# ---- block 1 ----
$ cat config.mk
export PLATFORM = sky130hd
export DESIGN_NAME = nanosoc_exp_region_mux
export DESIGN_NICKNAME = d
export VERILOG_FILES = /design/src/rtl/nanosoc_exp_pkg.sv /design/src/rtl/nanosoc_exp_default_target.sv /design/src/rtl/nanosoc_exp_region_mux.sv
export SDC_FILE = /design/constraint.sdc
export NUM_CORES = 1
export LEC_CHECK = 0
export CORE_AREA = 2 2 95 97
export DETAILED_ROUTE_END_ITERATION = 12
export DIE_AREA = 0 0 97 99
export PLACE_DENSITY = 0.91
export SYNTH_ARGS = -nofsm -noshare
export SYNTH_HDL_FRONTEND = slang
export SYNTH_HIERARCHICAL = 1
export SYNTH_SLANG_ARGS = --single-unit
$ cat constraint.sdc
create_clock -name HCLK -period 3.4 [get_ports HCLK]
set_clock_uncertainty 0.1 [all_clocks]
set_input_delay 0.51 -clock HCLK [delete_from_list [all_inputs] [get_ports HCLK]]
set_output_delay 0.51 -clock HCLK [all_outputs]
set_load 0.01 [all_outputs]
$ cat src/rtl/nanosoc_exp_pkg.sv
// Shared encodings for the nanosoc expansion-region interconnect.
package nanosoc_exp_pkg;

  typedef enum logic [1:0] {
    HTRANS_IDLE   = 2'd0,
    HTRANS_BUSY   = 2'd1,
    HTRANS_NONSEQ = 2'd2,
    HTRANS_SEQ    = 2'd3
  } htrans_t;

  localparam logic HRESP_OKAY  = 1'b0;
  localparam logic HRESP_ERROR = 1'b1;

  typedef enum logic [1:0] {
    DT_IDLE = 2'd0,
    DT_ERR1 = 2'd1,
    DT_ERR2 = 2'd2
  } dt_state_t;

  localparam int ERR_CNT_W = 8;

endpackage

$ cat src/rtl/nanosoc_exp_default_target.sv
// Default AHB target: two-cycle ERROR for active transfers and a sticky decode-error log.
module nanosoc_exp_default_target
  import nanosoc_exp_pkg::*;
#(
  parameter int ADDRWIDTH = 29
) (
  input  logic                 HCLK,
  input  logic                 HRESETn,
  input  logic                 hreadys_i,
  input  logic                 dflt_sel_i,
  input  logic [1:0]           htrans_i,
  input  logic [ADDRWIDTH-1:0] haddr_i,
  input  logic                 err_clr_i,
  output logic                 hreadyout_o,
  output logic                 hresp_o,
  output logic [ERR_CNT_W-1:0] err_count_o,
  output logic [ADDRWIDTH-1:0] err_addr_o
);

  dt_state_t             state_q, state_d;
  logic [ERR_CNT_W-1:0]  cnt_q, cnt_d;
  logic [ADDRWIDTH-1:0]  addr_q, addr_d;
  logic                  active, err_start, enter_err1;

  // IDLE/BUSY to the default target are zero-wait OKAY; only NONSEQ/SEQ error out.
  assign active     = (htrans_i == HTRANS_NONSEQ) || (htrans_i == HTRANS_SEQ);
  assign err_start  = hreadys_i & dflt_sel_i & active;
  assign enter_err1 = err_start & ((state_q == DT_IDLE) || (state_q == DT_ERR2));

  // State, error count and error address registers.
  always_ff @(posedge HCLK or negedge HRESETn) begin
    if (!HRESETn) begin
      state_q <= DT_IDLE;
      cnt_q   <= '0;
      addr_q  <= '0;
    end else begin
      state_q <= state_d;
      cnt_q   <= cnt_d;
      addr_q  <= addr_d;
    end
  end

  // Next state and response outputs of the ERROR sequence.
  always_comb begin
    state_d     = state_q;
    hreadyout_o = 1'b1;
    hresp_o     = HRESP_OKAY;
    case (state_q)
      DT_IDLE: if (err_start) state_d = DT_ERR1;
      DT_ERR1: begin
        hreadyout_o = 1'b0;
        hresp_o     = HRESP_ERROR;
        state_d     = DT_ERR2;
      end
      DT_ERR2: begin
        hresp_o = HRESP_ERROR;
        state_d = err_start ? DT_ERR1 : DT_IDLE;
      end
      default: state_d = DT_IDLE;
    endcase
  end

  // Error log update; a new error in the clear cycle wins and is counted as the first.
  always_comb begin
    cnt_d  = cnt_q;
    addr_d = addr_q;
    if (err_clr_i) begin
      cnt_d  = '0;
      addr_d = '0;
    end
    if (enter_err1) begin
      addr_d = haddr_i;
      if (err_clr_i)             cnt_d = ERR_CNT_W'(1);
      else if (cnt_q != '1)      cnt_d = cnt_q + ERR_CNT_W'(1);
    end
  end

  assign err_count_o = cnt_q;
  assign err_addr_o  = addr_q;

endmodule

$ cat src/rtl/nanosoc_exp_region_mux.sv
// Expansion-region interconnect: window decode, data-phase owner tracking, response mux.
module nanosoc_exp_region_mux
  import nanosoc_exp_pkg::*;
#(
  parameter int                   ADDRWIDTH      = 29,
  parameter int                   NUM_PORTS      = 4,
  parameter int                   PORT_ADDRWIDTH = 12,
  parameter logic [ADDRWIDTH-1:0] BASE_ADDR      = 29'h0010000,
  parameter logic [7:0]           PORT_ENABLE    = 8'hFF
) (
  input  logic                      HCLK,
  input  logic                      HRESETn,
  input  logic                      HSELS,
  input  logic [ADDRWIDTH-1:0]      HADDRS,
  input  logic [1:0]                HTRANSS,
  input  logic                      HREADYS,
  output logic                      HREADYOUTS,
  output logic                      HRESPS,
  output logic [31:0]               HRDATAS,
  output logic [NUM_PORTS-1:0]      HSELM,
  input  logic [NUM_PORTS-1:0]      HREADYOUTM,
  input  logic [NUM_PORTS-1:0]      HRESPM,
  input  logic [32*NUM_PORTS-1:0]   HRDATAM,
  input  logic                      err_clr,
  output logic [ERR_CNT_W-1:0]      err_count,
  output logic [ADDRWIDTH-1:0]      err_addr
);

  logic [ADDRWIDTH-1:0] off, idx;
  logic                 in_range, dflt_sel;
  logic [NUM_PORTS:0]   dsel_q, dsel_d;
  logic                 dt_ready, dt_resp;

  // Underflow of the offset is excluded by the in_range term.
  assign off      = HADDRS - BASE_ADDR;
  assign idx      = off >> PORT_ADDRWIDTH;
  assign in_range = (HADDRS >= BASE_ADDR);

  for (genvar gi = 0; gi < NUM_PORTS; gi++) begin : g_dec
    assign HSELM[gi] = HSELS & in_range & (idx == ADDRWIDTH'(gi)) & PORT_ENABLE[gi];
  end

  assign dflt_sel = HSELS & ~|HSELM;
  assign dsel_d   = HREADYS ? {dflt_sel, HSELM} : dsel_q;

  // Data-phase owner; held while the current owner stalls the bus.
  always_ff @(posedge HCLK or negedge HRESETn) begin
    if (!HRESETn) dsel_q <= '0;
    else          dsel_q <= dsel_d;
  end

  nanosoc_exp_default_target #(.ADDRWIDTH(ADDRWIDTH)) u_dflt (
    .HCLK        (HCLK),
    .HRESETn     (HRESETn),
    .hreadys_i   (HREADYS),
    .dflt_sel_i  (dflt_sel),
    .htrans_i    (HTRANSS),
    .haddr_i     (HADDRS),
    .err_clr_i   (err_clr),
    .hreadyout_o (dt_ready),
    .hresp_o     (dt_resp),
    .err_count_o (err_count),
    .err_addr_o  (err_addr)
  );

  // Response mux; an empty data phase answers ready/OKAY with zero data.
  always_comb begin
    HREADYOUTS = 1'b1;
    HRESPS     = HRESP_OKAY;
    HRDATAS    = '0;
    for (int i = 0; i < NUM_PORTS; i++) begin
      if (dsel_q[i]) begin
        HREADYOUTS = HREADYOUTM[i];
        HRESPS     = HRESPM[i];
        HRDATAS    = HRDATAM[32*i +: 32];
      end
    end
    if (dsel_q[NUM_PORTS]) begin
      HREADYOUTS = dt_ready;
      HRESPS     = dt_resp;
    end
  end

endmodule

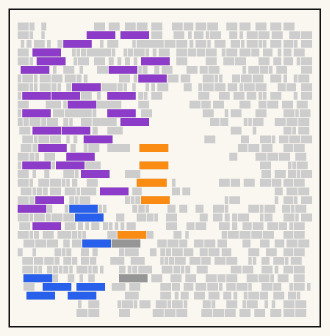
*Register map, names as in the netlist, block 1*
Other sequential cells in the stronger grey, the rest of the logic in the fainter grey.
| colour | netlist name | placed flops |
|---|---|---|
| blue | u_dflt/err_count_o | 8 |
| purple | u_dflt/err_addr_o | 29 |
| orange | dsel_q | 5 |
sequential group power: 0.000612 W
Sequential cell area: 1102 um^2

-- logic make-up after synthesis --
kind of cell / synth area share (%)
xor+xnor: 0.2882
simple gates: 25.16
compound gates: 28.65
flops: 36.23
buf+inv: 6.217
fa+ha+maj: 2.470
mux: 0.9881
-- stage by stage --
stage,cell area (um^2),hold WS (ps)
finish,5638,265.3
CTS,5638,307.7
global route,5638,340.2
global placement,5545,423.3
detailed placement,5545,433.2
floorplan,3039,114.4
==> results.txt <==
Results of the run.

The filler cells instantiated in the layout total 701. The floorplan has 34 rows. Per the OpenROAD floorplan log, the height of the die is 99 um. The top cell type by instance count after synthesis is sky130_fd_sc_hd__nand2_1. The met2 routing resource usage after global routing is 45.99%. The Yosys chip area is 3039 um^2.

The worst-case max-slew headroom was logged as 35.80%. The power share of the clock group is 23.5%. The x dimension of the die is 97 um. In the setup report, the worst path falls into the class primary input to output port. The synthesis run shows the most used standard cells to be sky130_fd_sc_hd__nand2_1 (97), sky130_fd_sc_hd__dfrtp_1 (44), sky130_fd_sc_hd__nor2_1 (36). The worst-case clock buffer depth is 2.

The relative contribution of sequential cells to total power is 42.4%. In the Yosys report the total cell count is 386. The run finished with clean final reports.

The number of unique standard cell types used by synthesis is 43.

# ---- block 2 ----
### Metal 1, block 2

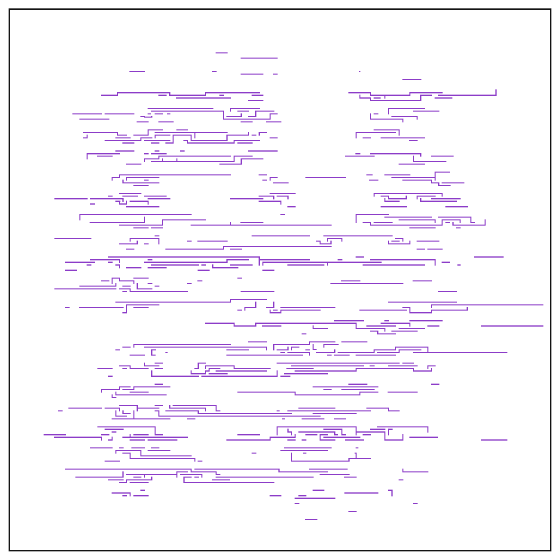
### Placement view, block 2

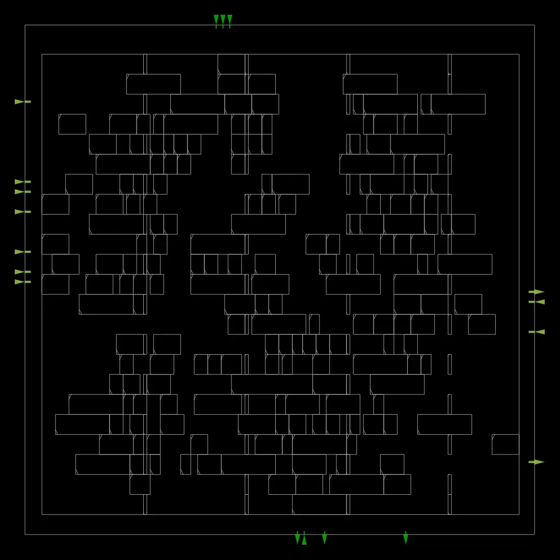
### config.mk
export PLATFORM = sky130hd
export DESIGN_NAME = spi_piso_master
export DESIGN_NICKNAME = d
export VERILOG_FILES = /design/src/rtl/spi_piso_master.sv
export SDC_FILE = /design/constraint.sdc
export NUM_CORES = 1
export LEC_CHECK = 0
export CAP_MARGIN = 30
export CORE_MARGIN = 2
export CORE_UTILIZATION = 35
export CTS_BUF_LIST = sky130_fd_sc_hd__clkbuf_8
export DETAILED_ROUTE_END_ITERATION = 7
export PLACE_DENSITY_LB_ADDON = 0.05
export SETUP_SLACK_MARGIN = 0.02
export SYNTH_ARGS = -nofsm -noshare
export SYNTH_HDL_FRONTEND = slang
export SYNTH_SLANG_ARGS = --single-unit
### constraint.sdc
create_clock -name CLK -period 4.23 [get_ports CLK]
set_clock_uncertainty 0.1 [all_clocks]
set_input_delay 0.846 -clock CLK [delete_from_list [all_inputs] [get_ports CLK]]
set_output_delay 0.846 -clock CLK [all_outputs]
set_load 0.02 [all_outputs]
### src/rtl/spi_piso_master.sv
// spi_piso_master: parallel-in serial-out SPI master, LSB first, runtime CPOL/CPHA
module spi_piso_master #(
    parameter int D_Pack = 8,
    parameter int DIV = 4
) (
    input  logic              CLK,
    input  logic              RST,
    input  logic [D_Pack-1:0] DATA_IN,
    input  logic              START,
    input  logic              C_PH,
    input  logic              C_POL,
    output logic              SCLK,
    output logic              MOSI,
    output logic              CS_N,
    output logic              BUSY,
    output logic              DONE
);
    typedef enum logic [1:0] {IDLE, LEAD, SHIFT, TRAIL} state_t;
    localparam int KW = $clog2(2 * D_Pack);
    localparam logic [KW-1:0] K_LAST = KW'(2 * D_Pack - 1);
    state_t state_q, state_d;
    logic [7:0] cnt_q, cnt_d;
    logic [KW-1:0] k_q, k_d, k_nx;
    logic [D_Pack-1:0] sh_q, sh_d;
    logic pol_q, pol_d, pha_q, pha_d, sclk_q, sclk_d, mosi_q, mosi_d, cs_n_q, cs_n_d, done_q, done_d;
    logic wrap;
    assign wrap = cnt_q == 8'(DIV - 1);
    assign k_nx = state_q == LEAD ? '0 : k_q + KW'(1);
    always_ff @(posedge CLK) begin
        if (RST) begin
            state_q <= IDLE;
            cnt_q   <= '0;
            k_q     <= '0;
            sh_q    <= '0;
            pol_q   <= 1'b0;
            pha_q   <= 1'b0;
            sclk_q  <= 1'b0;
            mosi_q  <= 1'b0;
            cs_n_q  <= 1'b1;
            done_q  <= 1'b0;
        end else begin
            state_q <= state_d;
            cnt_q   <= cnt_d;
            k_q     <= k_d;
            sh_q    <= sh_d;
            pol_q   <= pol_d;
            pha_q   <= pha_d;
            sclk_q  <= sclk_d;
            mosi_q  <= mosi_d;
            cs_n_q  <= cs_n_d;
            done_q  <= done_d;
        end
    end
    always_comb begin
        state_d = state_q;
        cnt_d   = (state_q == IDLE || wrap) ? 8'd0 : cnt_q + 8'd1;
        k_d     = k_q;
        sh_d    = sh_q;
        pol_d   = pol_q;
        pha_d   = pha_q;
        sclk_d  = sclk_q;
        mosi_d  = mosi_q;
        cs_n_d  = cs_n_q;
        done_d  = 1'b0;
        case (state_q)
            IDLE: begin
                sclk_d = C_POL;
                if (START) begin
                    state_d = LEAD;
                    pol_d   = C_POL;
                    pha_d   = C_PH;
                    sh_d    = C_PH ? DATA_IN : DATA_IN >> 1;
                    mosi_d  = ~C_PH & DATA_IN[0];
                    cs_n_d  = 1'b0;
                end
            end
            LEAD, SHIFT: if (wrap) begin
                if (state_q == SHIFT && k_q == K_LAST) begin
                    state_d = TRAIL;
                    sclk_d  = pol_q;
                end else begin
                    state_d = SHIFT;
                    k_d     = k_nx;
                    sclk_d  = pol_q ^ ~k_nx[0];
                    // new bit on odd halves (CPHA=0) or even halves (CPHA=1); last half only holds
                    if (k_nx[0] != pha_q && k_nx != K_LAST) begin
                        mosi_d = sh_q[0];
                        sh_d   = sh_q >> 1;
                    end
                end
            end
            TRAIL: if (wrap) begin
                state_d = IDLE;
                cs_n_d  = 1'b1;
                mosi_d  = 1'b0;
                done_d  = 1'b1;
            end
            default: state_d = IDLE;
        endcase
    end
    assign SCLK = sclk_q;
    assign MOSI = mosi_q;
    assign CS_N = cs_n_q;
    assign BUSY = state_q != IDLE;
    assign DONE = done_q;
endmodule

==> results.txt <==
Results of the run.

The run finished with clean final reports. For this run, global-route usage on met3 was measured as 2.326%. The logs give a warning total of 29.

The post-route netlist has 4.663% of its cells at a drive strength greater than 1. The I/O pin count is 18. The post-layout net count is 213. The global-route usage over all layers is 13.82%. The power per cell area is 341.3 nW/um^2. After filler insertion, the fill cell instance count of the layout stands at 401. Synthesis produced 181 cells.

The final timing report lists a hold violation count of 0. STA classifies the critical path startpoint as a flip-flop. OpenSTA lists the critical path endpoint as BUSY. The dominant power group in this design is registers.

The antenna diode count is 0. The required time reported for the critical path endpoint is 3280 ps. The clock buffers instantiated in the layout total 3. The first detailed-routing pass ran for 4 iterations.
About 'Metal 1' of block 2:
main direction: horizontal
share of all routed wire: 50%
wire length on this layer: 1640 um
nets with wire on the layer: 192

About 'Placement view' of block 2:
fraction of the core area covered by cells at the end of the flow: 43.14%
number of sequential cells in the layout: 28
Seq area share: 32.02%
area of the core region: 4058 um^2

-- cell families after synthesis --
family / Yosys count
AOI/OAI and AO/OA: 47
and+or+nand+nor: 67
DFF: 28
adders and majority gates: 6
xor gates and xnor gates: 9
buffers and inverters: 15
muxes: 9
-- per-layer routing --
| layer | share of wire (%) | wire length [um] |
|---|---|---|
| met1 | 50 | 1642 |
| met2 | 45 | 1469 |
| met3 | 3.2 | 105 |
| met4 | 1.6 | 51 |
| met5 | 0 | 0 |

# ---- block 3 ----
### M2 wires, block 3

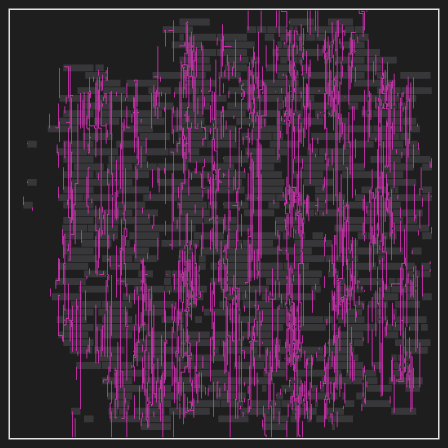
### Metal 1, block 3

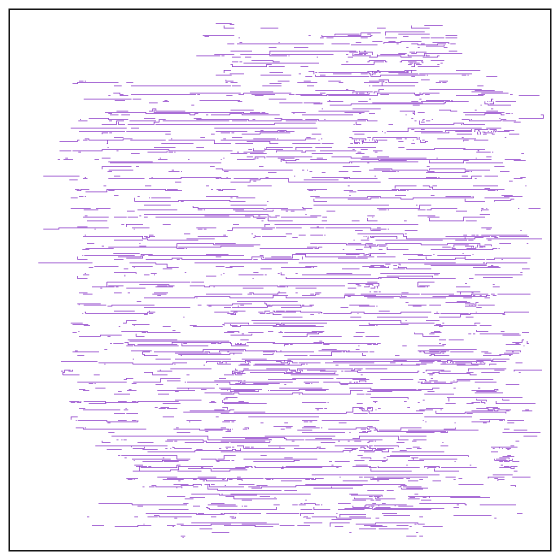
$ cat src/rtl/unpool2x_stream.sv
// Streaming 2x2 nearest-neighbour upsampler: each pooled pixel is emitted twice per row, and each row twice.
// Define UNPOOL_GRAD_EN for avgpool-backward mode, where each of the four copies carries in_data >>> 2.
module unpool2x_stream #(
  parameter int IN_WIDTH  = 14,
  parameter int IN_HEIGHT = 14,
  parameter int DW        = 16
) (
  input  logic          clk,
  input  logic          rst_n,
  input  logic [DW-1:0] in_data,
  input  logic          in_valid,
  output logic          in_ready,
  output logic [DW-1:0] out_data,
  output logic          out_valid,
  input  logic          out_ready,
  output logic          out_last
);

  localparam int CW = (IN_WIDTH  > 1) ? $clog2(IN_WIDTH)  : 1;
  localparam int RW = (IN_HEIGHT > 1) ? $clog2(IN_HEIGHT) : 1;

  typedef enum logic {ROW_A, ROW_B} state_t;

  state_t        state_q, state_d;
  logic [CW-1:0] col_q, col_d;
  logic [RW-1:0] row_q, row_d;
  logic [DW-1:0] hold_q, hold_d;
  logic          ph_q, ph_d;
  logic          vld_q, vld_d;
  logic          last_q, last_d;
  logic [DW-1:0] lbuf [IN_WIDTH];

  logic          free;
  logic          load;
  logic          wr_lbuf;
  logic          col_end;
  logic          row_end;
  logic [DW-1:0] in_val;

`ifdef UNPOOL_GRAD_EN
  logic signed [DW-1:0] in_signed;
  assign in_signed = in_data;
  assign in_val    = in_signed >>> 2;
`else
  assign in_val = in_data;
`endif

  // The holding register can take a new pixel when empty or when its second copy leaves this cycle.
  assign free    = !vld_q || (out_ready && ph_q);
  assign col_end = (col_q == CW'(IN_WIDTH - 1));
  assign row_end = (row_q == RW'(IN_HEIGHT - 1));

  always_comb begin
    state_d  = state_q;
    col_d    = col_q;
    row_d    = row_q;
    hold_d   = hold_q;
    ph_d     = ph_q;
    vld_d    = vld_q;
    last_d   = last_q;
    in_ready = 1'b0;
    load     = 1'b0;
    wr_lbuf  = 1'b0;

    if (vld_q && out_ready && !ph_q) begin
      ph_d = 1'b1;
    end

    case (state_q)
      ROW_A: begin
        in_ready = free;
        if (in_valid && free) begin
          load    = 1'b1;
          wr_lbuf = 1'b1;
          hold_d  = in_val;
          last_d  = 1'b0;
          if (col_end) begin
            col_d   = '0;
            state_d = ROW_B;
          end else begin
            col_d = col_q + 1'b1;
          end
        end
      end
      ROW_B: begin
        if (free) begin
          load   = 1'b1;
          hold_d = lbuf[col_q];
          last_d = col_end && row_end;
          if (col_end) begin
            col_d   = '0;
            state_d = ROW_A;
            row_d   = row_end ? '0 : row_q + 1'b1;
          end else begin
            col_d = col_q + 1'b1;
          end
        end
      end
      default: state_d = ROW_A;
    endcase

    if (load) begin
      ph_d  = 1'b0;
      vld_d = 1'b1;
    end else if (free) begin
      ph_d  = 1'b0;
      vld_d = 1'b0;
    end
  end

  always_ff @(posedge clk or negedge rst_n) begin
    if (!rst_n) begin
      state_q <= ROW_A;
      col_q   <= '0;
      row_q   <= '0;
      hold_q  <= '0;
      ph_q    <= 1'b0;
      vld_q   <= 1'b0;
      last_q  <= 1'b0;
    end else begin
      state_q <= state_d;
      col_q   <= col_d;
      row_q   <= row_d;
      hold_q  <= hold_d;
      ph_q    <= ph_d;
      vld_q   <= vld_d;
      last_q  <= last_d;
    end
  end

  always_ff @(posedge clk) begin
    if (wr_lbuf) begin
      lbuf[col_q] <= in_val;
    end
  end

  assign out_data  = hold_q;
  assign out_valid = vld_q;
  assign out_last  = vld_q && ph_q && last_q;

endmodule

$ cat config.mk
export PLATFORM = sky130hd
export DESIGN_NAME = unpool2x_stream
export DESIGN_NICKNAME = d
export VERILOG_FILES = /design/src/rtl/unpool2x_stream.sv
export SDC_FILE = /design/constraint.sdc
export NUM_CORES = 1
export LEC_CHECK = 0
export CORE_MARGIN = 2
export CORE_UTILIZATION = 45
export CTS_CLUSTER_DIAMETER = 40
export DETAILED_ROUTE_END_ITERATION = 7
export SYNTH_ARGS = -nofsm -noshare
export SYNTH_HDL_FRONTEND = slang
export SYNTH_SLANG_ARGS = --single-unit
export TNS_END_PERCENT = 20
$ cat constraint.sdc
create_clock -name clk -period 3.33 [get_ports clk]
set_input_delay 0.333 -clock clk [delete_from_list [all_inputs] [get_ports clk]]
set_output_delay 0.333 -clock clk [all_outputs]
set_load 0.02 [all_outputs]
==> results.txt <==
Results of the run.

The flow ran to the end, and the final reports show no timing, DRC or antenna violations. Per the detail_route log, the uppermost layer with routed signals is met4. In the global route stage, met3 resource usage came out at 2.332%.

The final timing report gives a worst setup slack of 738.2 ps. In the final layout, the multi-input gates occupy 2364 um^2. Clock skew on the completed layout was measured at 9.504 ps.

The layout has 36 clock buffers. After Yosys synthesis, XOR and XNOR cells account for 0.2647% of the synthesized area. The Yosys chip area is 9926 um^2. The die height is 152.5 um. The number of antenna violations at the first check in global routing was 0. Setup repair after global routing left no endpoint under its margin. The worst setup path category is flip-flop to output port. The post-synthesis mux area share is 14.02%.

The peak-usage layer in the global routing report is met2. The final sequential cell count is 252. The well-tap cell count is 280. Yosys printed 0 warnings.

The tightest hold path in the finished design has a slack of 196.5 ps. Per the timing report, the achievable frequency comes out to 385.8 MHz. The class of the tightest hold or removal check is primary input to async pin. The ratio of final minimum period to clock period is 77.83%. Once the clock tree was built, the setup fixing pass inserted 0 buffers. Per the OpenROAD floorplan log, the width of the die is 152.5 um. In the final layout, multi-input gates take up 20.06% of the cell area. After filler insertion, the fill cell instance count of the layout stands at 1660.

The filler-free cell count of the finished design is 891. The number of gates given a new drive strength after cts is 0. In the synthesized netlist the dominant register cell turns out to be sky130_fd_sc_hd__edfxtp_1. The number of unique standard cell types used by synthesis is 43.
About 'M2 wires' of block 3:
nets with wire on the layer: 535
share of all routed wire: 48%
wire length on this layer: 9880 um
main direction: vertical
longest straight run: 85.2 um
post-detailed-routing wire length: 20750 um
met2 Resource Use GR: 28.12%
via count: 5078

About 'Metal 1' of block 3:
wire length on this layer: 9500 um
share of all routed wire: 46%
longest straight run: 57.5 um

sequential cells by signal (all words and copies together), names as in the netlist:
name	count
col_q	4
state_q	1
ph_q	1
row_q	4
out_valid	1
out_data	16
last_q	1
lbuf	224
where the power goes:
| part | switching (W) | internal (W) | total, W | leakage, nW |
|---|---|---|---|---|
| registers | 0.000261 | 0.00370 | 0.00396 | 2.37 |
| logic | 0.00113 | 0.00107 | 0.00220 | 1.18 |
| clock network | 0.00126 | 0.00203 | 0.00329 | 0.491 |
| total | 0.00266 | 0.00680 | 0.00945 | 4.03 |

# ---- block 4 ----
### Cell density map, block 4

The die is cut into 24 by 24 equal tiles; white is low, dark blue is high, 0 to 100% covered.
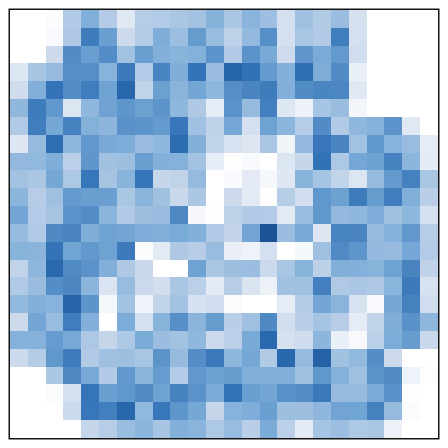
File: src/rtl/svd_result_serializer.sv
`default_nettype none
// +--------------------------------------------------------------------------+
// | svd_result_serializer                                                    |
// | Captures 11 SVD result words and streams them out one per handshake.     |
// | Optional NaN/Inf frame flag: define SVD_SER_NAN_CHECK_EN.                |
// | Revision: 1.0                                                            |
// +--------------------------------------------------------------------------+
module svd_result_serializer (
  input  logic        clk,
  input  logic        rst_n,
  input  logic        in_valid,
  output logic        in_ready,
  input  logic [31:0] sigma1,
  input  logic [31:0] sigma2,
  input  logic [31:0] u11,
  input  logic [31:0] u12,
  input  logic [31:0] u21,
  input  logic [31:0] u22,
  input  logic [31:0] v11,
  input  logic [31:0] v12,
  input  logic [31:0] v21,
  input  logic [31:0] v22,
  input  logic [31:0] neg_s,
  output logic [31:0] out_data,
  output logic        out_valid,
  input  logic        out_ready,
  output logic [3:0]  out_idx,
  output logic        out_last,
  output logic        out_err,
  output logic [15:0] frame_cnt
);

  localparam int         C_NUM_WORDS = 11;
  localparam logic [3:0] C_LAST_IDX  = 4'd10;

  typedef enum logic [0:0] {
    ST_IDLE = 1'b0,
    ST_SEND = 1'b1
  } state_t;

  state_t      r_state;
  state_t      w_state_nxt;
  logic [3:0]  r_idx;
  logic [3:0]  w_idx_nxt;
  logic [15:0] r_frame_cnt;
  logic [31:0] w_in_words [C_NUM_WORDS];
  logic [31:0] r_words    [C_NUM_WORDS];
  logic        w_capture;
  logic        w_done;

  // Array position equals the serialized word index.
  assign w_in_words[0]  = sigma1;
  assign w_in_words[1]  = sigma2;
  assign w_in_words[2]  = u11;
  assign w_in_words[3]  = u12;
  assign w_in_words[4]  = u21;
  assign w_in_words[5]  = u22;
  assign w_in_words[6]  = v11;
  assign w_in_words[7]  = v12;
  assign w_in_words[8]  = v21;
  assign w_in_words[9]  = v22;
  assign w_in_words[10] = neg_s;

  always_ff @(posedge clk or negedge rst_n) begin
    if (!rst_n) begin
      r_state <= ST_IDLE;
      r_idx   <= 4'd0;
    end else begin
      r_state <= w_state_nxt;
      r_idx   <= w_idx_nxt;
    end
  end

  always_comb begin
    w_state_nxt = r_state;
    w_idx_nxt   = r_idx;
    in_ready    = 1'b0;
    out_valid   = 1'b0;
    w_capture   = 1'b0;
    w_done      = 1'b0;
    case (r_state)
      ST_IDLE: begin
        in_ready = 1'b1;
        if (in_valid) begin
          w_capture   = 1'b1;
          w_state_nxt = ST_SEND;
          w_idx_nxt   = 4'd0;
        end
      end
      ST_SEND: begin
        out_valid = 1'b1;
        if (out_ready) begin
          if (r_idx == C_LAST_IDX) begin
            w_done      = 1'b1;
            w_state_nxt = ST_IDLE;
            w_idx_nxt   = 4'd0;
          end else begin
            w_idx_nxt = r_idx + 4'd1;
          end
        end
      end
      default: begin
        w_state_nxt = ST_IDLE;
        w_idx_nxt   = 4'd0;
      end
    endcase
  end

  always_ff @(posedge clk or negedge rst_n) begin
    if (!rst_n) begin
      for (int i = 0; i < C_NUM_WORDS; i++) r_words[i] <= 32'd0;
    end else if (w_capture) begin
      for (int i = 0; i < C_NUM_WORDS; i++) r_words[i] <= w_in_words[i];
    end
  end

  always_ff @(posedge clk or negedge rst_n) begin
    if (!rst_n) begin
      r_frame_cnt <= 16'd0;
    end else if (w_done) begin
      r_frame_cnt <= r_frame_cnt + 16'd1;
    end
  end

  always_comb begin
    out_data = 32'd0;
    if ((r_state == ST_SEND) && (r_idx <= C_LAST_IDX)) begin
      out_data = r_words[r_idx];
    end
  end

  assign out_idx   = r_idx;
  assign out_last  = (r_state == ST_SEND) && (r_idx == C_LAST_IDX);
  assign frame_cnt = r_frame_cnt;

`ifdef SVD_SER_NAN_CHECK_EN
  logic r_err;
  logic w_nan;

  // An all-ones exponent marks NaN or Inf in IEEE-754 single precision.
  always_comb begin
    w_nan = 1'b0;
    for (int i = 0; i < C_NUM_WORDS; i++) begin
      if (w_in_words[i][30:23] == 8'hFF) w_nan = 1'b1;
    end
  end

  always_ff @(posedge clk or negedge rst_n) begin
    if (!rst_n) begin
      r_err <= 1'b0;
    end else if (w_capture) begin
      r_err <= w_nan;
    end
  end

  assign out_err = r_err & out_last;
`else
  assign out_err = 1'b0;
`endif

endmodule
`default_nettype wire

File: config.mk
export PLATFORM = sky130hd
export DESIGN_NAME = svd_result_serializer
export DESIGN_NICKNAME = d
export VERILOG_FILES = /design/src/rtl/svd_result_serializer.sv
export SDC_FILE = /design/constraint.sdc
export NUM_CORES = 1
export LEC_CHECK = 0
export CAP_MARGIN = 20
export CORE_MARGIN = 2
export CORE_UTILIZATION = 30
export DETAILED_ROUTE_END_ITERATION = 16
export PLACE_DENSITY = 0.52
export RECOVER_POWER = 50
export SLEW_MARGIN = 20
export SYNTH_ARGS = -nofsm -noshare
export SYNTH_HDL_FRONTEND = slang
export SYNTH_SLANG_ARGS = --single-unit
File: constraint.sdc
create_clock -name clk -period 4.4 [get_ports clk]
set_input_delay 0.88 -clock clk [delete_from_list [all_inputs] [get_ports clk]]
set_output_delay 0.88 -clock clk [all_outputs]
set_load 0.005 [all_outputs]
==> results.txt <==
Results of the run.

The flow ran to the end, but the final reports show violations. The checks that failed: capacitance limit, slew limit. Per the post-route antenna check, the number of violating nets is 0.

Looking at the clock tree report, the maximum root-to-sink buffer count equals 3. The post-placement cell area is 21870 um^2. Per the summary, power density relative to cell area is 649.2 nW/um^2. The required time reported for the critical path endpoint is 3520 ps. The total non-filler cell area in the finished layout is 23220 um^2. By area the synthesized netlist is led by sky130_fd_sc_hd__dfrtp_1 (55%), sky130_fd_sc_hd__nand2_1 (23%), sky130_fd_sc_hd__mux2i_1 (5.6%), sky130_fd_sc_hd__mux4_2 (4.2%), sky130_fd_sc_hd__buf_2 (2.4%). Setup repair after global routing left no endpoint under its margin. The area share of the largest cell type after synthesis is 54.51%. The final timing report lists a max-slew violation count of 165.

Hold analysis shows the worst path with a depth of 1. The routed layout has 14540 vias. The max-slew headroom at the worst pin is -73.49%. In the final run the clock tree shows a worst skew of 13.73 ps.

TritonCTS built the clock tree. The flow reports power dissipated in sequential cells as 0.00607 W. The sequential-to-total area share from yosys stat is 54.51%.

The flip-flop count of the largest register, all copies and words added is 352. The met1 track demand over resource in global routing is 29.96%. The routed design uses 29770 um of met2 wire. The area used by multi-input combinational logic is 7089 um^2. Leaving out the clock tree, the finished layout contains an inverter count of 4.

The final sequential cell count is 373. The via count of the first global-routing pass is 15090. The run reported a max-capacitance violation count of 2. The biggest slice of the area belongs to flip-flops and latches.

The final RePlAce weighted congestion is 0.8486.
Notes on 'Cell density map' of block 4 above:
nearly empty tiles: 11%
fullest tile: 86%
mean over tiles: 38%
tiles over 75% full: 1.9%
initial core utilization: 30.37%
area of the core region: 56390 um^2
fraction of the core area covered by cells at the end of the flow: 41.19%

## how the worst max path moves through the flow
stage / startpoint / end / slack [ps] / cells past startpoint
6_report: out_idx[1] / out_data[11] / 140 / 5
5_1_grt: out_idx[1] / out_data[11] / 60 / 5
4_1_cts: out_idx[1] / out_data[11] / 100 / 5
3_5_place_dp: out_idx[1] / out_data[1] / 610 / 6
3_3_place_gp: out_idx[1] / out_data[2] / 620 / 6
2_1_floorplan: out_idx[0] / out_data[21] / 2030 / 7
## critical path, delay by kind of cell (launching register included)
family	cells	cell delay, ps
compound gates	2	570
buf+inv	2	1160
flops	1	650
mux	1	400

# ---- block 5 ----
### Metal 1, block 5

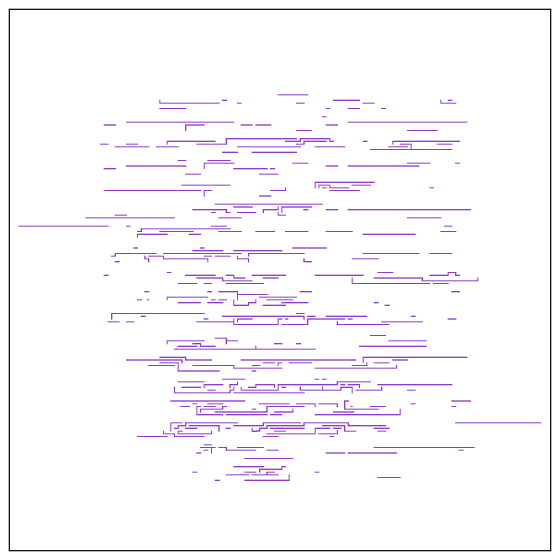
### M2 wires, block 5

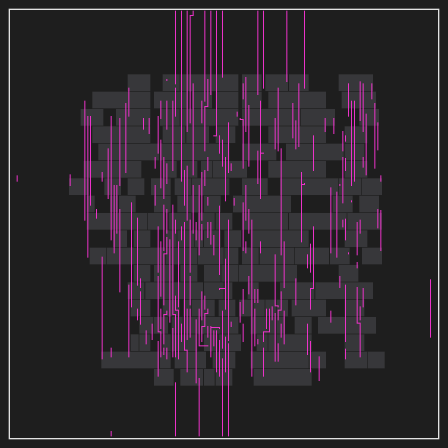
<file path="src/rtl/mem_loader_arbiter.sv">
// -----------------------------------------------------------------------------
// mem_loader_arbiter
//
// Purpose:
//   Shares the small program RAM between the CPU datapath and an external
//   byte-stream program loader (UART or switch panel front-end). When the
//   loader asks for the RAM, the CPU is paused at a safe instruction boundary.
//   The loader is then granted the RAM and its bytes are written to
//   auto-incrementing addresses starting at 0. When the session ends, the RAM
//   goes back to the CPU and a one-cycle restart pulse makes the CPU begin
//   again at address 0.
//
// Ports:
//   clk           system clock, all state on the rising edge
//   rst           asynchronous, active-low reset
//   cpu_boundary  controller is in fetch stage 0 (safe boundary)
//   cpu_hlt       CPU halted, treated as a boundary
//   cpu_pause     holds the controller stage counter and PC
//   cpu_restart   one-cycle pulse, resets PC and stage of the CPU
//   ld_req        loader requests the RAM (level, held for the session)
//   ld_gnt        loader owns the RAM
//   ld_valid      ld_data is valid
//   ld_data       byte to write
//   ld_ready      arbiter accepts ld_data this cycle
//   ld_full       sticky: the last session filled the whole RAM
//   mem_sel       RAM port mux, 0 = CPU, 1 = loader
//   mem_addr      loader write address
//   mem_wdata     loader write data
//   mem_we        loader write strobe
//
// Every output comes straight from a flop. The per-state outputs are decoded
// from the next state, so each output is valid during the state it belongs to.
// -----------------------------------------------------------------------------
module mem_loader_arbiter #(
    parameter int ADDR_W = 4,
    parameter int DATA_W = 8
) (
    input  logic              clk,
    input  logic              rst,
    input  logic              cpu_boundary,
    input  logic              cpu_hlt,
    output logic              cpu_pause,
    output logic              cpu_restart,
    input  logic              ld_req,
    output logic              ld_gnt,
    input  logic              ld_valid,
    input  logic [DATA_W-1:0] ld_data,
    output logic              ld_ready,
    output logic              ld_full,
    output logic              mem_sel,
    output logic [ADDR_W-1:0] mem_addr,
    output logic [DATA_W-1:0] mem_wdata,
    output logic              mem_we
);

    typedef enum logic [2:0] {
        ST_IDLE    = 3'd0,
        ST_DRAIN   = 3'd1,
        ST_GRANT   = 3'd2,
        ST_WRITE   = 3'd3,
        ST_RELEASE = 3'd4
    } state_t;

    // The last RAM address. Reaching it ends the session, because the counter
    // must never wrap into a second pass.
    localparam logic [ADDR_W-1:0] CNT_LAST = {ADDR_W{1'b1}};
    localparam logic [ADDR_W-1:0] CNT_ONE  = {{(ADDR_W-1){1'b0}}, 1'b1};
    localparam logic [ADDR_W-1:0] CNT_ZERO = {ADDR_W{1'b0}};
    localparam logic [DATA_W-1:0] DATA_ZERO = {DATA_W{1'b0}};

    state_t              state_q, state_d;
    logic [ADDR_W-1:0]   cnt_q, cnt_d;
    logic                ld_full_q, ld_full_d;
    logic [ADDR_W-1:0]   mem_addr_q, mem_addr_d;
    logic [DATA_W-1:0]   mem_wdata_q, mem_wdata_d;
    logic                cpu_pause_q, cpu_pause_d;
    logic                cpu_restart_q, cpu_restart_d;
    logic                ld_gnt_q, ld_gnt_d;
    logic                ld_ready_q, ld_ready_d;
    logic                mem_sel_q, mem_sel_d;
    logic                mem_we_q, mem_we_d;

    // Next-state, address-counter, data-latch and full-flag logic
    always_comb begin
        state_d     = state_q;
        cnt_d       = cnt_q;
        ld_full_d   = ld_full_q;
        mem_addr_d  = mem_addr_q;
        mem_wdata_d = mem_wdata_q;
        case (state_q)
            ST_IDLE: begin
                if (ld_req) begin
                    state_d = ST_DRAIN;
                end else begin
                    state_d = ST_IDLE;
                end
            end
            ST_DRAIN: begin
                // If the loader withdraws before a boundary, the CPU was never
                // disturbed, so it is released without a restart.
                if (!ld_req) begin
                    state_d = ST_IDLE;
                end else if (cpu_boundary || cpu_hlt) begin
                    state_d   = ST_GRANT;
                    cnt_d     = CNT_ZERO;
                    ld_full_d = 1'b0;
                end else begin
                    state_d = ST_DRAIN;
                end
            end
            ST_GRANT: begin
                // An offered byte wins over a falling ld_req, so a last byte
                // that arrives with the drop is still written.
                if (ld_valid && ld_ready_q) begin
                    state_d     = ST_WRITE;
                    mem_addr_d  = cnt_q;
                    mem_wdata_d = ld_data;
                end else if (!ld_req) begin
                    state_d = ST_RELEASE;
                end else begin
                    state_d = ST_GRANT;
                end
            end
            ST_WRITE: begin
                if (cnt_q == CNT_LAST) begin
                    ld_full_d = 1'b1;
                    state_d   = ST_RELEASE;
                end else begin
                    cnt_d = cnt_q + CNT_ONE;
                    if (ld_req) begin
                        state_d = ST_GRANT;
                    end else begin
                        state_d = ST_RELEASE;
                    end
                end
            end
            ST_RELEASE: begin
                state_d = ST_IDLE;
            end
            default: begin
                state_d = ST_IDLE;
            end
        endcase
    end

    // Per-state outputs decoded from the next state so that the flops line up with the state
    always_comb begin
        cpu_pause_d   = 1'b0;
        cpu_restart_d = 1'b0;
        ld_gnt_d      = 1'b0;
        ld_ready_d    = 1'b0;
        mem_sel_d     = 1'b0;
        mem_we_d      = 1'b0;
        case (state_d)
            ST_IDLE: begin
                cpu_pause_d = 1'b0;
            end
            ST_DRAIN: begin
                cpu_pause_d = 1'b1;
            end
            ST_GRANT: begin
                cpu_pause_d = 1'b1;
                ld_gnt_d    = 1'b1;
                mem_sel_d   = 1'b1;
                ld_ready_d  = 1'b1;
            end
            ST_WRITE: begin
                cpu_pause_d = 1'b1;
                ld_gnt_d    = 1'b1;
                mem_sel_d   = 1'b1;
                mem_we_d    = 1'b1;
            end
            ST_RELEASE: begin
                // The RAM stays with the loader for this cycle. It moves back
                // to the CPU together with the pause release in IDLE.
                cpu_pause_d   = 1'b1;
                cpu_restart_d = 1'b1;
                ld_gnt_d      = 1'b1;
                mem_sel_d     = 1'b1;
            end
            default: begin
                cpu_pause_d = 1'b0;
            end
        endcase
    end

    // State and output registers. Reset clears everything at once, so a write
    // strobe in flight is dropped.
    always_ff @(posedge clk or negedge rst) begin
        if (!rst) begin
            state_q       <= ST_IDLE;
            cnt_q         <= CNT_ZERO;
            ld_full_q     <= 1'b0;
            mem_addr_q    <= CNT_ZERO;
            mem_wdata_q   <= DATA_ZERO;
            cpu_pause_q   <= 1'b0;
            cpu_restart_q <= 1'b0;
            ld_gnt_q      <= 1'b0;
            ld_ready_q    <= 1'b0;
            mem_sel_q     <= 1'b0;
            mem_we_q      <= 1'b0;
        end else begin
            state_q       <= state_d;
            cnt_q         <= cnt_d;
            ld_full_q     <= ld_full_d;
            mem_addr_q    <= mem_addr_d;
            mem_wdata_q   <= mem_wdata_d;
            cpu_pause_q   <= cpu_pause_d;
            cpu_restart_q <= cpu_restart_d;
            ld_gnt_q      <= ld_gnt_d;
            ld_ready_q    <= ld_ready_d;
            mem_sel_q     <= mem_sel_d;
            mem_we_q      <= mem_we_d;
        end
    end

    assign cpu_pause   = cpu_pause_q;
    assign cpu_restart = cpu_restart_q;
    assign ld_gnt      = ld_gnt_q;
    assign ld_ready    = ld_ready_q;
    assign ld_full     = ld_full_q;
    assign mem_sel     = mem_sel_q;
    assign mem_addr    = mem_addr_q;
    assign mem_wdata   = mem_wdata_q;
    assign mem_we      = mem_we_q;

endmodule

</file>
<file path="config.mk">
export PLATFORM = sky130hd
export DESIGN_NAME = mem_loader_arbiter
export DESIGN_NICKNAME = d
export VERILOG_FILES = /design/src/rtl/mem_loader_arbiter.sv
export SDC_FILE = /design/constraint.sdc
export NUM_CORES = 1
export LEC_CHECK = 0
export CORE_MARGIN = 8
export CORE_UTILIZATION = 41
export DETAILED_ROUTE_END_ITERATION = 7
export PLACE_DENSITY = 0.74
export SLEW_MARGIN = 40
export SYNTH_ARGS = -nofsm -noshare
export SYNTH_HDL_FRONTEND = slang
export SYNTH_SLANG_ARGS = --single-unit
</file>
<file path="constraint.sdc">
create_clock -name clk -period 1.4 [get_ports clk]
set_input_delay 0.21 -clock clk [delete_from_list [all_inputs] [get_ports clk]]
set_output_delay 0.21 -clock clk [all_outputs]
set_load 0.02 [all_outputs]
</file>
==> results.txt <==
Results of the run.

The final reports fail on setup timing. The count of endpoints failing setup in the final report is 14. The synthesis report gives the async set-or-reset register share as 100.0%.

The Yosys chip area is 1074 um^2. The dominant kind of cell by area is flip-flops and latches. The leading register cell type out of synthesis is sky130_fd_sc_hd__dfrtp_1. Excluding fillers, the count of instances in the completed layout stands at 175. The worst clock skew is 3.677 ps.

The power per cell area is 1818 nW/um^2. The max-slew headroom at the worst pin is 79.52%. The number of antenna violations at the first check in global routing was 0. In this run the critical path is formed by nand2b_4 > o32a_1 > a21boi_1 > or3_1. The clock network latency to the later pin of the worst-skew pair is 320 ps.

The internal power is 0.001959 W. The detailed route wirelength on metal2 is 1336 um. The type recorded for the worst min-delay path is primary input to async pin. The timing report shows that the slowest cell on the worst path is sky130_fd_sc_hd__dfrtp_1.

Switching power as a fraction of the total was reported as 36.77%. The run finished, with violations left. The setup slack of the critical path after layout is -78.57 ps. The first global-routing pass estimated 4402 um of wire. The routed wirelength on the met1 layer is recorded as 1055 um.

The horizontal die dimension reported for this design is 67.17 um. The worst setup path is launched from a flip-flop. The cell-mix breakdown from Yosys lists the simple-gate area share as 13.52%. Counting along the longest clock path gives a buffer depth of 2.

After clock tree synthesis, the setup repair step added 2 buffers.
Notes on 'Metal 1' of block 5 above:
wire length on this layer: 1060 um
nets with wire on the layer: 142
share of all routed wire: 40%
main direction: horizontal
via count: 895
global routing usage on met1: 14.34%

Notes on 'M2 wires' of block 5 above:
wire length on this layer: 1340 um
share of all routed wire: 51%
longest straight run: 26.7 um
nets with wire on the layer: 147
met2 Resource Use GR: 21.27%
post-detailed-routing wire length: 2641 um

==> kinds of logic (layout without fill, tap and decap cells) <==
family,count (synthesis),after routing
mux,12,12
buf+inv,4,62
compound gates,18,18
fa+ha+maj,1,1
simple gates,26,26
flops,25,25
xor+xnor,1,1
==> worst register-to-register path, stage by stage, from the launching register on <==
cell,delay (ps)
sky130_fd_sc_hd__dfrtp_1,430
sky130_fd_sc_hd__nand2b_4,180
sky130_fd_sc_hd__o32a_1,300
sky130_fd_sc_hd__a21boi_1,140
sky130_fd_sc_hd__or3_1,320

# ---- block 6 ----
### Placement view, block 6

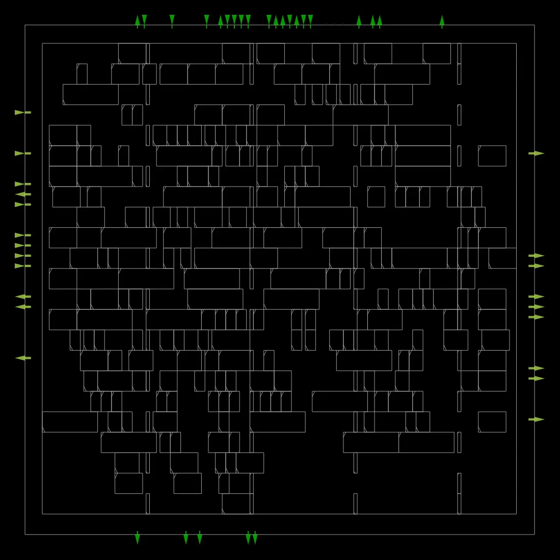
### src/rtl/arbitro_vc_dest.sv
// VC0/VC1 -> D0/D1 scheduler: pops one eligible VC head per cycle and pushes it to the addressed D-FIFO a cycle later.
// Optional ARB_ROUND_ROBIN_EN selects round-robin between VCs; default build uses strict VC0 priority.
module arbitro_vc_dest #(
  parameter int BW       = 6,
  parameter int DEST_BIT = 4,
  parameter int CNT_W    = 8
) (
  input  logic             clk,
  input  logic             reset,
  input  logic             active_in,
  input  logic             vc0_empty,
  input  logic             vc1_empty,
  input  logic [BW-1:0]    vc0_data,
  input  logic [BW-1:0]    vc1_data,
  input  logic             d0_almost_full,
  input  logic             d1_almost_full,
  output logic             vc0_pop,
  output logic             vc1_pop,
  output logic             d0_push,
  output logic             d1_push,
  output logic [BW-1:0]    data_out,
  output logic             idle_out,
  output logic [CNT_W-1:0] cnt_vc0,
  output logic [CNT_W-1:0] cnt_vc1
);

  typedef enum logic {DISABLED = 1'b0, ARB = 1'b1} state_t;

  state_t state_reg, state_next;

  logic          elig0, elig1;
  logic          grant0, grant1, grant_any;
  logic [BW-1:0] sel_data;

  logic             d0_push_reg, d1_push_reg, idle_reg;
  logic [BW-1:0]    data_reg;
  logic [CNT_W-1:0] cnt0_reg, cnt1_reg;

  localparam logic [CNT_W-1:0] CNT_MAX = {CNT_W{1'b1}};

`ifdef ARB_ROUND_ROBIN_EN
  // 1 means VC1 was granted last, so VC0 wins the next tie.
  logic rr_last_reg;
`endif

  always_ff @(posedge clk) begin
    if (reset) state_reg <= DISABLED;
    else       state_reg <= state_next;
  end

  // A grant made in the cycle active_in falls is still honoured, since the state only leaves ARB at that edge.
  always_comb begin
    state_next = state_reg;
    elig0      = 1'b0;
    elig1      = 1'b0;
    grant0     = 1'b0;
    grant1     = 1'b0;
    case (state_reg)
      DISABLED: if (active_in) state_next = ARB;
      ARB: begin
        if (!active_in) state_next = DISABLED;
        if (!reset) begin
          elig0 = !vc0_empty && !(vc0_data[DEST_BIT] ? d1_almost_full : d0_almost_full);
          elig1 = !vc1_empty && !(vc1_data[DEST_BIT] ? d1_almost_full : d0_almost_full);
        end
`ifdef ARB_ROUND_ROBIN_EN
        if (elig0 && elig1) begin
          grant0 = rr_last_reg;
          grant1 = !rr_last_reg;
        end else begin
          grant0 = elig0;
          grant1 = elig1;
        end
`else
        grant0 = elig0;
        grant1 = elig1 && !elig0;
`endif
      end
      default: state_next = DISABLED;
    endcase
  end

  assign grant_any = grant0 | grant1;
  assign sel_data  = grant1 ? vc1_data : vc0_data;
  assign vc0_pop   = grant0;
  assign vc1_pop   = grant1;

  always_ff @(posedge clk) begin
    if (reset) begin
      d0_push_reg <= 1'b0;
      d1_push_reg <= 1'b0;
      data_reg    <= '0;
      idle_reg    <= 1'b1;
      cnt0_reg    <= '0;
      cnt1_reg    <= '0;
    end else begin
      d0_push_reg <= grant_any && !sel_data[DEST_BIT];
      d1_push_reg <= grant_any &&  sel_data[DEST_BIT];
      if (grant_any) data_reg <= sel_data;
      idle_reg <= vc0_empty && vc1_empty && !grant_any;
      if (grant0 && cnt0_reg != CNT_MAX) cnt0_reg <= cnt0_reg + 1'b1;
      if (grant1 && cnt1_reg != CNT_MAX) cnt1_reg <= cnt1_reg + 1'b1;
    end
  end

`ifdef ARB_ROUND_ROBIN_EN
  always_ff @(posedge clk) begin
    if (reset)          rr_last_reg <= 1'b1;
    else if (grant_any) rr_last_reg <= grant1;
  end
`endif

  assign d0_push  = d0_push_reg;
  assign d1_push  = d1_push_reg;
  assign data_out = data_reg;
  assign idle_out = idle_reg;
  assign cnt_vc0  = cnt0_reg;
  assign cnt_vc1  = cnt1_reg;

endmodule
### config.mk
export PLATFORM = sky130hd
export DESIGN_NAME = arbitro_vc_dest
export DESIGN_NICKNAME = d
export VERILOG_FILES = /design/src/rtl/arbitro_vc_dest.sv
export SDC_FILE = /design/constraint.sdc
export NUM_CORES = 1
export LEC_CHECK = 0
export ABC_AREA = 1
export ABC_CLOCK_PERIOD_IN_PS = 4100
export CAP_MARGIN = 20
export CORE_MARGIN = 2
export CORE_UTILIZATION = 33
export DETAILED_ROUTE_END_ITERATION = 10
export SYNTH_ARGS = -nofsm -noshare
export SYNTH_HDL_FRONTEND = slang
export SYNTH_SLANG_ARGS = --single-unit
### constraint.sdc
create_clock -name clk -period 4.1 [get_ports clk]
set_input_delay 1.025 -clock clk [delete_from_list [all_inputs] [get_ports clk]]
set_output_delay 1.025 -clock clk [all_outputs]
set_load 0.005 [all_outputs]
==> results.txt <==
Results of the run.

The overall power consumption is 0.0004523 W. The final RePlAce weighted congestion is 0.7772. The antenna diode count is 0. The run finished with clean final reports.

The wire length on met1 is 1336 um. The synthesis stats list as the most numerous cell sky130_fd_sc_hd__nand2_1. The layout summary lists the proportion of cells stronger than drive strength 1 as 7.950%. The detailed route wirelength on metal2 is 1496 um.

The worst reg-to-reg path cell count is 7. Per the final report, max-transition violations number 0. The switching power of the nets is 0.0001001 W. The placed wire-length estimate after detailed placement is 2306 um. The routed wirelength normalized by instance count is 10.36 um.

In this run, post-CTS repair resized a total of 0 instances. The cell leakage power is 0.7980 nW. For reference, the final report shows the hold violation count at 0.

Among cell families on the critical path, the largest total delay comes from buffers and inverters. The synthesis run shows the most used standard cells to be sky130_fd_sc_hd__nand2_1 (62), sky130_fd_sc_hd__dfxtp_1 (26), sky130_fd_sc_hd__nor2_1 (21).
Notes on 'Placement view' of block 6 above:
number of tap instances: 50
area of the core region: 3943 um^2
final instance count without filler cells: 289

[logic make-up (layout without fill, tap and decap cells)]
| kind of cell | count (synthesis) | count (layout) |
|---|---|---|
| compound gates | 25 | 25 |
| fa+ha+maj | 2 | 2 |
| xor+xnor | 8 | 8 |
| flops | 26 | 26 |
| buf+inv | 24 | 72 |
| simple gates | 106 | 106 |
[area by class of cell]
class,count,area (um^2),share of cell area (%)
Multi-Input combinational cell,141,720.7,37.99
Sequential cell,26,520.5,27.44
Timing Repair Buffer,48,473.0,24.93
Inverter,21,78.83,4.156
Tap cell,50,62.56,3.298
Clock buffer,3,41.29,2.177

# ---- block 7 ----
### Placement view, block 7

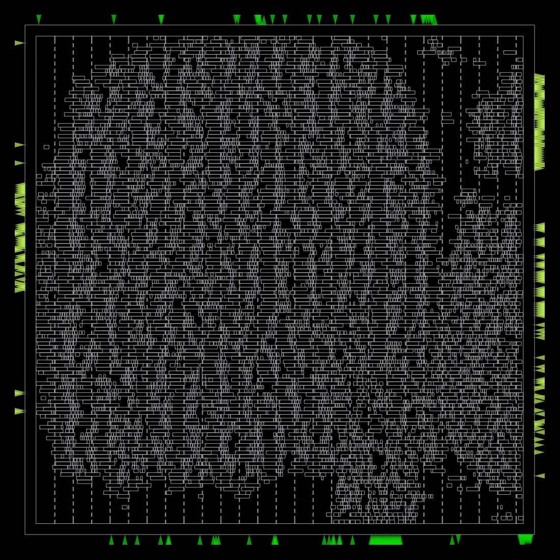
### M2 wires, block 7

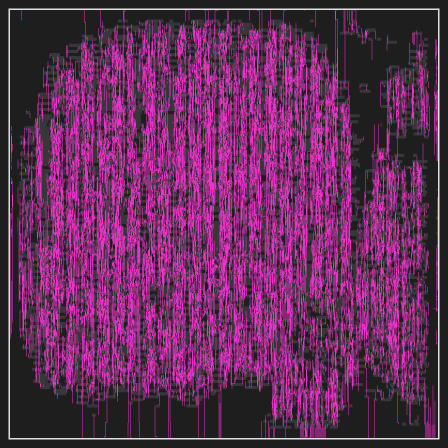
### Register map, names as in the netlist, block 7

Other sequential cells in the stronger grey, the rest of the logic in the fainter grey.
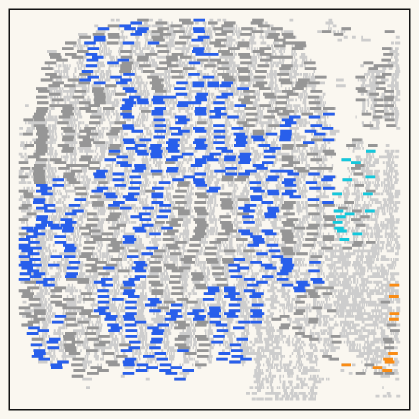
**src/rtl/bilinear_window_fetch.sv**
```systemverilog
// 2x2 neighbourhood fetcher with a two-row register cache (rows y0/y1), edge clamping,
// runtime image size and valid/ready output flow control.
module bilinear_window_fetch #(
    parameter int ADDR_W    = 10,
    parameter int MAX_WIDTH = 64,
    parameter int RD_LAT    = 2
) (
    input  logic              clk,
    input  logic              rst_n,
    input  logic [15:0]       img_w,
    input  logic [15:0]       img_h,
    input  logic [ADDR_W-1:0] frame_base,
    input  logic              flush,
    input  logic              req_valid,
    output logic              req_ready,
    input  logic [15:0]       req_xi,
    input  logic [15:0]       req_yi,
    input  logic [7:0]        req_fx,
    input  logic [7:0]        req_fy,
    output logic              out_valid,
    input  logic              out_ready,
    output logic [7:0]        pix_tl,
    output logic [7:0]        pix_tr,
    output logic [7:0]        pix_bl,
    output logic [7:0]        pix_br,
    output logic [7:0]        frac_x,
    output logic [7:0]        frac_y,
    output logic [ADDR_W-1:0] mem_raddr0,
    output logic [ADDR_W-1:0] mem_raddr1,
    input  logic [31:0]       mem_rdata0,
    input  logic [31:0]       mem_rdata1,
    output logic [15:0]       miss_count
);
    localparam int DEPTH = MAX_WIDTH / 4;
    localparam int IW    = (DEPTH > 1) ? $clog2(DEPTH) : 1;

    typedef enum logic {SERVE, LOAD} state_t;
    state_t state, state_nxt;

    logic [31:0]    row_t [DEPTH];
    logic [31:0]    row_b [DEPTH];
    logic           cache_valid;
    logic [15:0]    cached_y, load_y, issue_cnt;
    logic [RD_LAT:1] vld_pipe;
    logic [IW-1:0]  idx_pipe [1:RD_LAT];

    logic [15:0]       wpl, x0, x1, y0, ly1;
    logic [ADDR_W-1:0] off0, off1;
    logic              hit, accept, start_load, issue_v, wr_en, last_wr;
    logic [31:0]       wt0, wt1, wb0, wb1;

    function automatic logic [7:0] pick(input logic [31:0] w, input logic [1:0] b);
        return w[{b, 3'b000} +: 8];
    endfunction

    assign wpl  = (img_w + 16'd3) >> 2;
    assign x0   = (req_xi < img_w) ? req_xi : img_w - 16'd1;
    assign x1   = (x0 + 16'd1 < img_w) ? x0 + 16'd1 : img_w - 16'd1;
    assign y0   = (req_yi < img_h) ? req_yi : img_h - 16'd1;
    assign ly1  = (load_y + 16'd1 < img_h) ? load_y + 16'd1 : img_h - 16'd1;
    assign off0 = ADDR_W'(32'(load_y) * 32'(wpl));
    assign off1 = ADDR_W'(32'(ly1) * 32'(wpl));

    assign hit        = cache_valid && (y0 == cached_y);
    assign req_ready  = (state == SERVE) && hit && !flush && (!out_valid || out_ready);
    assign accept     = req_valid && req_ready;
    assign start_load = (state == SERVE) && req_valid && !hit && !flush;
    assign issue_v    = (state == LOAD) && !flush && (issue_cnt < wpl);
    assign wr_en      = (state == LOAD) && !flush && vld_pipe[RD_LAT];
    assign last_wr    = wr_en && (idx_pipe[RD_LAT] == IW'(wpl - 16'd1));

    assign wt0 = row_t[x0[IW+1:2]];
    assign wt1 = row_t[x1[IW+1:2]];
    assign wb0 = row_b[x0[IW+1:2]];
    assign wb1 = row_b[x1[IW+1:2]];

    wire unused_bits = &{1'b0, x0[15:IW+2], x1[15:IW+2]};

    always_ff @(posedge clk or negedge rst_n) begin
        if (!rst_n) state <= SERVE;
        else        state <= state_nxt;
    end

    always_comb begin
        state_nxt = state;
        case (state)
            SERVE: if (start_load)       state_nxt = LOAD;
            LOAD:  if (flush || last_wr) state_nxt = SERVE;
            default:                     state_nxt = SERVE;
        endcase
    end

    // Returned words are matched to their index by the latency-deep valid/index pipe.
    always_ff @(posedge clk or negedge rst_n) begin
        if (!rst_n) begin
            vld_pipe <= '0;
            for (int s = 1; s <= RD_LAT; s++) idx_pipe[s] <= '0;
        end else begin
            for (int s = RD_LAT; s > 1; s--) begin
                vld_pipe[s] <= vld_pipe[s-1];
                idx_pipe[s] <= idx_pipe[s-1];
            end
            vld_pipe[1] <= issue_v;
            idx_pipe[1] <= IW'(issue_cnt);
            if (flush) vld_pipe <= '0;
        end
    end

    always_ff @(posedge clk) begin
        if (wr_en) begin
            row_t[idx_pipe[RD_LAT]] <= mem_rdata0;
            row_b[idx_pipe[RD_LAT]] <= mem_rdata1;
        end
    end

    always_ff @(posedge clk or negedge rst_n) begin
        if (!rst_n) begin
            cache_valid <= 1'b0;
            cached_y    <= '0;
            load_y      <= '0;
            issue_cnt   <= '0;
            mem_raddr0  <= '0;
            mem_raddr1  <= '0;
            miss_count  <= '0;
            out_valid   <= 1'b0;
            pix_tl      <= '0;
            pix_tr      <= '0;
            pix_bl      <= '0;
            pix_br      <= '0;
            frac_x      <= '0;
            frac_y      <= '0;
        end else begin
            if (start_load) begin
                load_y      <= y0;
                issue_cnt   <= '0;
                cache_valid <= 1'b0;
            end
            if (issue_v) begin
                mem_raddr0 <= frame_base + off0 + ADDR_W'(issue_cnt);
                mem_raddr1 <= frame_base + off1 + ADDR_W'(issue_cnt);
                issue_cnt  <= issue_cnt + 16'd1;
            end
            if (last_wr) begin
                cached_y    <= load_y;
                cache_valid <= 1'b1;
                if (miss_count != 16'hFFFF) miss_count <= miss_count + 16'd1;
            end
            if (flush) cache_valid <= 1'b0;

            if (accept) begin
                out_valid <= 1'b1;
                pix_tl    <= pick(wt0, x0[1:0]);
                pix_tr    <= pick(wt1, x1[1:0]);
                pix_bl    <= pick(wb0, x0[1:0]);
                pix_br    <= pick(wb1, x1[1:0]);
                frac_x    <= req_fx;
                frac_y    <= req_fy;
            end else if (out_ready) begin
                out_valid <= 1'b0;
            end
        end
    end
endmodule

```
**config.mk**
```make
export PLATFORM = sky130hd
export DESIGN_NAME = bilinear_window_fetch
export DESIGN_NICKNAME = d
export VERILOG_FILES = /design/src/rtl/bilinear_window_fetch.sv
export SDC_FILE = /design/constraint.sdc
export NUM_CORES = 2
export LEC_CHECK = 0
export ABC_AREA = 1
export CAP_MARGIN = 20
export CORE_MARGIN = 8
export CORE_UTILIZATION = 50
export DETAILED_ROUTE_END_ITERATION = 12
export PLACE_DENSITY = 0.67
export SYNTH_ARGS = -nofsm -noshare
export SYNTH_HDL_FRONTEND = slang
export SYNTH_SLANG_ARGS = --single-unit
export TNS_END_PERCENT = 10
```
**constraint.sdc**
```tcl
create_clock -name clk -period 14.5 [get_ports clk]
set_clock_uncertainty 0.05 [all_clocks]
set_input_delay 2.9 -clock clk [delete_from_list [all_inputs] [get_ports clk]]
set_output_delay 2.9 -clock clk [all_outputs]
set_load 0.005 [all_outputs]
```
==> results.txt <==
Results of the run.

The final hold slack is 293.1 ps. The number of gates given a new drive strength after cts is 0. STA puts the critical path data arrival time at 13130 ps. By instance count, the cell type seen most on the critical path is sky130_fd_sc_hd__nand2_1. The highest-delay cell along the critical path is sky130_fd_sc_hd__nand2_8.

In this run, power in the clock network comes to 0.00331 W. The class of the tightest hold or removal check is flip-flop to flip-flop. The dominant kind of cell by area is flip-flops and latches. By area the synthesized netlist is led by sky130_fd_sc_hd__edfxtp_1 (46%), sky130_fd_sc_hd__nand3_1 (10%), sky130_fd_sc_hd__nand2_1 (9.0%), sky130_fd_sc_hd__inv_1 (7.3%), sky130_fd_sc_hd__dfrtp_1 (5.4%). The startpoint class of the critical path is a primary input. The area fraction in xor and xnor cells is 1.628%.

The post-synth register bit count is 1169. The endpoint of the worst hold path is idx_pipe[1]. The placeable core region is 132800 um^2. The DRC violation total after the first TritonRoute iteration is 7696. The peak ir drop on the vdd network is 0.1753 mV.

The number of cells in Yosys stat is 7644. The residual antenna-violating net count after detailed routing is 0. The filler cell count in the final layout is 11580.

The final RePlAce weighted congestion is 0.9146. The run finished with clean final reports. The number of unique standard cell types used by synthesis is 54. The number of buffers outside the clock class in the layout is 353. The sum of buffers and inverters on the critical path is 9. Global routing used 8.466% of the available met3 tracks.
About 'Placement view' of block 7:
number of tap instances: 1768
cell row count: 134

About 'M2 wires' of block 7:
share of all routed wire: 44%
longest straight run: 115 um
wire length on this layer: 104 mm
post-detailed-routing wire length: 233700 um
met2 Resource Use GR: 48.04%
via count: 57200

About 'Register map, names as in the netlist' of block 7:
| colour | netlist name | placed flops |
|---|---|---|
| cyan | cached_y | 16 |
| orange | mem_raddr0 | 10 |
| blue | row_b | 512 |
not coloured: 631
sequential group power: 0.00377 W
Sequential cell area: 34380 um^2

-- placed cells by master (no fill, tap or decap), drive strengths merged, types with 88 or more instances in the layout --
| cell type | count |
|---|---|
| nand2 | 1606 |
| nand3 | 1371 |
| inv | 1305 |
| edfxtp | 1024 |
| o21ai | 408 |
| a21oi | 308 |
| o211ai | 258 |
| clkdlybuf4s50 | 243 |
| clkbuf | 191 |
| nor2 | 177 |
| dfrtp | 145 |
| ha | 130 |
| o311ai | 128 |
| buf | 109 |
| xor2 | 88 |
-- metal layers --
layer	wire (um)	part of all wire (%)
met3	30040	13
met5	79	0.034
met2	103900	44
met1	85300	36
met4	14420	6.2

# ---- block 8 ----
[config.mk]
export PLATFORM = sky130hd
export DESIGN_NAME = pc_sequencer
export DESIGN_NICKNAME = d
export VERILOG_FILES = /design/src/rtl/pc_sequencer_pkg.sv /design/src/rtl/pc_sequencer_ras.sv /design/src/rtl/pc_sequencer.sv
export SDC_FILE = /design/constraint.sdc
export NUM_CORES = 1
export LEC_CHECK = 0
export ABC_CLOCK_PERIOD_IN_PS = 5400
export CAP_MARGIN = 20
export CORE_MARGIN = 2
export CORE_UTILIZATION = 36
export CTS_CLUSTER_DIAMETER = 120
export CTS_CLUSTER_SIZE = 40
export DETAILED_ROUTE_END_ITERATION = 10
export GPL_TIMING_DRIVEN = 1
export PLACE_DENSITY = 0.9
export SETUP_SLACK_MARGIN = 0.2
export SYNTH_ARGS = -nofsm -noshare
export SYNTH_HDL_FRONTEND = slang
export SYNTH_SLANG_ARGS = --single-unit
[constraint.sdc]
create_clock -name clk -period 5.4 [get_ports clk]
set_input_delay 0.81 -clock clk [delete_from_list [all_inputs] [get_ports clk]]
set_output_delay 0.81 -clock clk [all_outputs]
set_load 0.02 [all_outputs]
[src/rtl/pc_sequencer_pkg.sv]
// Shared types and constants for the fetch PC sequencer.
// Build option: define PC_SEQUENCER_RAS_EN to include the hardware return-address stack.
package pc_seq_pkg;

  // PC-source select from the PC control unit; 3'b101..3'b111 fall back to sequential.
  typedef enum logic [2:0] {
    PC_PLUS4   = 3'b000,
    PC_JUMP    = 3'b001,
    PC_BRANCH  = 3'b010,
    PC_CALLRS1 = 3'b011,
    PC_RET     = 3'b100
  } pc_src_e;

  typedef enum logic [1:0] {
    BOOT,
    RUN,
    FLUSH
  } seq_state_e;

  localparam int unsigned PC_INCR = 4;

  // Word-align a fetch address by clearing the byte-offset bits.
  function automatic logic [31:0] align_word(input logic [31:0] addr);
    return {addr[31:2], 2'b00};
  endfunction

endpackage

[src/rtl/pc_sequencer_ras.sv]
// Return-address stack: circular write pointer plus a saturating occupancy count.
// When full, a push overwrites the oldest entry. Push and pop together replace the top.
// Overflow/underflow flags are sticky until reset.
module ras_stack #(
  parameter int unsigned DEPTH = 4,
  parameter int unsigned WIDTH = 32
) (
  input  logic             clk_i,
  input  logic             rst_i,
  input  logic             push_i,
  input  logic             pop_i,
  input  logic [WIDTH-1:0] data_i,
  output logic [WIDTH-1:0] top_o,
  output logic             full_o,
  output logic             empty_o,
  output logic             ovf_o,
  output logic             unf_o
);

  localparam int unsigned PW = (DEPTH > 1) ? $clog2(DEPTH) : 1;
  localparam int unsigned CW = $clog2(DEPTH + 1);

  logic [WIDTH-1:0] mem_q [DEPTH];
  logic [PW-1:0]    ptr_q, ptr_d;
  logic [PW-1:0]    top_idx;
  logic [CW-1:0]    cnt_q, cnt_d;
  logic             ovf_q, ovf_d;
  logic             unf_q, unf_d;
  logic             do_pop;
  logic             replace;

  assign empty_o = (cnt_q == '0);
  assign full_o  = (cnt_q == CW'(DEPTH));
  assign top_idx = ptr_q - PW'(1);
  assign top_o   = mem_q[top_idx];
  assign ovf_o   = ovf_q;
  assign unf_o   = unf_q;

  assign do_pop  = pop_i && !empty_o;
  // Popping an empty stack yields no entry, so a simultaneous push is an ordinary push.
  assign replace = push_i && do_pop;

  // Next pointer, count and sticky error flags.
  always_comb begin
    ptr_d = ptr_q;
    cnt_d = cnt_q;
    ovf_d = ovf_q;
    unf_d = unf_q;
    if (pop_i && empty_o) begin
      unf_d = 1'b1;
    end
    if (replace) begin
      ptr_d = ptr_q;
      cnt_d = cnt_q;
    end else if (push_i) begin
      ptr_d = ptr_q + PW'(1);
      if (full_o) begin
        ovf_d = 1'b1;
      end else begin
        cnt_d = cnt_q + CW'(1);
      end
    end else if (do_pop) begin
      ptr_d = top_idx;
      cnt_d = cnt_q - CW'(1);
    end
  end

  // Control state with synchronous reset; dropping the count discards the contents.
  always_ff @(posedge clk_i) begin
    if (rst_i) begin
      ptr_q <= '0;
      cnt_q <= '0;
      ovf_q <= 1'b0;
      unf_q <= 1'b0;
    end else begin
      ptr_q <= ptr_d;
      cnt_q <= cnt_d;
      ovf_q <= ovf_d;
      unf_q <= unf_d;
    end
  end

  // Entry storage; a replace writes the current top, a push writes the next slot.
  always_ff @(posedge clk_i) begin
    if (!rst_i) begin
      if (replace) begin
        mem_q[top_idx] <= data_i;
      end else if (push_i) begin
        mem_q[ptr_q] <= data_i;
      end
    end
  end

endmodule

[src/rtl/pc_sequencer.sv]
// Fetch PC sequencer: owns the fetch PC, applies redirects with a fixed bubble window,
// and qualifies fetch with o_if_valid / o_flush.
// Build option: PC_SEQUENCER_RAS_EN instantiates ras_stack so Ret targets come from hardware;
// without it Ret uses i_ret_target, SIG_Call is ignored and the RAS flags read 0.
module pc_sequencer
  import pc_seq_pkg::*;
#(
  parameter int unsigned       ADDR_W      = 32,
  parameter logic [ADDR_W-1:0] RESET_PC    = '0,
  parameter int unsigned       RAS_DEPTH   = 4,
  parameter int unsigned       KILL_CYCLES = 1
) (
  input  logic              clk,
  input  logic              reset,
  input  logic [2:0]        PcSource,
  input  logic              SIG_Kill,
  input  logic              SIG_Call,
  input  logic              SIG_Stall,
  input  logic [ADDR_W-1:0] i_jump_target,
  input  logic [ADDR_W-1:0] i_branch_target,
  input  logic [ADDR_W-1:0] i_rs1_target,
  input  logic [ADDR_W-1:0] i_ret_target,
  input  logic [ADDR_W-1:0] i_link_addr,
  output logic [ADDR_W-1:0] o_pc,
  output logic              o_if_valid,
  output logic              o_flush,
  output logic              o_misalign,
  output logic              o_ras_ovf,
  output logic              o_ras_unf
);

  localparam logic [1:0] KILL_LD = 2'(KILL_CYCLES);

  seq_state_e        state_q, state_d;
  logic [ADDR_W-1:0] pc_q, pc_d;
  logic [1:0]        cnt_q, cnt_d;
  logic              mis_q, mis_d;

  logic              redirect;
  logic [ADDR_W-1:0] sel_target;
  logic [ADDR_W-1:0] ret_target;

`ifdef PC_SEQUENCER_RAS_EN
  logic [ADDR_W-1:0] ras_top;
  logic              ras_full;
  logic              ras_empty;
  logic              ret_pop;
  logic              unused_ok;

  // Only a taken Ret consumes a stack entry, whether or not fetch is stalled.
  assign ret_pop    = SIG_Kill && (PcSource == PC_RET);
  assign ret_target = ras_empty ? RESET_PC : ras_top;

  ras_stack #(
    .DEPTH (RAS_DEPTH),
    .WIDTH (ADDR_W)
  ) u_ras (
    .clk_i   (clk),
    .rst_i   (reset),
    .push_i  (SIG_Call),
    .pop_i   (ret_pop),
    .data_i  (i_link_addr),
    .top_o   (ras_top),
    .full_o  (ras_full),
    .empty_o (ras_empty),
    .ovf_o   (o_ras_ovf),
    .unf_o   (o_ras_unf)
  );

  assign unused_ok = ^{ras_full, i_ret_target};
`else
  logic unused_ok;

  assign ret_target = i_ret_target;
  assign o_ras_ovf  = 1'b0;
  assign o_ras_unf  = 1'b0;
  assign unused_ok  = ^{SIG_Call, i_link_addr};
`endif

  // Redirect decode: only a killed cycle with a non-sequential source redirects.
  always_comb begin
    redirect   = 1'b0;
    sel_target = '0;
    if (SIG_Kill) begin
      case (PcSource)
        PC_JUMP: begin
          redirect   = 1'b1;
          sel_target = i_jump_target;
        end
        PC_BRANCH: begin
          redirect   = 1'b1;
          sel_target = i_branch_target;
        end
        PC_CALLRS1: begin
          redirect   = 1'b1;
          sel_target = i_rs1_target;
        end
        PC_RET: begin
          redirect   = 1'b1;
          sel_target = ret_target;
        end
        default: begin
          redirect   = 1'b0;
          sel_target = '0;
        end
      endcase
    end
  end

  // Next state: redirect beats stall; PC holds during BOOT and bubbles so the
  // target instruction is fetched again once the window closes.
  always_comb begin
    state_d = state_q;
    pc_d    = pc_q;
    cnt_d   = cnt_q;
    mis_d   = redirect && (sel_target[1:0] != 2'b00);
    if (redirect) begin
      pc_d    = {sel_target[ADDR_W-1:2], 2'b00};
      state_d = FLUSH;
      cnt_d   = KILL_LD;
    end else begin
      case (state_q)
        BOOT: begin
          state_d = RUN;
        end
        RUN: begin
          if (!SIG_Stall) begin
            pc_d = pc_q + ADDR_W'(PC_INCR);
          end
        end
        FLUSH: begin
          cnt_d = cnt_q - 2'd1;
          if (cnt_q <= 2'd1) begin
            cnt_d   = '0;
            state_d = RUN;
          end
        end
        default: begin
          state_d = BOOT;
        end
      endcase
    end
  end

  // Sequencer registers with synchronous reset.
  always_ff @(posedge clk) begin
    if (reset) begin
      state_q <= BOOT;
      pc_q    <= RESET_PC;
      cnt_q   <= '0;
      mis_q   <= 1'b0;
    end else begin
      state_q <= state_d;
      pc_q    <= pc_d;
      cnt_q   <= cnt_d;
      mis_q   <= mis_d;
    end
  end

  assign o_pc       = pc_q;
  assign o_misalign = mis_q;
  assign o_if_valid = (state_q == RUN) && !SIG_Stall;
  assign o_flush    = (state_q == FLUSH) || redirect;

endmodule

==> results.txt <==
Results of the run.

The flow ran to the end, and the final reports show no timing, DRC or antenna violations. The end-of-flow timing check tallies setup violations at 0. Per STA, the startpoint of the critical path is PcSource[2]. Looking at the gate-level netlist, the highest instance count belongs to sky130_fd_sc_hd__dfxtp_1. The via count of the first global-routing pass is 3388. The final critical-path required period is 4074 ps.

The power per cell area is 169.0 nW/um^2. The clock network latency to the later pin of the worst-skew pair is 280 ps. For this run, the post-layout net count is 637. Synthesis inferred 35 register bits. The cell at the root of the clock tree is sky130_fd_sc_hd__clkbuf_8. According to the timing report, the arrival time at the worst endpoint equals 3260 ps. For this run, the slowest stage of the critical path takes 690 ps.

The remaining global-route overflow is 0. Setup slack on the worst reg-to-reg path comes out at 3160 ps. The number of synthesized flops with an enable pin is 0.

The clock network burns 23.4% of the power. Switching power as a fraction of the total was reported as 30.50%. The design draws 0.0007787 W.

The cell accounting for the most synthesized area is sky130_fd_sc_hd__dfxtp_1. Per the layout report, the design carries 666 filler cells. The global-route usage over all layers is 23.39%. The power report attributes to the combinational group a share of 37.9%. The share of the core area taken by cells at floorplan is 36.91%.

The post-route netlist has 12.79% of its cells at a drive strength greater than 1. The library cells used most frequently in the layout, excluding fill and tap cells, are sky130_fd_sc_hd__clkdlybuf4s50_1 (164), sky130_fd_sc_hd__dfxtp_1 (35), sky130_fd_sc_hd__a221oi_1 (24). The global-route wire length before repair is 16290 um. The internal power is 0.0005412 W.
## cell type report
| cell class | count | area [um^2] | area share, % |
|---|---|---|---|
| flip-flops and latches | 35 | 700.7 | 15.20 |
| repair buffers | 170 | 1687 | 36.60 |
| clock inverters | 1 | 5.005 | 0.1086 |
| multi-input cells | 250 | 1989 | 43.17 |
| well taps | 102 | 127.6 | 2.769 |
| inverters | 6 | 22.52 | 0.4887 |
| clock buffers | 7 | 76.32 | 1.656 |
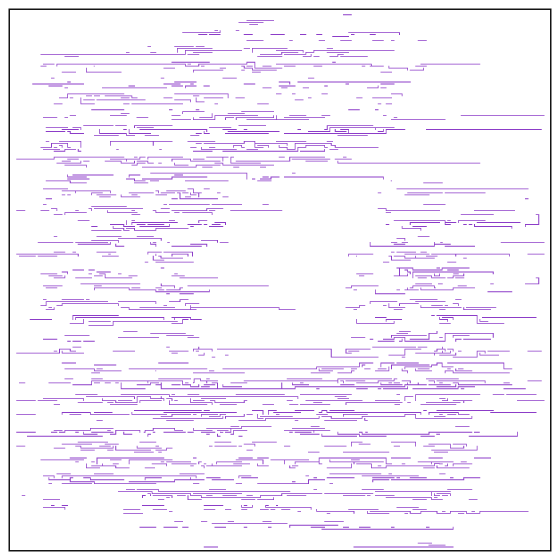
*Metal 1, block 8*
main direction: horizontal
share of all routed wire: 40%
longest straight run: 24.8 um
global routing usage on met1: 27.01%
via count: 3232
post-detailed-routing wire length: 10050 um

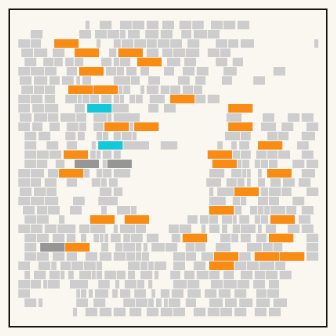
*Register map, names as in the netlist, block 8*
Other sequential cells in the stronger grey, the rest of the logic in the fainter grey.
| colour | netlist name | placed flops |
|---|---|---|
| cyan | state_q | 2 |
| orange | o_pc | 30 |
not coloured: 3
sequential group power: 0.000301 W
fraction of the core area covered by cells at the end of the flow: 59.94%


# ---- block 9 ----
## src/rtl/ibex_alu_mc.sv

```systemverilog
// Multi-cycle ALU with valid/ready handshakes on both sides.
// Most operators finish in one cycle. ROL/ROR take a second cycle (ROT2) to merge in the wrapped bits.
module ibex_alu_mc #(
    parameter int WIDTH  = 32,
    parameter int ROTATE = 1
) (
    input  logic             clk_i,
    input  logic             rst_i,
    input  logic             valid_i,
    output logic             ready_o,
    input  logic [3:0]       operator_i,
    input  logic [WIDTH-1:0] operand_a_i,
    input  logic [WIDTH-1:0] operand_b_i,
    output logic             valid_o,
    input  logic             ready_i,
    output logic [WIDTH-1:0] result_o,
    output logic             comparison_result_o,
    output logic             is_equal_result_o,
    output logic             busy_o
);
    localparam int AW = $clog2(WIDTH);
    localparam logic [AW:0] W_L = (AW+1)'(WIDTH);

    localparam logic [3:0] OP_ADD  = 4'd0,  OP_SUB  = 4'd1,  OP_AND = 4'd2,  OP_OR  = 4'd3;
    localparam logic [3:0] OP_XOR  = 4'd4,  OP_SLL  = 4'd5,  OP_SRL = 4'd6,  OP_SRA = 4'd7;
    localparam logic [3:0] OP_ROL  = 4'd8,  OP_ROR  = 4'd9,  OP_SLT = 4'd10, OP_SLTU = 4'd11;
    localparam logic [3:0] OP_EQ   = 4'd12, OP_NE   = 4'd13;

    typedef enum logic [1:0] {IDLE, ROT2, DONE} state_t;

    state_t           state, state_d;
    logic             accept;
    logic [AW-1:0]    amt;
    logic             is_sub, is_rot, lt, lt_s, lt_u, eq;
    logic [WIDTH:0]   sum;
    logic [WIDTH-1:0] alu_res, rot_first, rot_res;
    logic             alu_cmp;

    logic [WIDTH-1:0] result_q, rot_q, a_q;
    logic [AW-1:0]    amt_q;
    logic             cmp_q, eq_q, ror_q;

    assign ready_o = !rst_i && ((state == IDLE) || (state == DONE && ready_i));
    assign accept  = valid_i && ready_o;
    assign valid_o = (state == DONE);
    assign busy_o  = (state != IDLE);

    assign result_o            = result_q;
    assign comparison_result_o = cmp_q;
    assign is_equal_result_o   = eq_q;

    assign amt    = operand_b_i[AW-1:0];
    assign is_sub = (operator_i == OP_SUB) || (operator_i == OP_SLT) || (operator_i == OP_SLTU);
    assign is_rot = (ROTATE != 0) && ((operator_i == OP_ROL) || (operator_i == OP_ROR));
    assign eq     = (operand_a_i == operand_b_i);

    // Shared adder: the subtract path also feeds the less-than flags.
    assign sum  = {1'b0, operand_a_i} + {1'b0, (is_sub ? ~operand_b_i : operand_b_i)}
                + {{WIDTH{1'b0}}, is_sub};
    assign lt_u = ~sum[WIDTH];
    assign lt_s = (operand_a_i[WIDTH-1] ^ operand_b_i[WIDTH-1]) ? operand_a_i[WIDTH-1]
                                                                : sum[WIDTH-1];
    assign lt   = (operator_i == OP_SLT) ? lt_s : lt_u;

    assign rot_first = (operator_i == OP_ROR) ? (operand_a_i >> amt) : (operand_a_i << amt);

    // With amt==0 the first half already equals a, so the wrap term is suppressed
    // instead of shifting by WIDTH.
    always_comb begin
        rot_res = rot_q;
        if (amt_q != '0) begin
            if (ror_q) rot_res = rot_q | (a_q << (W_L - {1'b0, amt_q}));
            else       rot_res = rot_q | (a_q >> (W_L - {1'b0, amt_q}));
        end
    end

    always_comb begin
        alu_res = '0;
        alu_cmp = 1'b0;
        case (operator_i)
            OP_ADD, OP_SUB: alu_res = sum[WIDTH-1:0];
            OP_AND:         alu_res = operand_a_i & operand_b_i;
            OP_OR:          alu_res = operand_a_i | operand_b_i;
            OP_XOR:         alu_res = operand_a_i ^ operand_b_i;
            OP_SLL:         alu_res = operand_a_i << amt;
            OP_SRL:         alu_res = operand_a_i >> amt;
            OP_SRA:         alu_res = $unsigned($signed(operand_a_i) >>> amt);
            OP_SLT, OP_SLTU: begin
                alu_res = {{(WIDTH-1){1'b0}}, lt};
                alu_cmp = lt;
            end
            OP_EQ:          alu_cmp = eq;
            OP_NE:          alu_cmp = !eq;
            default: ;
        endcase
    end

    always_comb begin
        state_d = state;
        case (state)
            IDLE: if (accept) state_d = is_rot ? ROT2 : DONE;
            ROT2: state_d = DONE;
            DONE: if (ready_i) state_d = accept ? (is_rot ? ROT2 : DONE) : IDLE;
            default: state_d = IDLE;
        endcase
    end

    always_ff @(posedge clk_i) begin
        if (rst_i) begin
            state    <= IDLE;
            result_q <= '0;
            cmp_q    <= 1'b0;
            eq_q     <= 1'b0;
            rot_q    <= '0;
            a_q      <= '0;
            amt_q    <= '0;
            ror_q    <= 1'b0;
        end else begin
            state <= state_d;
            if (accept) begin
                result_q <= alu_res;
                cmp_q    <= alu_cmp;
                eq_q     <= eq;
                rot_q    <= is_rot ? rot_first : '0;
                a_q      <= operand_a_i;
                amt_q    <= amt;
                ror_q    <= (operator_i == OP_ROR);
            end else if (state == ROT2) begin
                result_q <= rot_res;
            end
        end
    end
endmodule

```

## config.mk

```make
export PLATFORM = sky130hd
export DESIGN_NAME = ibex_alu_mc
export DESIGN_NICKNAME = d
export VERILOG_FILES = /design/src/rtl/ibex_alu_mc.sv
export SDC_FILE = /design/constraint.sdc
export NUM_CORES = 1
export LEC_CHECK = 0
export ABC_AREA = 1
export CAP_MARGIN = 15
export CELL_PAD_IN_SITES_DETAIL_PLACEMENT = 1
export CELL_PAD_IN_SITES_GLOBAL_PLACEMENT = 2
export CORE_ASPECT_RATIO = 0.7
export CORE_MARGIN = 4
export CORE_UTILIZATION = 32
export CTS_CLUSTER_SIZE = 20
export DETAILED_ROUTE_END_ITERATION = 10
export PLACE_DENSITY = 0.92
export SLEW_MARGIN = 5
export SYNTH_ARGS = -nofsm -noshare
export SYNTH_HDL_FRONTEND = slang
export SYNTH_SLANG_ARGS = --single-unit
```

## constraint.sdc

```tcl
create_clock -name clk_i -period 3.7 [get_ports clk_i]
set_input_delay 0.555 -clock clk_i [delete_from_list [all_inputs] [get_ports clk_i]]
set_output_delay 0.555 -clock clk_i [all_outputs]
set_load 0.01 [all_outputs]
```

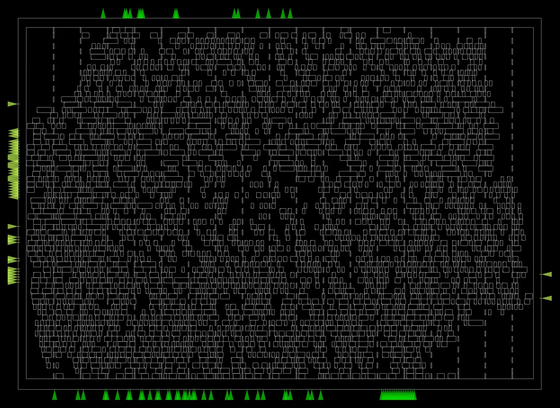
*Placement view, block 9*
number of sequential cells in the layout: 106
fillers: 6300

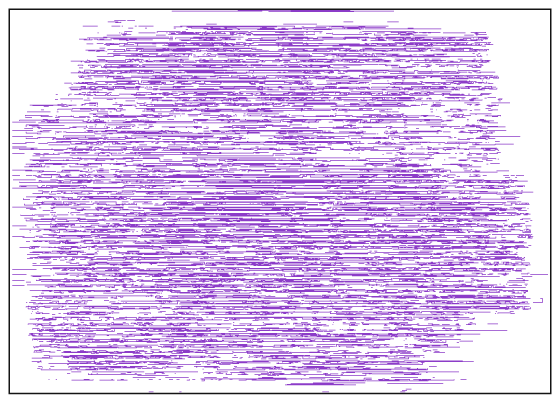
*Metal 1, block 9*
wire length on this layer: 42.9 mm
share of all routed wire: 47%
nets with wire on the layer: 2813
longest straight run: 122 um
via count: 20350
post-detailed-routing wire length: 91760 um
global routing usage on met1: 51.53%

==> results.txt <==
Results of the run.

The analysis attributes to net switching a power of 0.003025 W. The cell-mix breakdown from Yosys lists the adder-cell area share as 8.422%. The number of gates given a new drive strength after cts is 0.

The ratio of final minimum period to clock period is 95.94%. The average cell area after synthesis is 5.696 um^2. The largest total area in the synthesized netlist belongs to sky130_fd_sc_hd__nand2_1. The number of buffers outside the clock class in the layout is 345. The number of hold buffers added after cts is 0.

In the layout the commonest cells are sky130_fd_sc_hd__nand2_1 (748), sky130_fd_sc_hd__o21ai_0 (277), sky130_fd_sc_hd__buf_4 (226). The flow ran to the end, and the final reports show no timing, DRC or antenna violations. The script parses the final routing iteration and logs DRC violations as 0. The clock group total power is 0.00109 W. The synthesized netlist devotes 30.38% of its cell area to compound gates. The flow reports power dissipated in sequential cells as 0.00128 W.

In this run, CTS created clock tree buffers numbering 9. The overall power consumption is 0.005990 W. Of the total standard cell area in the layout, the multi-input combinational portion is 62.01%. The worst-case clock buffer depth is 2. The layout report gives the register share of total cell area as 11.50%. Hold timing on the final database bottoms out at a slack of 481.3 ps.
path summary, 6_finish.rpt:
path | start | end | depth (start not counted)
min reg2reg | rot_q[17] | rot_q[17] | 2
max reg2reg | amt_q[1] | result_o[13] | 11
max | operator_i[0] | result_o[8] | 18
min | rot_q[17] | rot_q[17] | 2
metrics by stage:
stage                     std cells  setup TNS, ps
after detailed placement       3426          -5764
after floorplan                2650              0
after CTS                      3442              0
after global placement         3426          -3098
after global routing           3442         -35.93
final                          3442              0

# ---- block 10 ----
### Cell density map, block 10

The die is cut into 11 by 11 equal tiles; white is low, dark blue is high, 0 to 100% covered.
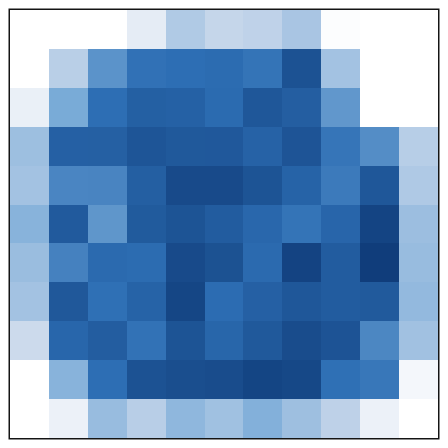
===== src/rtl/seq_div_pkg.sv =====
// Shared types and helpers for the signed/unsigned sequential divider.
// Helpers work on 64-bit containers, so WIDTH is limited to 2..64.
package seq_div_pkg;

    typedef enum logic [1:0] {
        IDLE  = 2'd0,
        BUSY  = 2'd1,
        FIXUP = 2'd2,
        DONE  = 2'd3
    } state_t;

    function automatic logic [63:0] min_pattern(input int width);
        return 64'd1 << (width - 1);
    endfunction

    function automatic logic [63:0] neg(input logic [63:0] value);
        return ~value + 64'd1;
    endfunction

    // Magnitude of a width-bit value; the sign bit only matters in signed mode.
    function automatic logic [63:0] abs_val(input logic [63:0] value,
                                            input logic        signed_mode,
                                            input int          width);
        logic [63:0] mask;
        mask = (min_pattern(width) << 1) - 64'd1;
        if (signed_mode && ((value & min_pattern(width)) != 64'd0)) begin
            return neg(value) & mask;
        end else begin
            return value & mask;
        end
    endfunction

endpackage


===== src/rtl/div_step.sv =====
// One restoring-division iteration on unsigned magnitudes (combinational).
module div_step #(
    parameter int WIDTH = 16
) (
    input  logic [WIDTH-1:0] rem_i,
    input  logic [WIDTH-1:0] quo_i,
    input  logic [WIDTH-1:0] dvs_i,
    output logic [WIDTH-1:0] rem_o,
    output logic [WIDTH-1:0] quo_o
);

    logic [WIDTH:0]   shifted_s;
    logic [WIDTH+1:0] diff_s;
    logic             fits_s;

    assign shifted_s = {rem_i, quo_i[WIDTH-1]};
    assign diff_s    = {1'b0, shifted_s} - {2'b00, dvs_i};
    // Non-negative trial is always below the divisor, so both top bits are zero.
    assign fits_s    = (diff_s[WIDTH+1:WIDTH] == 2'b00);
    assign rem_o     = fits_s ? diff_s[WIDTH-1:0] : shifted_s[WIDTH-1:0];
    assign quo_o     = {quo_i[WIDTH-2:0], fits_s};

endmodule


===== src/rtl/seq_div_sgn.sv =====
// Multi-cycle restoring divider with signed/unsigned mode, special-case
// early completion and valid/ready back-pressure on the result.
module seq_div_sgn
    import seq_div_pkg::*;
#(
    parameter int WIDTH = 16
) (
    input  logic             clk,
    input  logic             reset,
    input  logic             src_valid,
    output logic             src_ready,
    input  logic [WIDTH-1:0] dividend,
    input  logic [WIDTH-1:0] divisor,
    input  logic             signed_mode,
    output logic             dest_valid,
    input  logic             dest_ready,
    output logic [WIDTH-1:0] quotient,
    output logic [WIDTH-1:0] remainder,
    output logic             div_by_zero,
    output logic             overflow
);

    localparam int CNT_W = $clog2(WIDTH + 1);
    localparam logic [WIDTH-1:0] MIN_VAL = WIDTH'(min_pattern(WIDTH));

    state_t           state_q, state_d;
    logic [CNT_W-1:0] cnt_q, cnt_d;
    logic [WIDTH-1:0] rem_q, rem_d, quo_q, quo_d, dvs_q, dvs_d, dvd_q, dvd_d;
    logic             q_neg_q, q_neg_d, r_neg_q, r_neg_d;
    logic [WIDTH-1:0] quotient_q, quotient_d, remainder_q, remainder_d;
    logic             dbz_q, dbz_d, ovf_q, ovf_d;
    logic [WIDTH-1:0] step_rem_s, step_quo_s;

    div_step #(.WIDTH(WIDTH)) u_step (
        .rem_i (rem_q),
        .quo_i (quo_q),
        .dvs_i (dvs_q),
        .rem_o (step_rem_s),
        .quo_o (step_quo_s)
    );

    // Next-state and datapath update for every state.
    always_comb begin
        state_d     = state_q;
        cnt_d       = cnt_q;
        rem_d       = rem_q;
        quo_d       = quo_q;
        dvs_d       = dvs_q;
        dvd_d       = dvd_q;
        q_neg_d     = q_neg_q;
        r_neg_d     = r_neg_q;
        quotient_d  = quotient_q;
        remainder_d = remainder_q;
        dbz_d       = dbz_q;
        ovf_d       = ovf_q;
        case (state_q)
            IDLE: begin
                if (src_valid) begin
                    dvd_d   = dividend;
                    dvs_d   = WIDTH'(abs_val(64'(divisor), signed_mode, WIDTH));
                    quo_d   = WIDTH'(abs_val(64'(dividend), signed_mode, WIDTH));
                    rem_d   = '0;
                    q_neg_d = signed_mode & (dividend[WIDTH-1] ^ divisor[WIDTH-1]);
                    r_neg_d = signed_mode & dividend[WIDTH-1];
                    dbz_d   = 1'b0;
                    ovf_d   = 1'b0;
                    if (divisor == '0) begin
                        dbz_d   = 1'b1;
                        state_d = FIXUP;
                    end else if (signed_mode && (dividend == MIN_VAL) && (divisor == {WIDTH{1'b1}})) begin
                        ovf_d   = 1'b1;
                        state_d = FIXUP;
                    end else begin
                        cnt_d   = CNT_W'(WIDTH);
                        state_d = BUSY;
                    end
                end else begin
                    state_d = IDLE;
                end
            end
            BUSY: begin
                rem_d = step_rem_s;
                quo_d = step_quo_s;
                cnt_d = cnt_q - CNT_W'(1);
                if (cnt_q == CNT_W'(1)) begin
                    state_d = FIXUP;
                end else begin
                    state_d = BUSY;
                end
            end
            FIXUP: begin
                if (dbz_q) begin
                    quotient_d  = {WIDTH{1'b1}};
                    remainder_d = dvd_q;
                end else if (ovf_q) begin
                    quotient_d  = MIN_VAL;
                    remainder_d = '0;
                end else begin
                    quotient_d  = q_neg_q ? WIDTH'(neg(64'(quo_q))) : quo_q;
                    remainder_d = r_neg_q ? WIDTH'(neg(64'(rem_q))) : rem_q;
                end
                state_d = DONE;
            end
            DONE: begin
                if (dest_ready) begin
                    state_d = IDLE;
                end else begin
                    state_d = DONE;
                end
            end
            default: begin
                state_d = IDLE;
            end
        endcase
    end

    // State and datapath registers with synchronous reset.
    always_ff @(posedge clk) begin
        if (reset) begin
            state_q     <= IDLE;
            cnt_q       <= '0;
            rem_q       <= '0;
            quo_q       <= '0;
            dvs_q       <= '0;
            dvd_q       <= '0;
            q_neg_q     <= 1'b0;
            r_neg_q     <= 1'b0;
            quotient_q  <= '0;
            remainder_q <= '0;
            dbz_q       <= 1'b0;
            ovf_q       <= 1'b0;
        end else begin
            state_q     <= state_d;
            cnt_q       <= cnt_d;
            rem_q       <= rem_d;
            quo_q       <= quo_d;
            dvs_q       <= dvs_d;
            dvd_q       <= dvd_d;
            q_neg_q     <= q_neg_d;
            r_neg_q     <= r_neg_d;
            quotient_q  <= quotient_d;
            remainder_q <= remainder_d;
            dbz_q       <= dbz_d;
            ovf_q       <= ovf_d;
        end
    end

    assign src_ready   = (state_q == IDLE);
    assign dest_valid  = (state_q == DONE);
    assign quotient    = quotient_q;
    assign remainder   = remainder_q;
    assign div_by_zero = dbz_q;
    assign overflow    = ovf_q;

endmodule


===== config.mk =====
export PLATFORM = sky130hd
export DESIGN_NAME = seq_div_sgn
export DESIGN_NICKNAME = d
export VERILOG_FILES = /design/src/rtl/seq_div_pkg.sv /design/src/rtl/div_step.sv /design/src/rtl/seq_div_sgn.sv
export SDC_FILE = /design/constraint.sdc
export NUM_CORES = 1
export LEC_CHECK = 0
export CAP_MARGIN = 15
export CORE_MARGIN = 5
export CORE_UTILIZATION = 61
export CTS_BUF_LIST = sky130_fd_sc_hd__clkbuf_4 sky130_fd_sc_hd__clkbuf_8 sky130_fd_sc_hd__clkbuf_16
export CTS_CLUSTER_SIZE = 40
export DETAILED_ROUTE_END_ITERATION = 7
export GPL_TIMING_DRIVEN = 0
export HOLD_SLACK_MARGIN = 0.03
export PLACE_DENSITY = 0.92
export SLEW_MARGIN = 25
export SYNTH_ARGS = -nofsm -noshare
export SYNTH_HDL_FRONTEND = slang
export SYNTH_SLANG_ARGS = --single-unit

===== constraint.sdc =====
create_clock -name clk -period 7.25 [get_ports clk]
set_input_delay 1.45 -clock clk [delete_from_list [all_inputs] [get_ports clk]]
set_output_delay 1.45 -clock clk [all_outputs]
set_load 0.05 [all_outputs]

==> results.txt <==
Results of the run.

The flow ran to the end, and the final reports show no timing, DRC or antenna violations. The overall die size recorded for this design is 12600 um^2. For this design, the slowest cell found on the critical path is sky130_fd_sc_hd__or4b_2. Per the post-synthesis stats, the area per cell is 7.710 um^2. TritonCTS built the clock tree. The final timing report derives a shortest allowable period of 3988 ps.

At the placement stage, the worst setup path has a slack of 2975 ps. In this run the critical path is formed by clkdlybuf4s50_1 > inv_1 > ha_1 > or4b_2 > nor4_1 > nand4_1 > a31oi_2 > nor4_1 > xnor2_1 > a21oi_1. The via count of the first global-routing pass was 5865. Across all checked pins, the minimum headroom to the slew limit is 52.73%. The data required time reported for the critical path is 7520 ps.

The layout has 123 buffers outside the clock class. The area fraction in xor and xnor cells is 9.203%. The number of flip-flops and latches in the synthesized netlist is 107. For reference, the top cells by count after synthesis are sky130_fd_sc_hd__nand2_1 (112), sky130_fd_sc_hd__dfxtp_1 (107), sky130_fd_sc_hd__nor2_1 (99). The total count of hold-check failures in the final report is 0.
About 'Cell density map' of block 10:
tiles over 75% full: 46%
densest ninth of the die: middle
fullest tile: 95%
emptiest ninth of the die: top right
nearly empty tiles: 12%

## power groups by stage
stage	Sequential [W]	Clock (W)	Combinational, W
2_1_floorplan	0.000682	0	0.000235
3_5_place_dp	0.000672	0	0.000357
6_report	0.000662	0.000371	0.000370
5_1_grt	0.000666	0.000398	0.000401
4_1_cts	0.000659	0.000372	0.000361
3_3_place_gp	0.000671	0	0.000349
## per-layer routing
metal | wire [um] | GRT usage, % | vias to the layer above
met5 | 0 | 0 | -
met4 | 424 | 8.734 | 0
met3 | 2018 | 6.523 | 46
met2 | 8038 | 43.35 | 355
met1 | 7631 | 38.72 | 3049
li1 | - | - | 3133

# ---- block 11 ----
### M2 wires, block 11

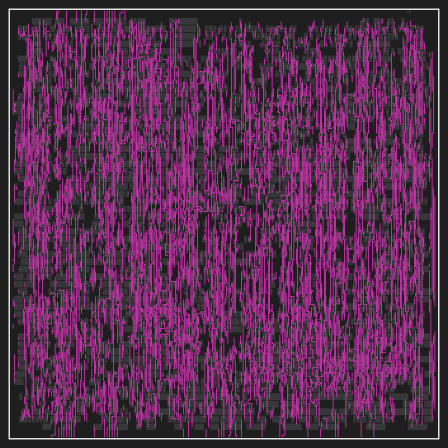
### Register map, names as in the netlist, block 11

Other sequential cells in the stronger grey, the rest of the logic in the fainter grey.
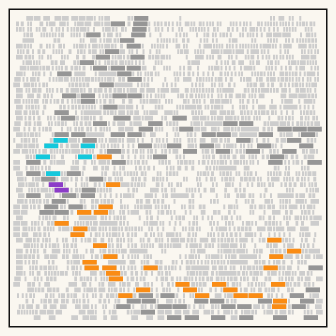
<file path="src/rtl/muldiv_pkg.sv">
// Shared types for the iterative multiply/divide unit: op encoding, FSM states and
// the iteration-counter width helper.
package muldiv_pkg;

  typedef enum logic [1:0] {
    OpMul  = 2'b00,
    OpMla  = 2'b01,
    OpSdiv = 2'b10,
    OpUdiv = 2'b11
  } op_e;

  typedef enum logic [1:0] {
    StIdle,
    StRun,
    StDone
  } state_e;

  // The counter has to hold the value WIDTH itself.
  function automatic int unsigned cnt_width(input int unsigned width);
    return $clog2(width + 1);
  endfunction

endpackage

</file>
<file path="src/rtl/muldiv_if.sv">
// Command/result bundle between the issuing datapath (master) and muldiv_unit (slave).
interface muldiv_if #(
  parameter int unsigned WIDTH = 32
);
  import muldiv_pkg::*;

  logic             start;
  op_e              op;
  logic [WIDTH-1:0] a;
  logic [WIDTH-1:0] b;
  logic [WIDTH-1:0] c;
  logic             ready;
  logic             done;
  logic [WIDTH-1:0] result;
  logic             div_by_zero;

  modport master (
    output start, op, a, b, c,
    input  ready, done, result, div_by_zero
  );

  modport slave (
    input  start, op, a, b, c,
    output ready, done, result, div_by_zero
  );

endinterface

</file>
<file path="src/rtl/div_step.sv">
// One restoring-division iteration: shift the next dividend bit into the partial
// remainder and subtract the divisor if it fits.
module div_step #(
  parameter int unsigned WIDTH = 32
) (
  input  logic [WIDTH-1:0] rem,
  input  logic             dividend_bit,
  input  logic [WIDTH-1:0] divisor,
  output logic [WIDTH-1:0] rem_next,
  output logic             q_bit
);

  logic [WIDTH:0] trial;

  // rem < divisor on entry, so the shifted value is < 2*divisor and trial's MSB is a
  // reliable borrow flag.
  always_comb begin
    trial    = {rem, dividend_bit} - {1'b0, divisor};
    q_bit    = ~trial[WIDTH];
    rem_next = q_bit ? trial[WIDTH-1:0] : {rem[WIDTH-2:0], dividend_bit};
  end

endmodule

</file>
<file path="src/rtl/muldiv_unit.sv">
// Iterative MUL/MLA/SDIV/UDIV engine with a start/ready/done handshake.
// Define MULDIV_MLA_EN to build the c addend path for MLA; otherwise MLA behaves as MUL.
module muldiv_unit
  import muldiv_pkg::*;
#(
  parameter int unsigned WIDTH = 32
) (
  input logic      clk,
  input logic      reset,
  muldiv_if.slave  bus
);

  localparam int unsigned CntW = cnt_width(WIDTH);

  state_e           state_q, state_d;
  op_e              op_q, op_d;
  logic [WIDTH-1:0] a_q, a_d;
  logic [WIDTH-1:0] b_q, b_d;
  logic [WIDTH-1:0] acc_q, acc_d;
  logic [WIDTH-1:0] result_q, result_d;
  logic [CntW-1:0]  cnt_q, cnt_d;
  logic             neg_q, neg_d;
  logic             dbz_q, dbz_d;
  logic             ready_q;
  logic             done_q;
`ifdef MULDIV_MLA_EN
  logic [WIDTH-1:0] c_q, c_d;
`endif

  logic [WIDTH-1:0] rem_next;
  logic             q_bit;
  logic [WIDTH-1:0] a_mag;
  logic [WIDTH-1:0] b_mag;
  logic             op_is_div;

  // acc_q doubles as product accumulator and division remainder; a_q collects quotient bits.
  div_step #(
    .WIDTH(WIDTH)
  ) u_div_step (
    .rem         (acc_q),
    .dividend_bit(a_q[WIDTH-1]),
    .divisor     (b_q),
    .rem_next    (rem_next),
    .q_bit       (q_bit)
  );

  always_comb begin
    a_mag     = bus.a[WIDTH-1] ? ('0 - bus.a) : bus.a;
    b_mag     = bus.b[WIDTH-1] ? ('0 - bus.b) : bus.b;
    op_is_div = (op_q == OpSdiv) || (op_q == OpUdiv);
  end

  always_comb begin
    state_d  = state_q;
    op_d     = op_q;
    a_d      = a_q;
    b_d      = b_q;
    acc_d    = acc_q;
    result_d = result_q;
    cnt_d    = cnt_q;
    neg_d    = neg_q;
    dbz_d    = dbz_q;
`ifdef MULDIV_MLA_EN
    c_d      = c_q;
`endif

    unique case (state_q)
      StIdle: begin
        if (bus.start) begin
          op_d  = bus.op;
          a_d   = bus.a;
          b_d   = bus.b;
          acc_d = '0;
          cnt_d = '0;
          neg_d = 1'b0;
`ifdef MULDIV_MLA_EN
          c_d   = bus.c;
`endif
          if ((bus.op == OpSdiv || bus.op == OpUdiv) && bus.b == '0) begin
            state_d  = StDone;
            result_d = '0;
            dbz_d    = 1'b1;
          end else begin
            state_d = StRun;
            if (bus.op == OpSdiv) begin
              a_d   = a_mag;
              b_d   = b_mag;
              neg_d = bus.a[WIDTH-1] ^ bus.b[WIDTH-1];
            end
          end
        end
      end

      StRun: begin
        if (cnt_q == CntW'(WIDTH)) begin
          state_d = StDone;
          dbz_d   = 1'b0;
          case (op_q)
            OpSdiv:  result_d = neg_q ? ('0 - a_q) : a_q;
            OpUdiv:  result_d = a_q;
`ifdef MULDIV_MLA_EN
            OpMla:   result_d = acc_q + c_q;
`endif
            default: result_d = acc_q;
          endcase
        end else begin
          cnt_d = cnt_q + 1'b1;
          if (op_is_div) begin
            acc_d = rem_next;
            a_d   = {a_q[WIDTH-2:0], q_bit};
          end else begin
            acc_d = acc_q + (b_q[0] ? a_q : '0);
            a_d   = a_q << 1;
            b_d   = b_q >> 1;
          end
        end
      end

      StDone:  state_d = StIdle;
      default: state_d = StIdle;
    endcase
  end

  always_ff @(posedge clk) begin
    if (reset) begin
      state_q  <= StIdle;
      op_q     <= OpMul;
      a_q      <= '0;
      b_q      <= '0;
      acc_q    <= '0;
      result_q <= '0;
      cnt_q    <= '0;
      neg_q    <= 1'b0;
      dbz_q    <= 1'b0;
      ready_q  <= 1'b1;
      done_q   <= 1'b0;
`ifdef MULDIV_MLA_EN
      c_q      <= '0;
`endif
    end else begin
      state_q  <= state_d;
      op_q     <= op_d;
      a_q      <= a_d;
      b_q      <= b_d;
      acc_q    <= acc_d;
      result_q <= result_d;
      cnt_q    <= cnt_d;
      neg_q    <= neg_d;
      dbz_q    <= dbz_d;
      ready_q  <= (state_d == StIdle);
      done_q   <= (state_d == StDone);
`ifdef MULDIV_MLA_EN
      c_q      <= c_d;
`endif
    end
  end

  assign bus.ready       = ready_q;
  assign bus.done        = done_q;
  assign bus.result      = result_q;
  assign bus.div_by_zero = dbz_q;

endmodule

</file>
<file path="src/flat_wrapper.sv">
// flat-port wrapper written by rule: the top's interface ports become plain ports
module muldiv_unit_flat import muldiv_pkg::*;
#(
  parameter int unsigned WIDTH = 32
)
  (clk, reset, bus_start, bus_op, bus_a, bus_b, bus_c, bus_ready, bus_done, bus_result, bus_div_by_zero);
  muldiv_if #(.WIDTH(WIDTH)) bus_i ();
  input logic clk;
  input logic reset;
  input wire logic [$bits(bus_i.start)-1:0] bus_start;
  input wire logic [$bits(bus_i.op)-1:0] bus_op;
  input wire logic [$bits(bus_i.a)-1:0] bus_a;
  input wire logic [$bits(bus_i.b)-1:0] bus_b;
  input wire logic [$bits(bus_i.c)-1:0] bus_c;
  output wire logic [$bits(bus_i.ready)-1:0] bus_ready;
  output wire logic [$bits(bus_i.done)-1:0] bus_done;
  output wire logic [$bits(bus_i.result)-1:0] bus_result;
  output wire logic [$bits(bus_i.div_by_zero)-1:0] bus_div_by_zero;
  assign bus_i.start = bus_start;
  assign bus_i.op = bus_op;
  assign bus_i.a = bus_a;
  assign bus_i.b = bus_b;
  assign bus_i.c = bus_c;
  assign bus_ready = bus_i.ready;
  assign bus_done = bus_i.done;
  assign bus_result = bus_i.result;
  assign bus_div_by_zero = bus_i.div_by_zero;
  muldiv_unit #(.WIDTH(WIDTH)) u_core (.clk(clk), .reset(reset), .bus(bus_i));
endmodule
</file>
<file path="config.mk">
export PLATFORM = sky130hd
export DESIGN_NAME = muldiv_unit_flat
export DESIGN_NICKNAME = d
export VERILOG_FILES = /design/src/rtl/muldiv_pkg.sv /design/src/rtl/muldiv_if.sv /design/src/rtl/div_step.sv /design/src/rtl/muldiv_unit.sv /design/src/flat_wrapper.sv
export SDC_FILE = /design/constraint.sdc
export NUM_CORES = 1
export LEC_CHECK = 0
export ABC_AREA = 1
export CAP_MARGIN = 15
export CORE_UTILIZATION = 60
export CTS_CLUSTER_SIZE = 14
export DETAILED_ROUTE_END_ITERATION = 8
export GPL_TIMING_DRIVEN = 0
export MAX_ROUTING_LAYER = met4
export PLACE_DENSITY = 0.85
export SLEW_MARGIN = 20
export SYNTH_ARGS = -nofsm -noshare
export SYNTH_HDL_FRONTEND = slang
export SYNTH_SLANG_ARGS = --single-unit
</file>
<file path="constraint.sdc">
create_clock -name clk -period 3.18 [get_ports clk]
set_clock_uncertainty 0.2 [all_clocks]
set_input_delay 0.636 -clock clk [delete_from_list [all_inputs] [get_ports clk]]
set_output_delay 0.636 -clock clk [all_outputs]
set_load 0.005 [all_outputs]
</file>
==> results.txt <==
Results of the run.

The flow ran to the end, and the final reports show no timing, DRC or antenna violations. Net switching is 43.04% of the power. The maximum number of pins on one net before global-route repair is 17.

The clock network latency to the later pin of the worst-skew pair is 450 ps. The switching component of the power was reported as 0.002842 W. The simple-gate portion of the synthesized area is 41.80%. The number of placement rows is 55. The design draws 0.006603 W. Among the non-sequential cells, simple AND/OR/NAND/NOR gates take the most area. For reference, the critical path cell chain is clkdlybuf4s50_1 > inv_1 > ha_1 > inv_1 > nor3_4 > nand4_1 > nor3_2 > nand3_2 > nand2_4 > buf_4 > nand2_1 > o211ai_1 > a21oi_1. In this run the tool buffered the top-level ports with 102 buffer cells. Clock tree synthesis found a total of 142 sinks. Pins over their slew limit in the final report were tallied at 0.

The Yosys chip area is 14050 um^2. The number of antenna violations at the first check in global routing was 1. The combinational group power is 0.00263 W. From left edge to right edge, the die measures 155.0 um.
Notes on 'M2 wires' of block 11 above:
share of all routed wire: 42%
wire length on this layer: 21.9 mm
met2 Resource Use GR: 65.49%
post-detailed-routing wire length: 52060 um
via count: 17360

Notes on 'Register map, names as in the netlist' of block 11 above:
| colour | netlist name | placed flops |
|---|---|---|
| cyan | u_core.cnt_q | 6 |
| orange | u_core.a_q | 32 |
| purple | u_core.state_q | 2 |
not coloured: 102
sequential group power: 0.00203 W
fraction of the core area covered by cells at the end of the flow: 70.83%
Seq area share: 17.65%

-- flip-flops by register name, summed over array words and instances, names as in the netlist --
name	flops
u_core.neg_q	1
u_core.state_q	2
u_core.cnt_q	6
u_core.a_q	32
u_core.b_q	32
u_core.bus.div_by_zero	1
u_core.op_q	2
u_core.bus.ready	1
u_core.bus.result	32
u_core.acc_q	32
u_core.bus.done	1
-- final timing paths --
path	to	slack [ps]
max reg2reg	u_core.acc_q[15]	140
min	u_core.cnt_q[5]	250
max	u_core.a_q[1]	80
min reg2reg	u_core.cnt_q[5]	250

# ---- block 12 ----
===== config.mk =====
export PLATFORM = sky130hd
export DESIGN_NAME = imu_i2c_sched
export DESIGN_NICKNAME = d
export VERILOG_FILES = /design/src/rtl/imu_i2c_sched.sv
export SDC_FILE = /design/constraint.sdc
export NUM_CORES = 1
export LEC_CHECK = 0
export CORE_UTILIZATION = 45
export DETAILED_ROUTE_END_ITERATION = 16
export DONT_BUFFER_PORTS = 1
export HOLD_SLACK_MARGIN = 0.1
export PLACE_DENSITY_LB_ADDON = 0.2
export SLEW_MARGIN = 20
export SYNTH_ARGS = -nofsm -noshare
export SYNTH_HDL_FRONTEND = slang
export SYNTH_SLANG_ARGS = --single-unit

===== constraint.sdc =====
create_clock -name clk -period 4.7 [get_ports clk]
set_input_delay 0.94 -clock clk [delete_from_list [all_inputs] [get_ports clk]]
set_output_delay 0.94 -clock clk [all_outputs]
set_load 0.01 [all_outputs]

===== src/rtl/imu_i2c_sched.sv =====
`default_nettype none
// ============================================================================
// Module   : imu_i2c_sched
// Purpose  : Arbitrates IMU burst reads (interrupt driven) and config writes
//            onto a single I2C master command port, with timeout abort and
//            a saturating count of dropped data-ready interrupts.
// Revision : 1.0  initial release
// ============================================================================
module imu_i2c_sched #(
    parameter logic [6:0] IMU_ADDR  = 7'h68,
    parameter logic [7:0] DATA_REG  = 8'h3B,
    parameter int         BURST_LEN = 14,
    parameter int         TIMEOUT   = 4095
) (
    input  logic       clk,
    input  logic       rst_n,
    input  logic       i_icu_int,
    input  logic       i_cfg_req,
    input  logic [7:0] i_cfg_reg,
    input  logic [7:0] i_cfg_data,
    output logic       o_cfg_ack,
    output logic       o_cmd_valid,
    input  logic       i_cmd_ready,
    output logic       o_cmd_rw,
    output logic [6:0] o_cmd_dev,
    output logic [7:0] o_cmd_reg,
    output logic [3:0] o_cmd_len,
    output logic [7:0] o_cmd_wdata,
    input  logic       i_i2c_busy,
    output logic       o_i2c_read_en,
    output logic       o_err,
    output logic [7:0] o_drop_cnt
);

    localparam int            c_TW       = $clog2(TIMEOUT + 1);
    localparam logic [c_TW-1:0] c_TMO_LAST = c_TW'(TIMEOUT - 1);

    typedef enum logic [1:0] {
        S_IDLE       = 2'd0,
        S_ISSUE      = 2'd1,
        S_WAIT_START = 2'd2,
        S_WAIT_DONE  = 2'd3
    } state_t;

    state_t          r_state;
    logic            r_int_s1, r_int_s2, r_int_s3;
    logic            r_read_pend;
    logic            r_last_rd;     // 1: last grant was a read, 0: config
    logic            r_gnt_rd;      // type of the transfer currently owned
    logic            r_busy_q;
    logic [c_TW-1:0] r_tmo;
    logic [7:0]      r_drop;
    logic            r_cfg_ack, r_cmd_valid, r_cmd_rw, r_read_en, r_err;
    logic [7:0]      r_cmd_reg, r_cmd_wdata;
    logic [3:0]      r_cmd_len;

    logic w_edge, w_rd_grant, w_cfg_grant, w_rd_busy, w_busy_fall;

    // On a tie the requester type that was not served last wins.
    assign w_edge      = r_int_s2 & ~r_int_s3;
    assign w_rd_grant  = (r_state == S_IDLE) && r_read_pend && (!i_cfg_req || !r_last_rd);
    assign w_cfg_grant = (r_state == S_IDLE) && i_cfg_req && (!r_read_pend || r_last_rd);
    assign w_rd_busy   = (r_state != S_IDLE) && r_gnt_rd;
    assign w_busy_fall = r_busy_q & ~i_i2c_busy;

    // Interrupt synchroniser, pending-read flag and dropped-interrupt counter.
    always_ff @(posedge clk or negedge rst_n) begin
        if (!rst_n) begin
            r_int_s1    <= 1'b0;
            r_int_s2    <= 1'b0;
            r_int_s3    <= 1'b0;
            r_read_pend <= 1'b0;
            r_drop      <= 8'd0;
        end else begin
            r_int_s1 <= i_icu_int;
            r_int_s2 <= r_int_s1;
            r_int_s3 <= r_int_s2;
            // An edge arriving while a read is pending, owned or being
            // granted this very cycle carries no new information: drop it.
            if (w_rd_grant)
                r_read_pend <= 1'b0;
            else if (w_edge && !w_rd_busy)
                r_read_pend <= 1'b1;
            if (w_edge && (r_read_pend || w_rd_busy || w_rd_grant) && (r_drop != 8'hFF))
                r_drop <= r_drop + 8'd1;
        end
    end

    // Transfer FSM with registered command and status outputs.
    always_ff @(posedge clk or negedge rst_n) begin
        if (!rst_n) begin
            r_state     <= S_IDLE;
            r_last_rd   <= 1'b0;
            r_gnt_rd    <= 1'b0;
            r_busy_q    <= 1'b0;
            r_tmo       <= '0;
            r_cfg_ack   <= 1'b0;
            r_cmd_valid <= 1'b0;
            r_cmd_rw    <= 1'b0;
            r_cmd_reg   <= 8'd0;
            r_cmd_len   <= 4'd0;
            r_cmd_wdata <= 8'd0;
            r_read_en   <= 1'b0;
            r_err       <= 1'b0;
        end else begin
            r_cfg_ack <= 1'b0;
            r_err     <= 1'b0;
            r_busy_q  <= i_i2c_busy;
            case (r_state)
                S_IDLE: begin
                    if (w_rd_grant) begin
                        r_gnt_rd    <= 1'b1;
                        r_last_rd   <= 1'b1;
                        r_cmd_rw    <= 1'b1;
                        r_cmd_reg   <= DATA_REG;
                        r_cmd_len   <= 4'(BURST_LEN);
                        r_cmd_wdata <= 8'd0;
                        r_cmd_valid <= 1'b1;
                        r_state     <= S_ISSUE;
                    end else if (w_cfg_grant) begin
                        r_gnt_rd    <= 1'b0;
                        r_last_rd   <= 1'b0;
                        r_cmd_rw    <= 1'b0;
                        r_cmd_reg   <= i_cfg_reg;
                        r_cmd_len   <= 4'd1;
                        r_cmd_wdata <= i_cfg_data;
                        r_cmd_valid <= 1'b1;
                        r_state     <= S_ISSUE;
                    end
                end
                S_ISSUE: begin
                    if (i_cmd_ready) begin
                        r_cmd_valid <= 1'b0;
                        r_read_en   <= r_gnt_rd;
                        r_tmo       <= '0;
                        r_state     <= S_WAIT_START;
                    end
                end
                S_WAIT_START: begin
                    if (r_tmo == c_TMO_LAST) begin
                        r_state   <= S_IDLE;
                        r_err     <= 1'b1;
                        r_read_en <= 1'b0;
                        r_cfg_ack <= ~r_gnt_rd;
                    end else begin
                        r_tmo <= r_tmo + 1'b1;
                        if (i_i2c_busy)
                            r_state <= S_WAIT_DONE;
                    end
                end
                default: begin
                    // Completion takes precedence over a coincident timeout.
                    if (w_busy_fall) begin
                        r_state   <= S_IDLE;
                        r_read_en <= 1'b0;
                        r_cfg_ack <= ~r_gnt_rd;
                    end else if (r_tmo == c_TMO_LAST) begin
                        r_state   <= S_IDLE;
                        r_err     <= 1'b1;
                        r_read_en <= 1'b0;
                        r_cfg_ack <= ~r_gnt_rd;
                    end else begin
                        r_tmo <= r_tmo + 1'b1;
                    end
                end
            endcase
        end
    end

    assign o_cfg_ack     = r_cfg_ack;
    assign o_cmd_valid   = r_cmd_valid;
    assign o_cmd_rw      = r_cmd_rw;
    assign o_cmd_dev     = IMU_ADDR;
    assign o_cmd_reg     = r_cmd_reg;
    assign o_cmd_len     = r_cmd_len;
    assign o_cmd_wdata   = r_cmd_wdata;
    assign o_i2c_read_en = r_read_en;
    assign o_err         = r_err;
    assign o_drop_cnt    = r_drop;

endmodule
`default_nettype wire


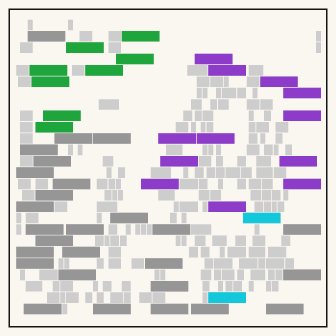
*Register map, names as in the netlist, block 12*
Other sequential cells in the stronger grey, the rest of the logic in the fainter grey.
| colour | netlist name | placed flops |
|---|---|---|
| green | o_cmd_wdata | 8 |
| cyan | r_state | 2 |
| purple | r_tmo | 12 |

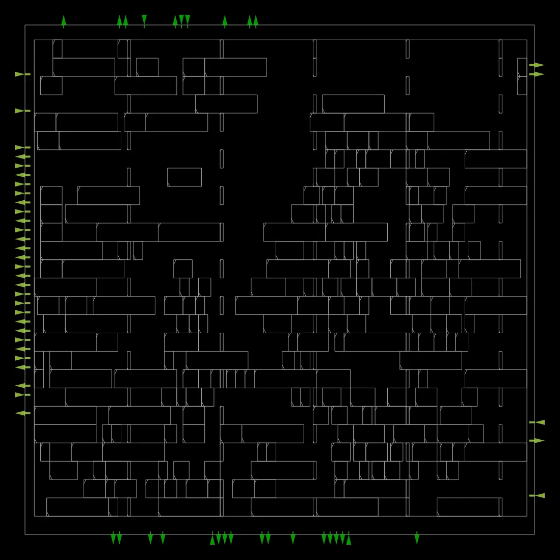
*Placement view, block 12*
number of sequential cells in the layout: 49
final instance count without filler cells: 301
number of tap instances: 70

[per-layer routing]
layer	up-vias	global-route usage (%)	part of all wire, %
li1	830	-	-
met1	815	22.49	46
met2	51	27.98	47
met3	7	4.101	5.4
met4	0	7.407	1.7
met5	-	0	0
[kinds of logic after synthesis]
family / Yosys count / synth area share [%]
AND-OR/OR-AND: 59 / 18.86
multiplexers: 3 / 1.384
buffers and inverters: 32 / 6.561
AND/OR/NAND/NOR: 76 / 16.04
flip-flops: 49 / 50.23
XOR/XNOR: 7 / 2.512
adder cells (fa/ha/maj): 8 / 4.101
other: 2 / 0.3076
==> results.txt <==
Results of the run.

The number of antenna violations at the first check in global routing is 0. Dividing the detail-routed wire length by the instance count gives 14.88 um. The power attributed to sequential cells is 0.000723 W. The flow ran to the end, and the final reports show no timing, DRC or antenna violations. The core region is 5172 um^2. The final timing report lists clock skew as 10.57 ps.

The multi-input gate count is 160. The combinational group power is 0.000502 W. Setup repair after global routing left no endpoint under its margin.

The total die area is 5723 um^2. After its last routability iteration, the placer logged a weighted congestion of 0.8421. Setup slack on the worst path after placement came out at 2217 ps. The mapped netlist covers 2441 um^2. The number of placed instances, taps included, is 293. After layout, the design draws a total of 0.001465 W. The vertical die dimension reported for this design is 75.65 um. Power spread over the standard cell area amounts to 578.7 nW/um^2.

The number of logged tool warnings is 31.

# ---- block 13 ----
### Register map, names as in the netlist, block 13

Other sequential cells in the stronger grey, the rest of the logic in the fainter grey.
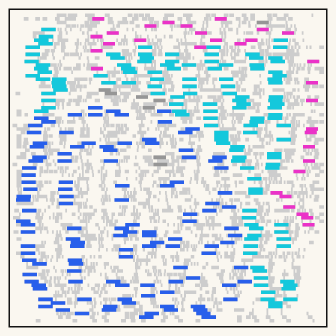
### Cell density map, block 13

The die is cut into 24 by 24 equal tiles; white is low, dark blue is high, 0 to 100% covered.
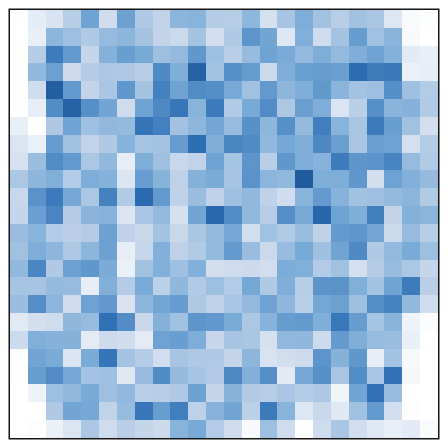
**src/rtl/store_buffer.sv**
```systemverilog
// Word-granularity store buffer between the MEM stage and data memory.
// Queues stores, drains them in FIFO order, and serves loads by forwarding or DM read.
module store_buffer #(
  parameter int unsigned DEPTH = 4
) (
  input  logic                     clk,
  input  logic                     rst_n,
  input  logic                     req_valid,
  input  logic                     req_write,
  input  logic [31:0]              req_addr,
  input  logic [31:0]              req_wdata,
  output logic                     req_ready,
  input  logic                     drain_hold,
  output logic                     load_valid,
  output logic [31:0]              load_data,
  output logic [31:0]              MemAddr,
  output logic [31:0]              MemWriteData,
  output logic                     MemWrite,
  output logic                     MemRead,
  input  logic [31:0]              MemReadData,
  output logic [$clog2(DEPTH):0]   count,
  output logic                     empty,
  output logic                     full
);

  localparam int unsigned PW = $clog2(DEPTH);
  localparam int unsigned CW = PW + 1;
  localparam int unsigned AW = 30;
  localparam int unsigned DW = 32;

  logic [AW-1:0] ent_addr [DEPTH];
  logic [DW-1:0] ent_data [DEPTH];
  logic [PW-1:0] head;
  logic [PW-1:0] tail;

  logic          accept;
  logic          push;
  logic          load;
  logic          hit;
  logic          miss;
  logic          drain;
  logic [DW-1:0] fwd_data;
  logic [PW-1:0] idx;

  assign empty     = (count == CW'(0));
  assign full      = (count == CW'(DEPTH));
  assign req_ready = rst_n & ~full;
  assign accept    = req_valid & req_ready;
  assign push      = accept & req_write;
  assign load      = accept & ~req_write;
  assign miss      = load & ~hit;
  assign drain     = ~empty & ~drain_hold & ~miss;

  // Scan oldest to youngest so the youngest matching entry wins.
  always_comb begin
    hit      = 1'b0;
    fwd_data = '0;
    idx      = '0;
    for (int unsigned i = 0; i < DEPTH; i++) begin
      idx = head + PW'(i);
      if ((CW'(i) < count) && (ent_addr[idx] == req_addr[31:2])) begin
        hit      = 1'b1;
        fwd_data = ent_data[idx];
      end
    end
  end

  // DM port: a load miss owns the port, otherwise the head entry drains.
  always_comb begin
    MemWrite     = 1'b0;
    MemRead      = 1'b0;
    MemAddr      = '0;
    MemWriteData = '0;
    if (miss) begin
      MemRead = 1'b1;
      MemAddr = {req_addr[31:2], 2'b00};
    end else if (drain) begin
      MemWrite     = 1'b1;
      MemAddr      = {ent_addr[head], 2'b00};
      MemWriteData = ent_data[head];
    end
  end

  always_ff @(posedge clk or negedge rst_n) begin
    if (!rst_n) begin
      head  <= '0;
      tail  <= '0;
      count <= '0;
    end else begin
      if (push)  tail <= tail + PW'(1);
      if (drain) head <= head + PW'(1);
      case ({push, drain})
        2'b10:   count <= count + CW'(1);
        2'b01:   count <= count - CW'(1);
        default: count <= count;
      endcase
    end
  end

  // Entry payload needs no reset; validity is tracked by head/count.
  always_ff @(posedge clk) begin
    if (push) begin
      ent_addr[tail] <= req_addr[31:2];
      ent_data[tail] <= req_wdata;
    end
  end

  always_ff @(posedge clk or negedge rst_n) begin
    if (!rst_n) begin
      load_valid <= 1'b0;
      load_data  <= '0;
    end else begin
      load_valid <= load;
      if (load) load_data <= hit ? fwd_data : MemReadData;
    end
  end

endmodule

```
**config.mk**
```make
export PLATFORM = sky130hd
export DESIGN_NAME = store_buffer
export DESIGN_NICKNAME = d
export VERILOG_FILES = /design/src/rtl/store_buffer.sv
export SDC_FILE = /design/constraint.sdc
export NUM_CORES = 1
export LEC_CHECK = 0
export ABC_AREA = 1
export CAP_MARGIN = 20
export CELL_PAD_IN_SITES_DETAIL_PLACEMENT = 0
export CELL_PAD_IN_SITES_GLOBAL_PLACEMENT = 1
export CORE_MARGIN = 1.5
export CORE_UTILIZATION = 35
export CTS_CLUSTER_SIZE = 20
export DETAILED_ROUTE_END_ITERATION = 16
export PLACE_DENSITY_LB_ADDON = 0.1
export REMOVE_ABC_BUFFERS = 1
export SLEW_MARGIN = 0
export SYNTH_ARGS = -nofsm -noshare
export SYNTH_HDL_FRONTEND = slang
export SYNTH_SLANG_ARGS = --single-unit
```
**constraint.sdc**
```tcl
create_clock -name clk -period 5.88 [get_ports clk]
set_input_delay 0.588 -clock clk [delete_from_list [all_inputs] [get_ports clk]]
set_output_delay 0.588 -clock clk [all_outputs]
set_load 0.005 [all_outputs]
```
==> results.txt <==
Results of the run.

The run finished with clean final reports. The CTS tree is yes. The first detailed-routing pass ran for 6 iterations. OpenSTA lists the critical path endpoint as MemAddr[10]. The setup check on the worst reg-to-reg path leaves a slack of 1340 ps. The residual antenna-violating net count after detailed routing is 0. For met2 alone, demand over resource in global routing was 38.98%. The tree is rooted in a sky130_fd_sc_hd__clkbuf_16. TritonRoute output was used to compute an average wire per cell of 17.84 um. The filler-free cell count of the finished design is 3809. In this run the maximum-capacitance check reported violations numbering 0.

The worst clock skew is 15.45 ps. The number of slew-limit violations in the final report is 0. The synthesized instance count is 2891. The filler cell count in the final layout is 5818. In the final layout, flip-flops and latches occupy 8453 um^2.
## Picture notes: 'Register map, names as in the netlist' of block 13
| colour | netlist name | placed flops |
|---|---|---|
| cyan | ent_data | 128 |
| blue | ent_addr | 120 |
| magenta | load_data | 32 |
sequential group power: 0.00256 W
Seq area share: 35.42%

## Picture notes: 'Cell density map' of block 13
tiles over 75% full: 1.6%
mean over tiles: 39%
fullest tile: 83%
nearly empty tiles: 4.2%

## kinds of logic (layout without fill, tap and decap cells)
| kind of cell | count (synthesis) | in the layout |
|---|---|---|
| fa+ha+maj | 9 | 9 |
| xor+xnor | 18 | 18 |
| compound gates | 254 | 254 |
| flops | 288 | 288 |
| other cells | 1 | 4 |
| simple gates | 1800 | 1800 |
| buf+inv | 425 | 584 |
| mux | 96 | 96 |
## through the flow
stage	setup slack, ps	total power [W]
after floorplan	-9030	0.006693
after global placement	392.1	0.008473
after detailed placement	401.5	0.008529
after CTS	118.7	0.01083
after global routing	30.65	0.01163
final	285.4	0.01073


## Gallery

Metal 1.
picture 1
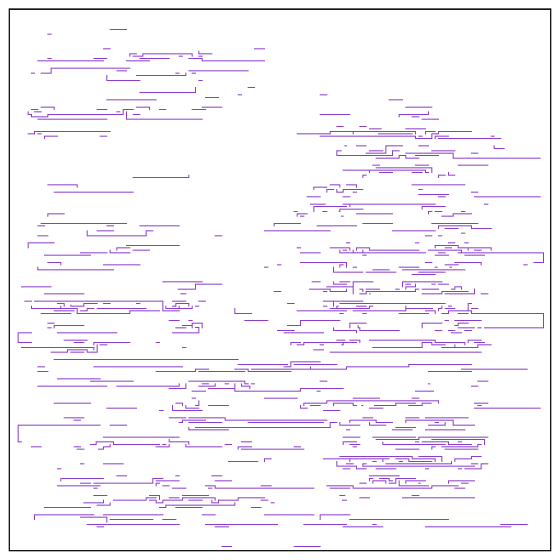
picture 2
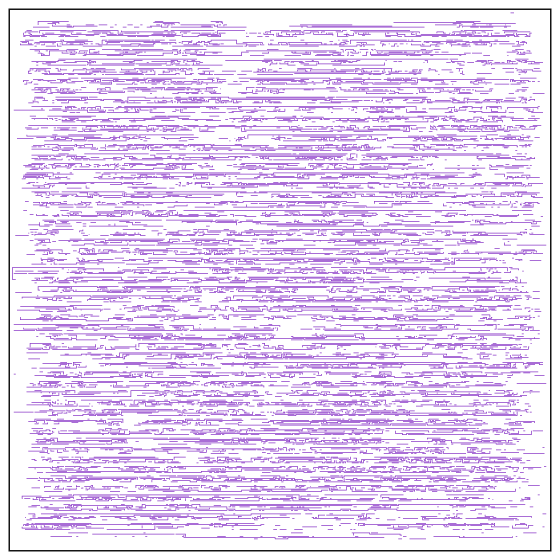
picture 3
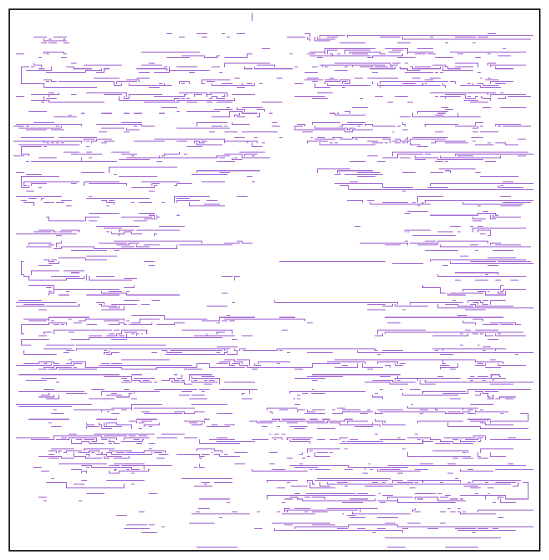
picture 4
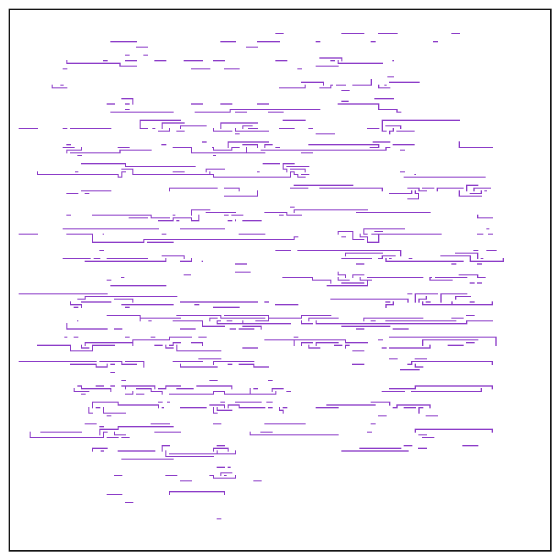
picture 5
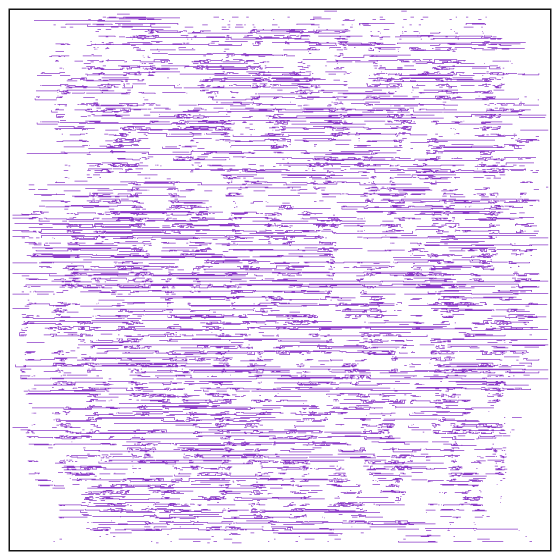
picture 6
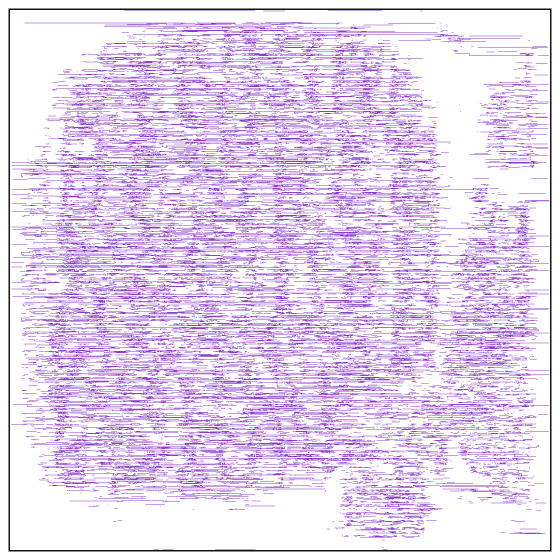
Picture 5 is block 13.
Picture 6 is block 7.
Picture 3 is block 1.
Picture 4 is block 6.
Picture 2 is block 11.
Picture 1 is block 12.

Key to picture 1:
wire length on this layer: 2060 um
nets with wire on the layer: 221
share of all routed wire: 46%


==> gallery <==
Placement view.
image #1
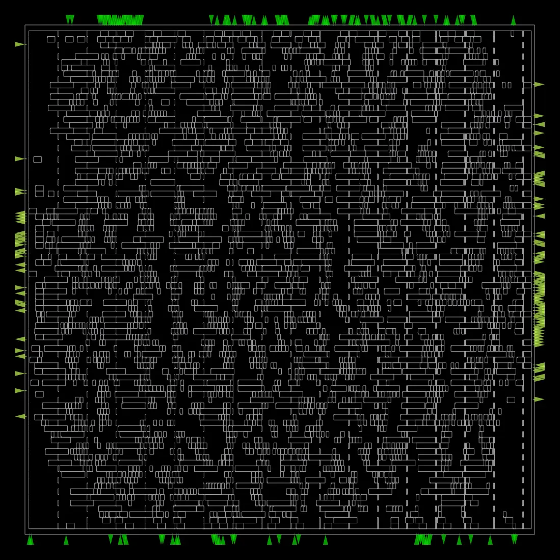
image #2
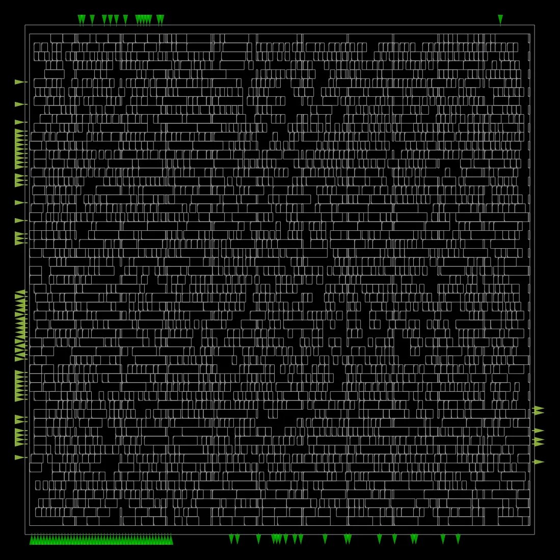
image #3
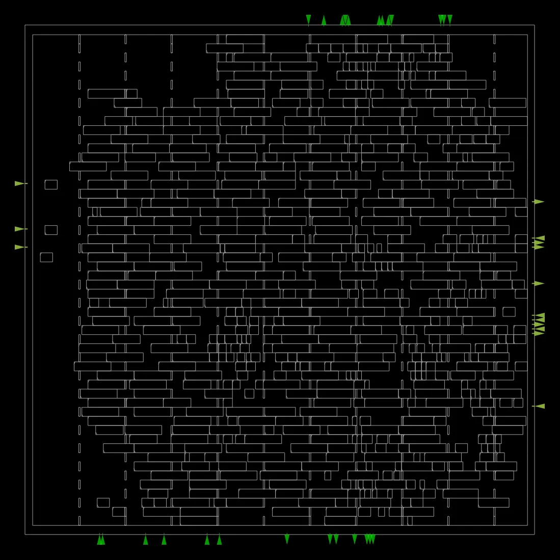
image #4
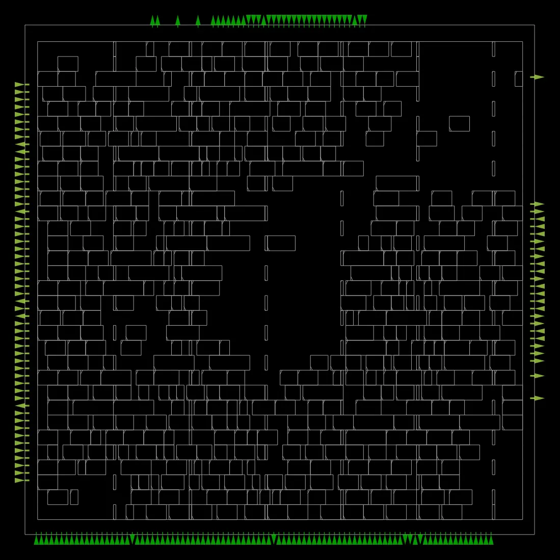
Image #3 is block 3.
Image #2 is block 11.
Image #1 is block 13.
Image #4 is block 8.
- most cells: image #1
- lowest utilization: image #1

Power figures rest on the tool's default switching activity, not on a simulated workload.
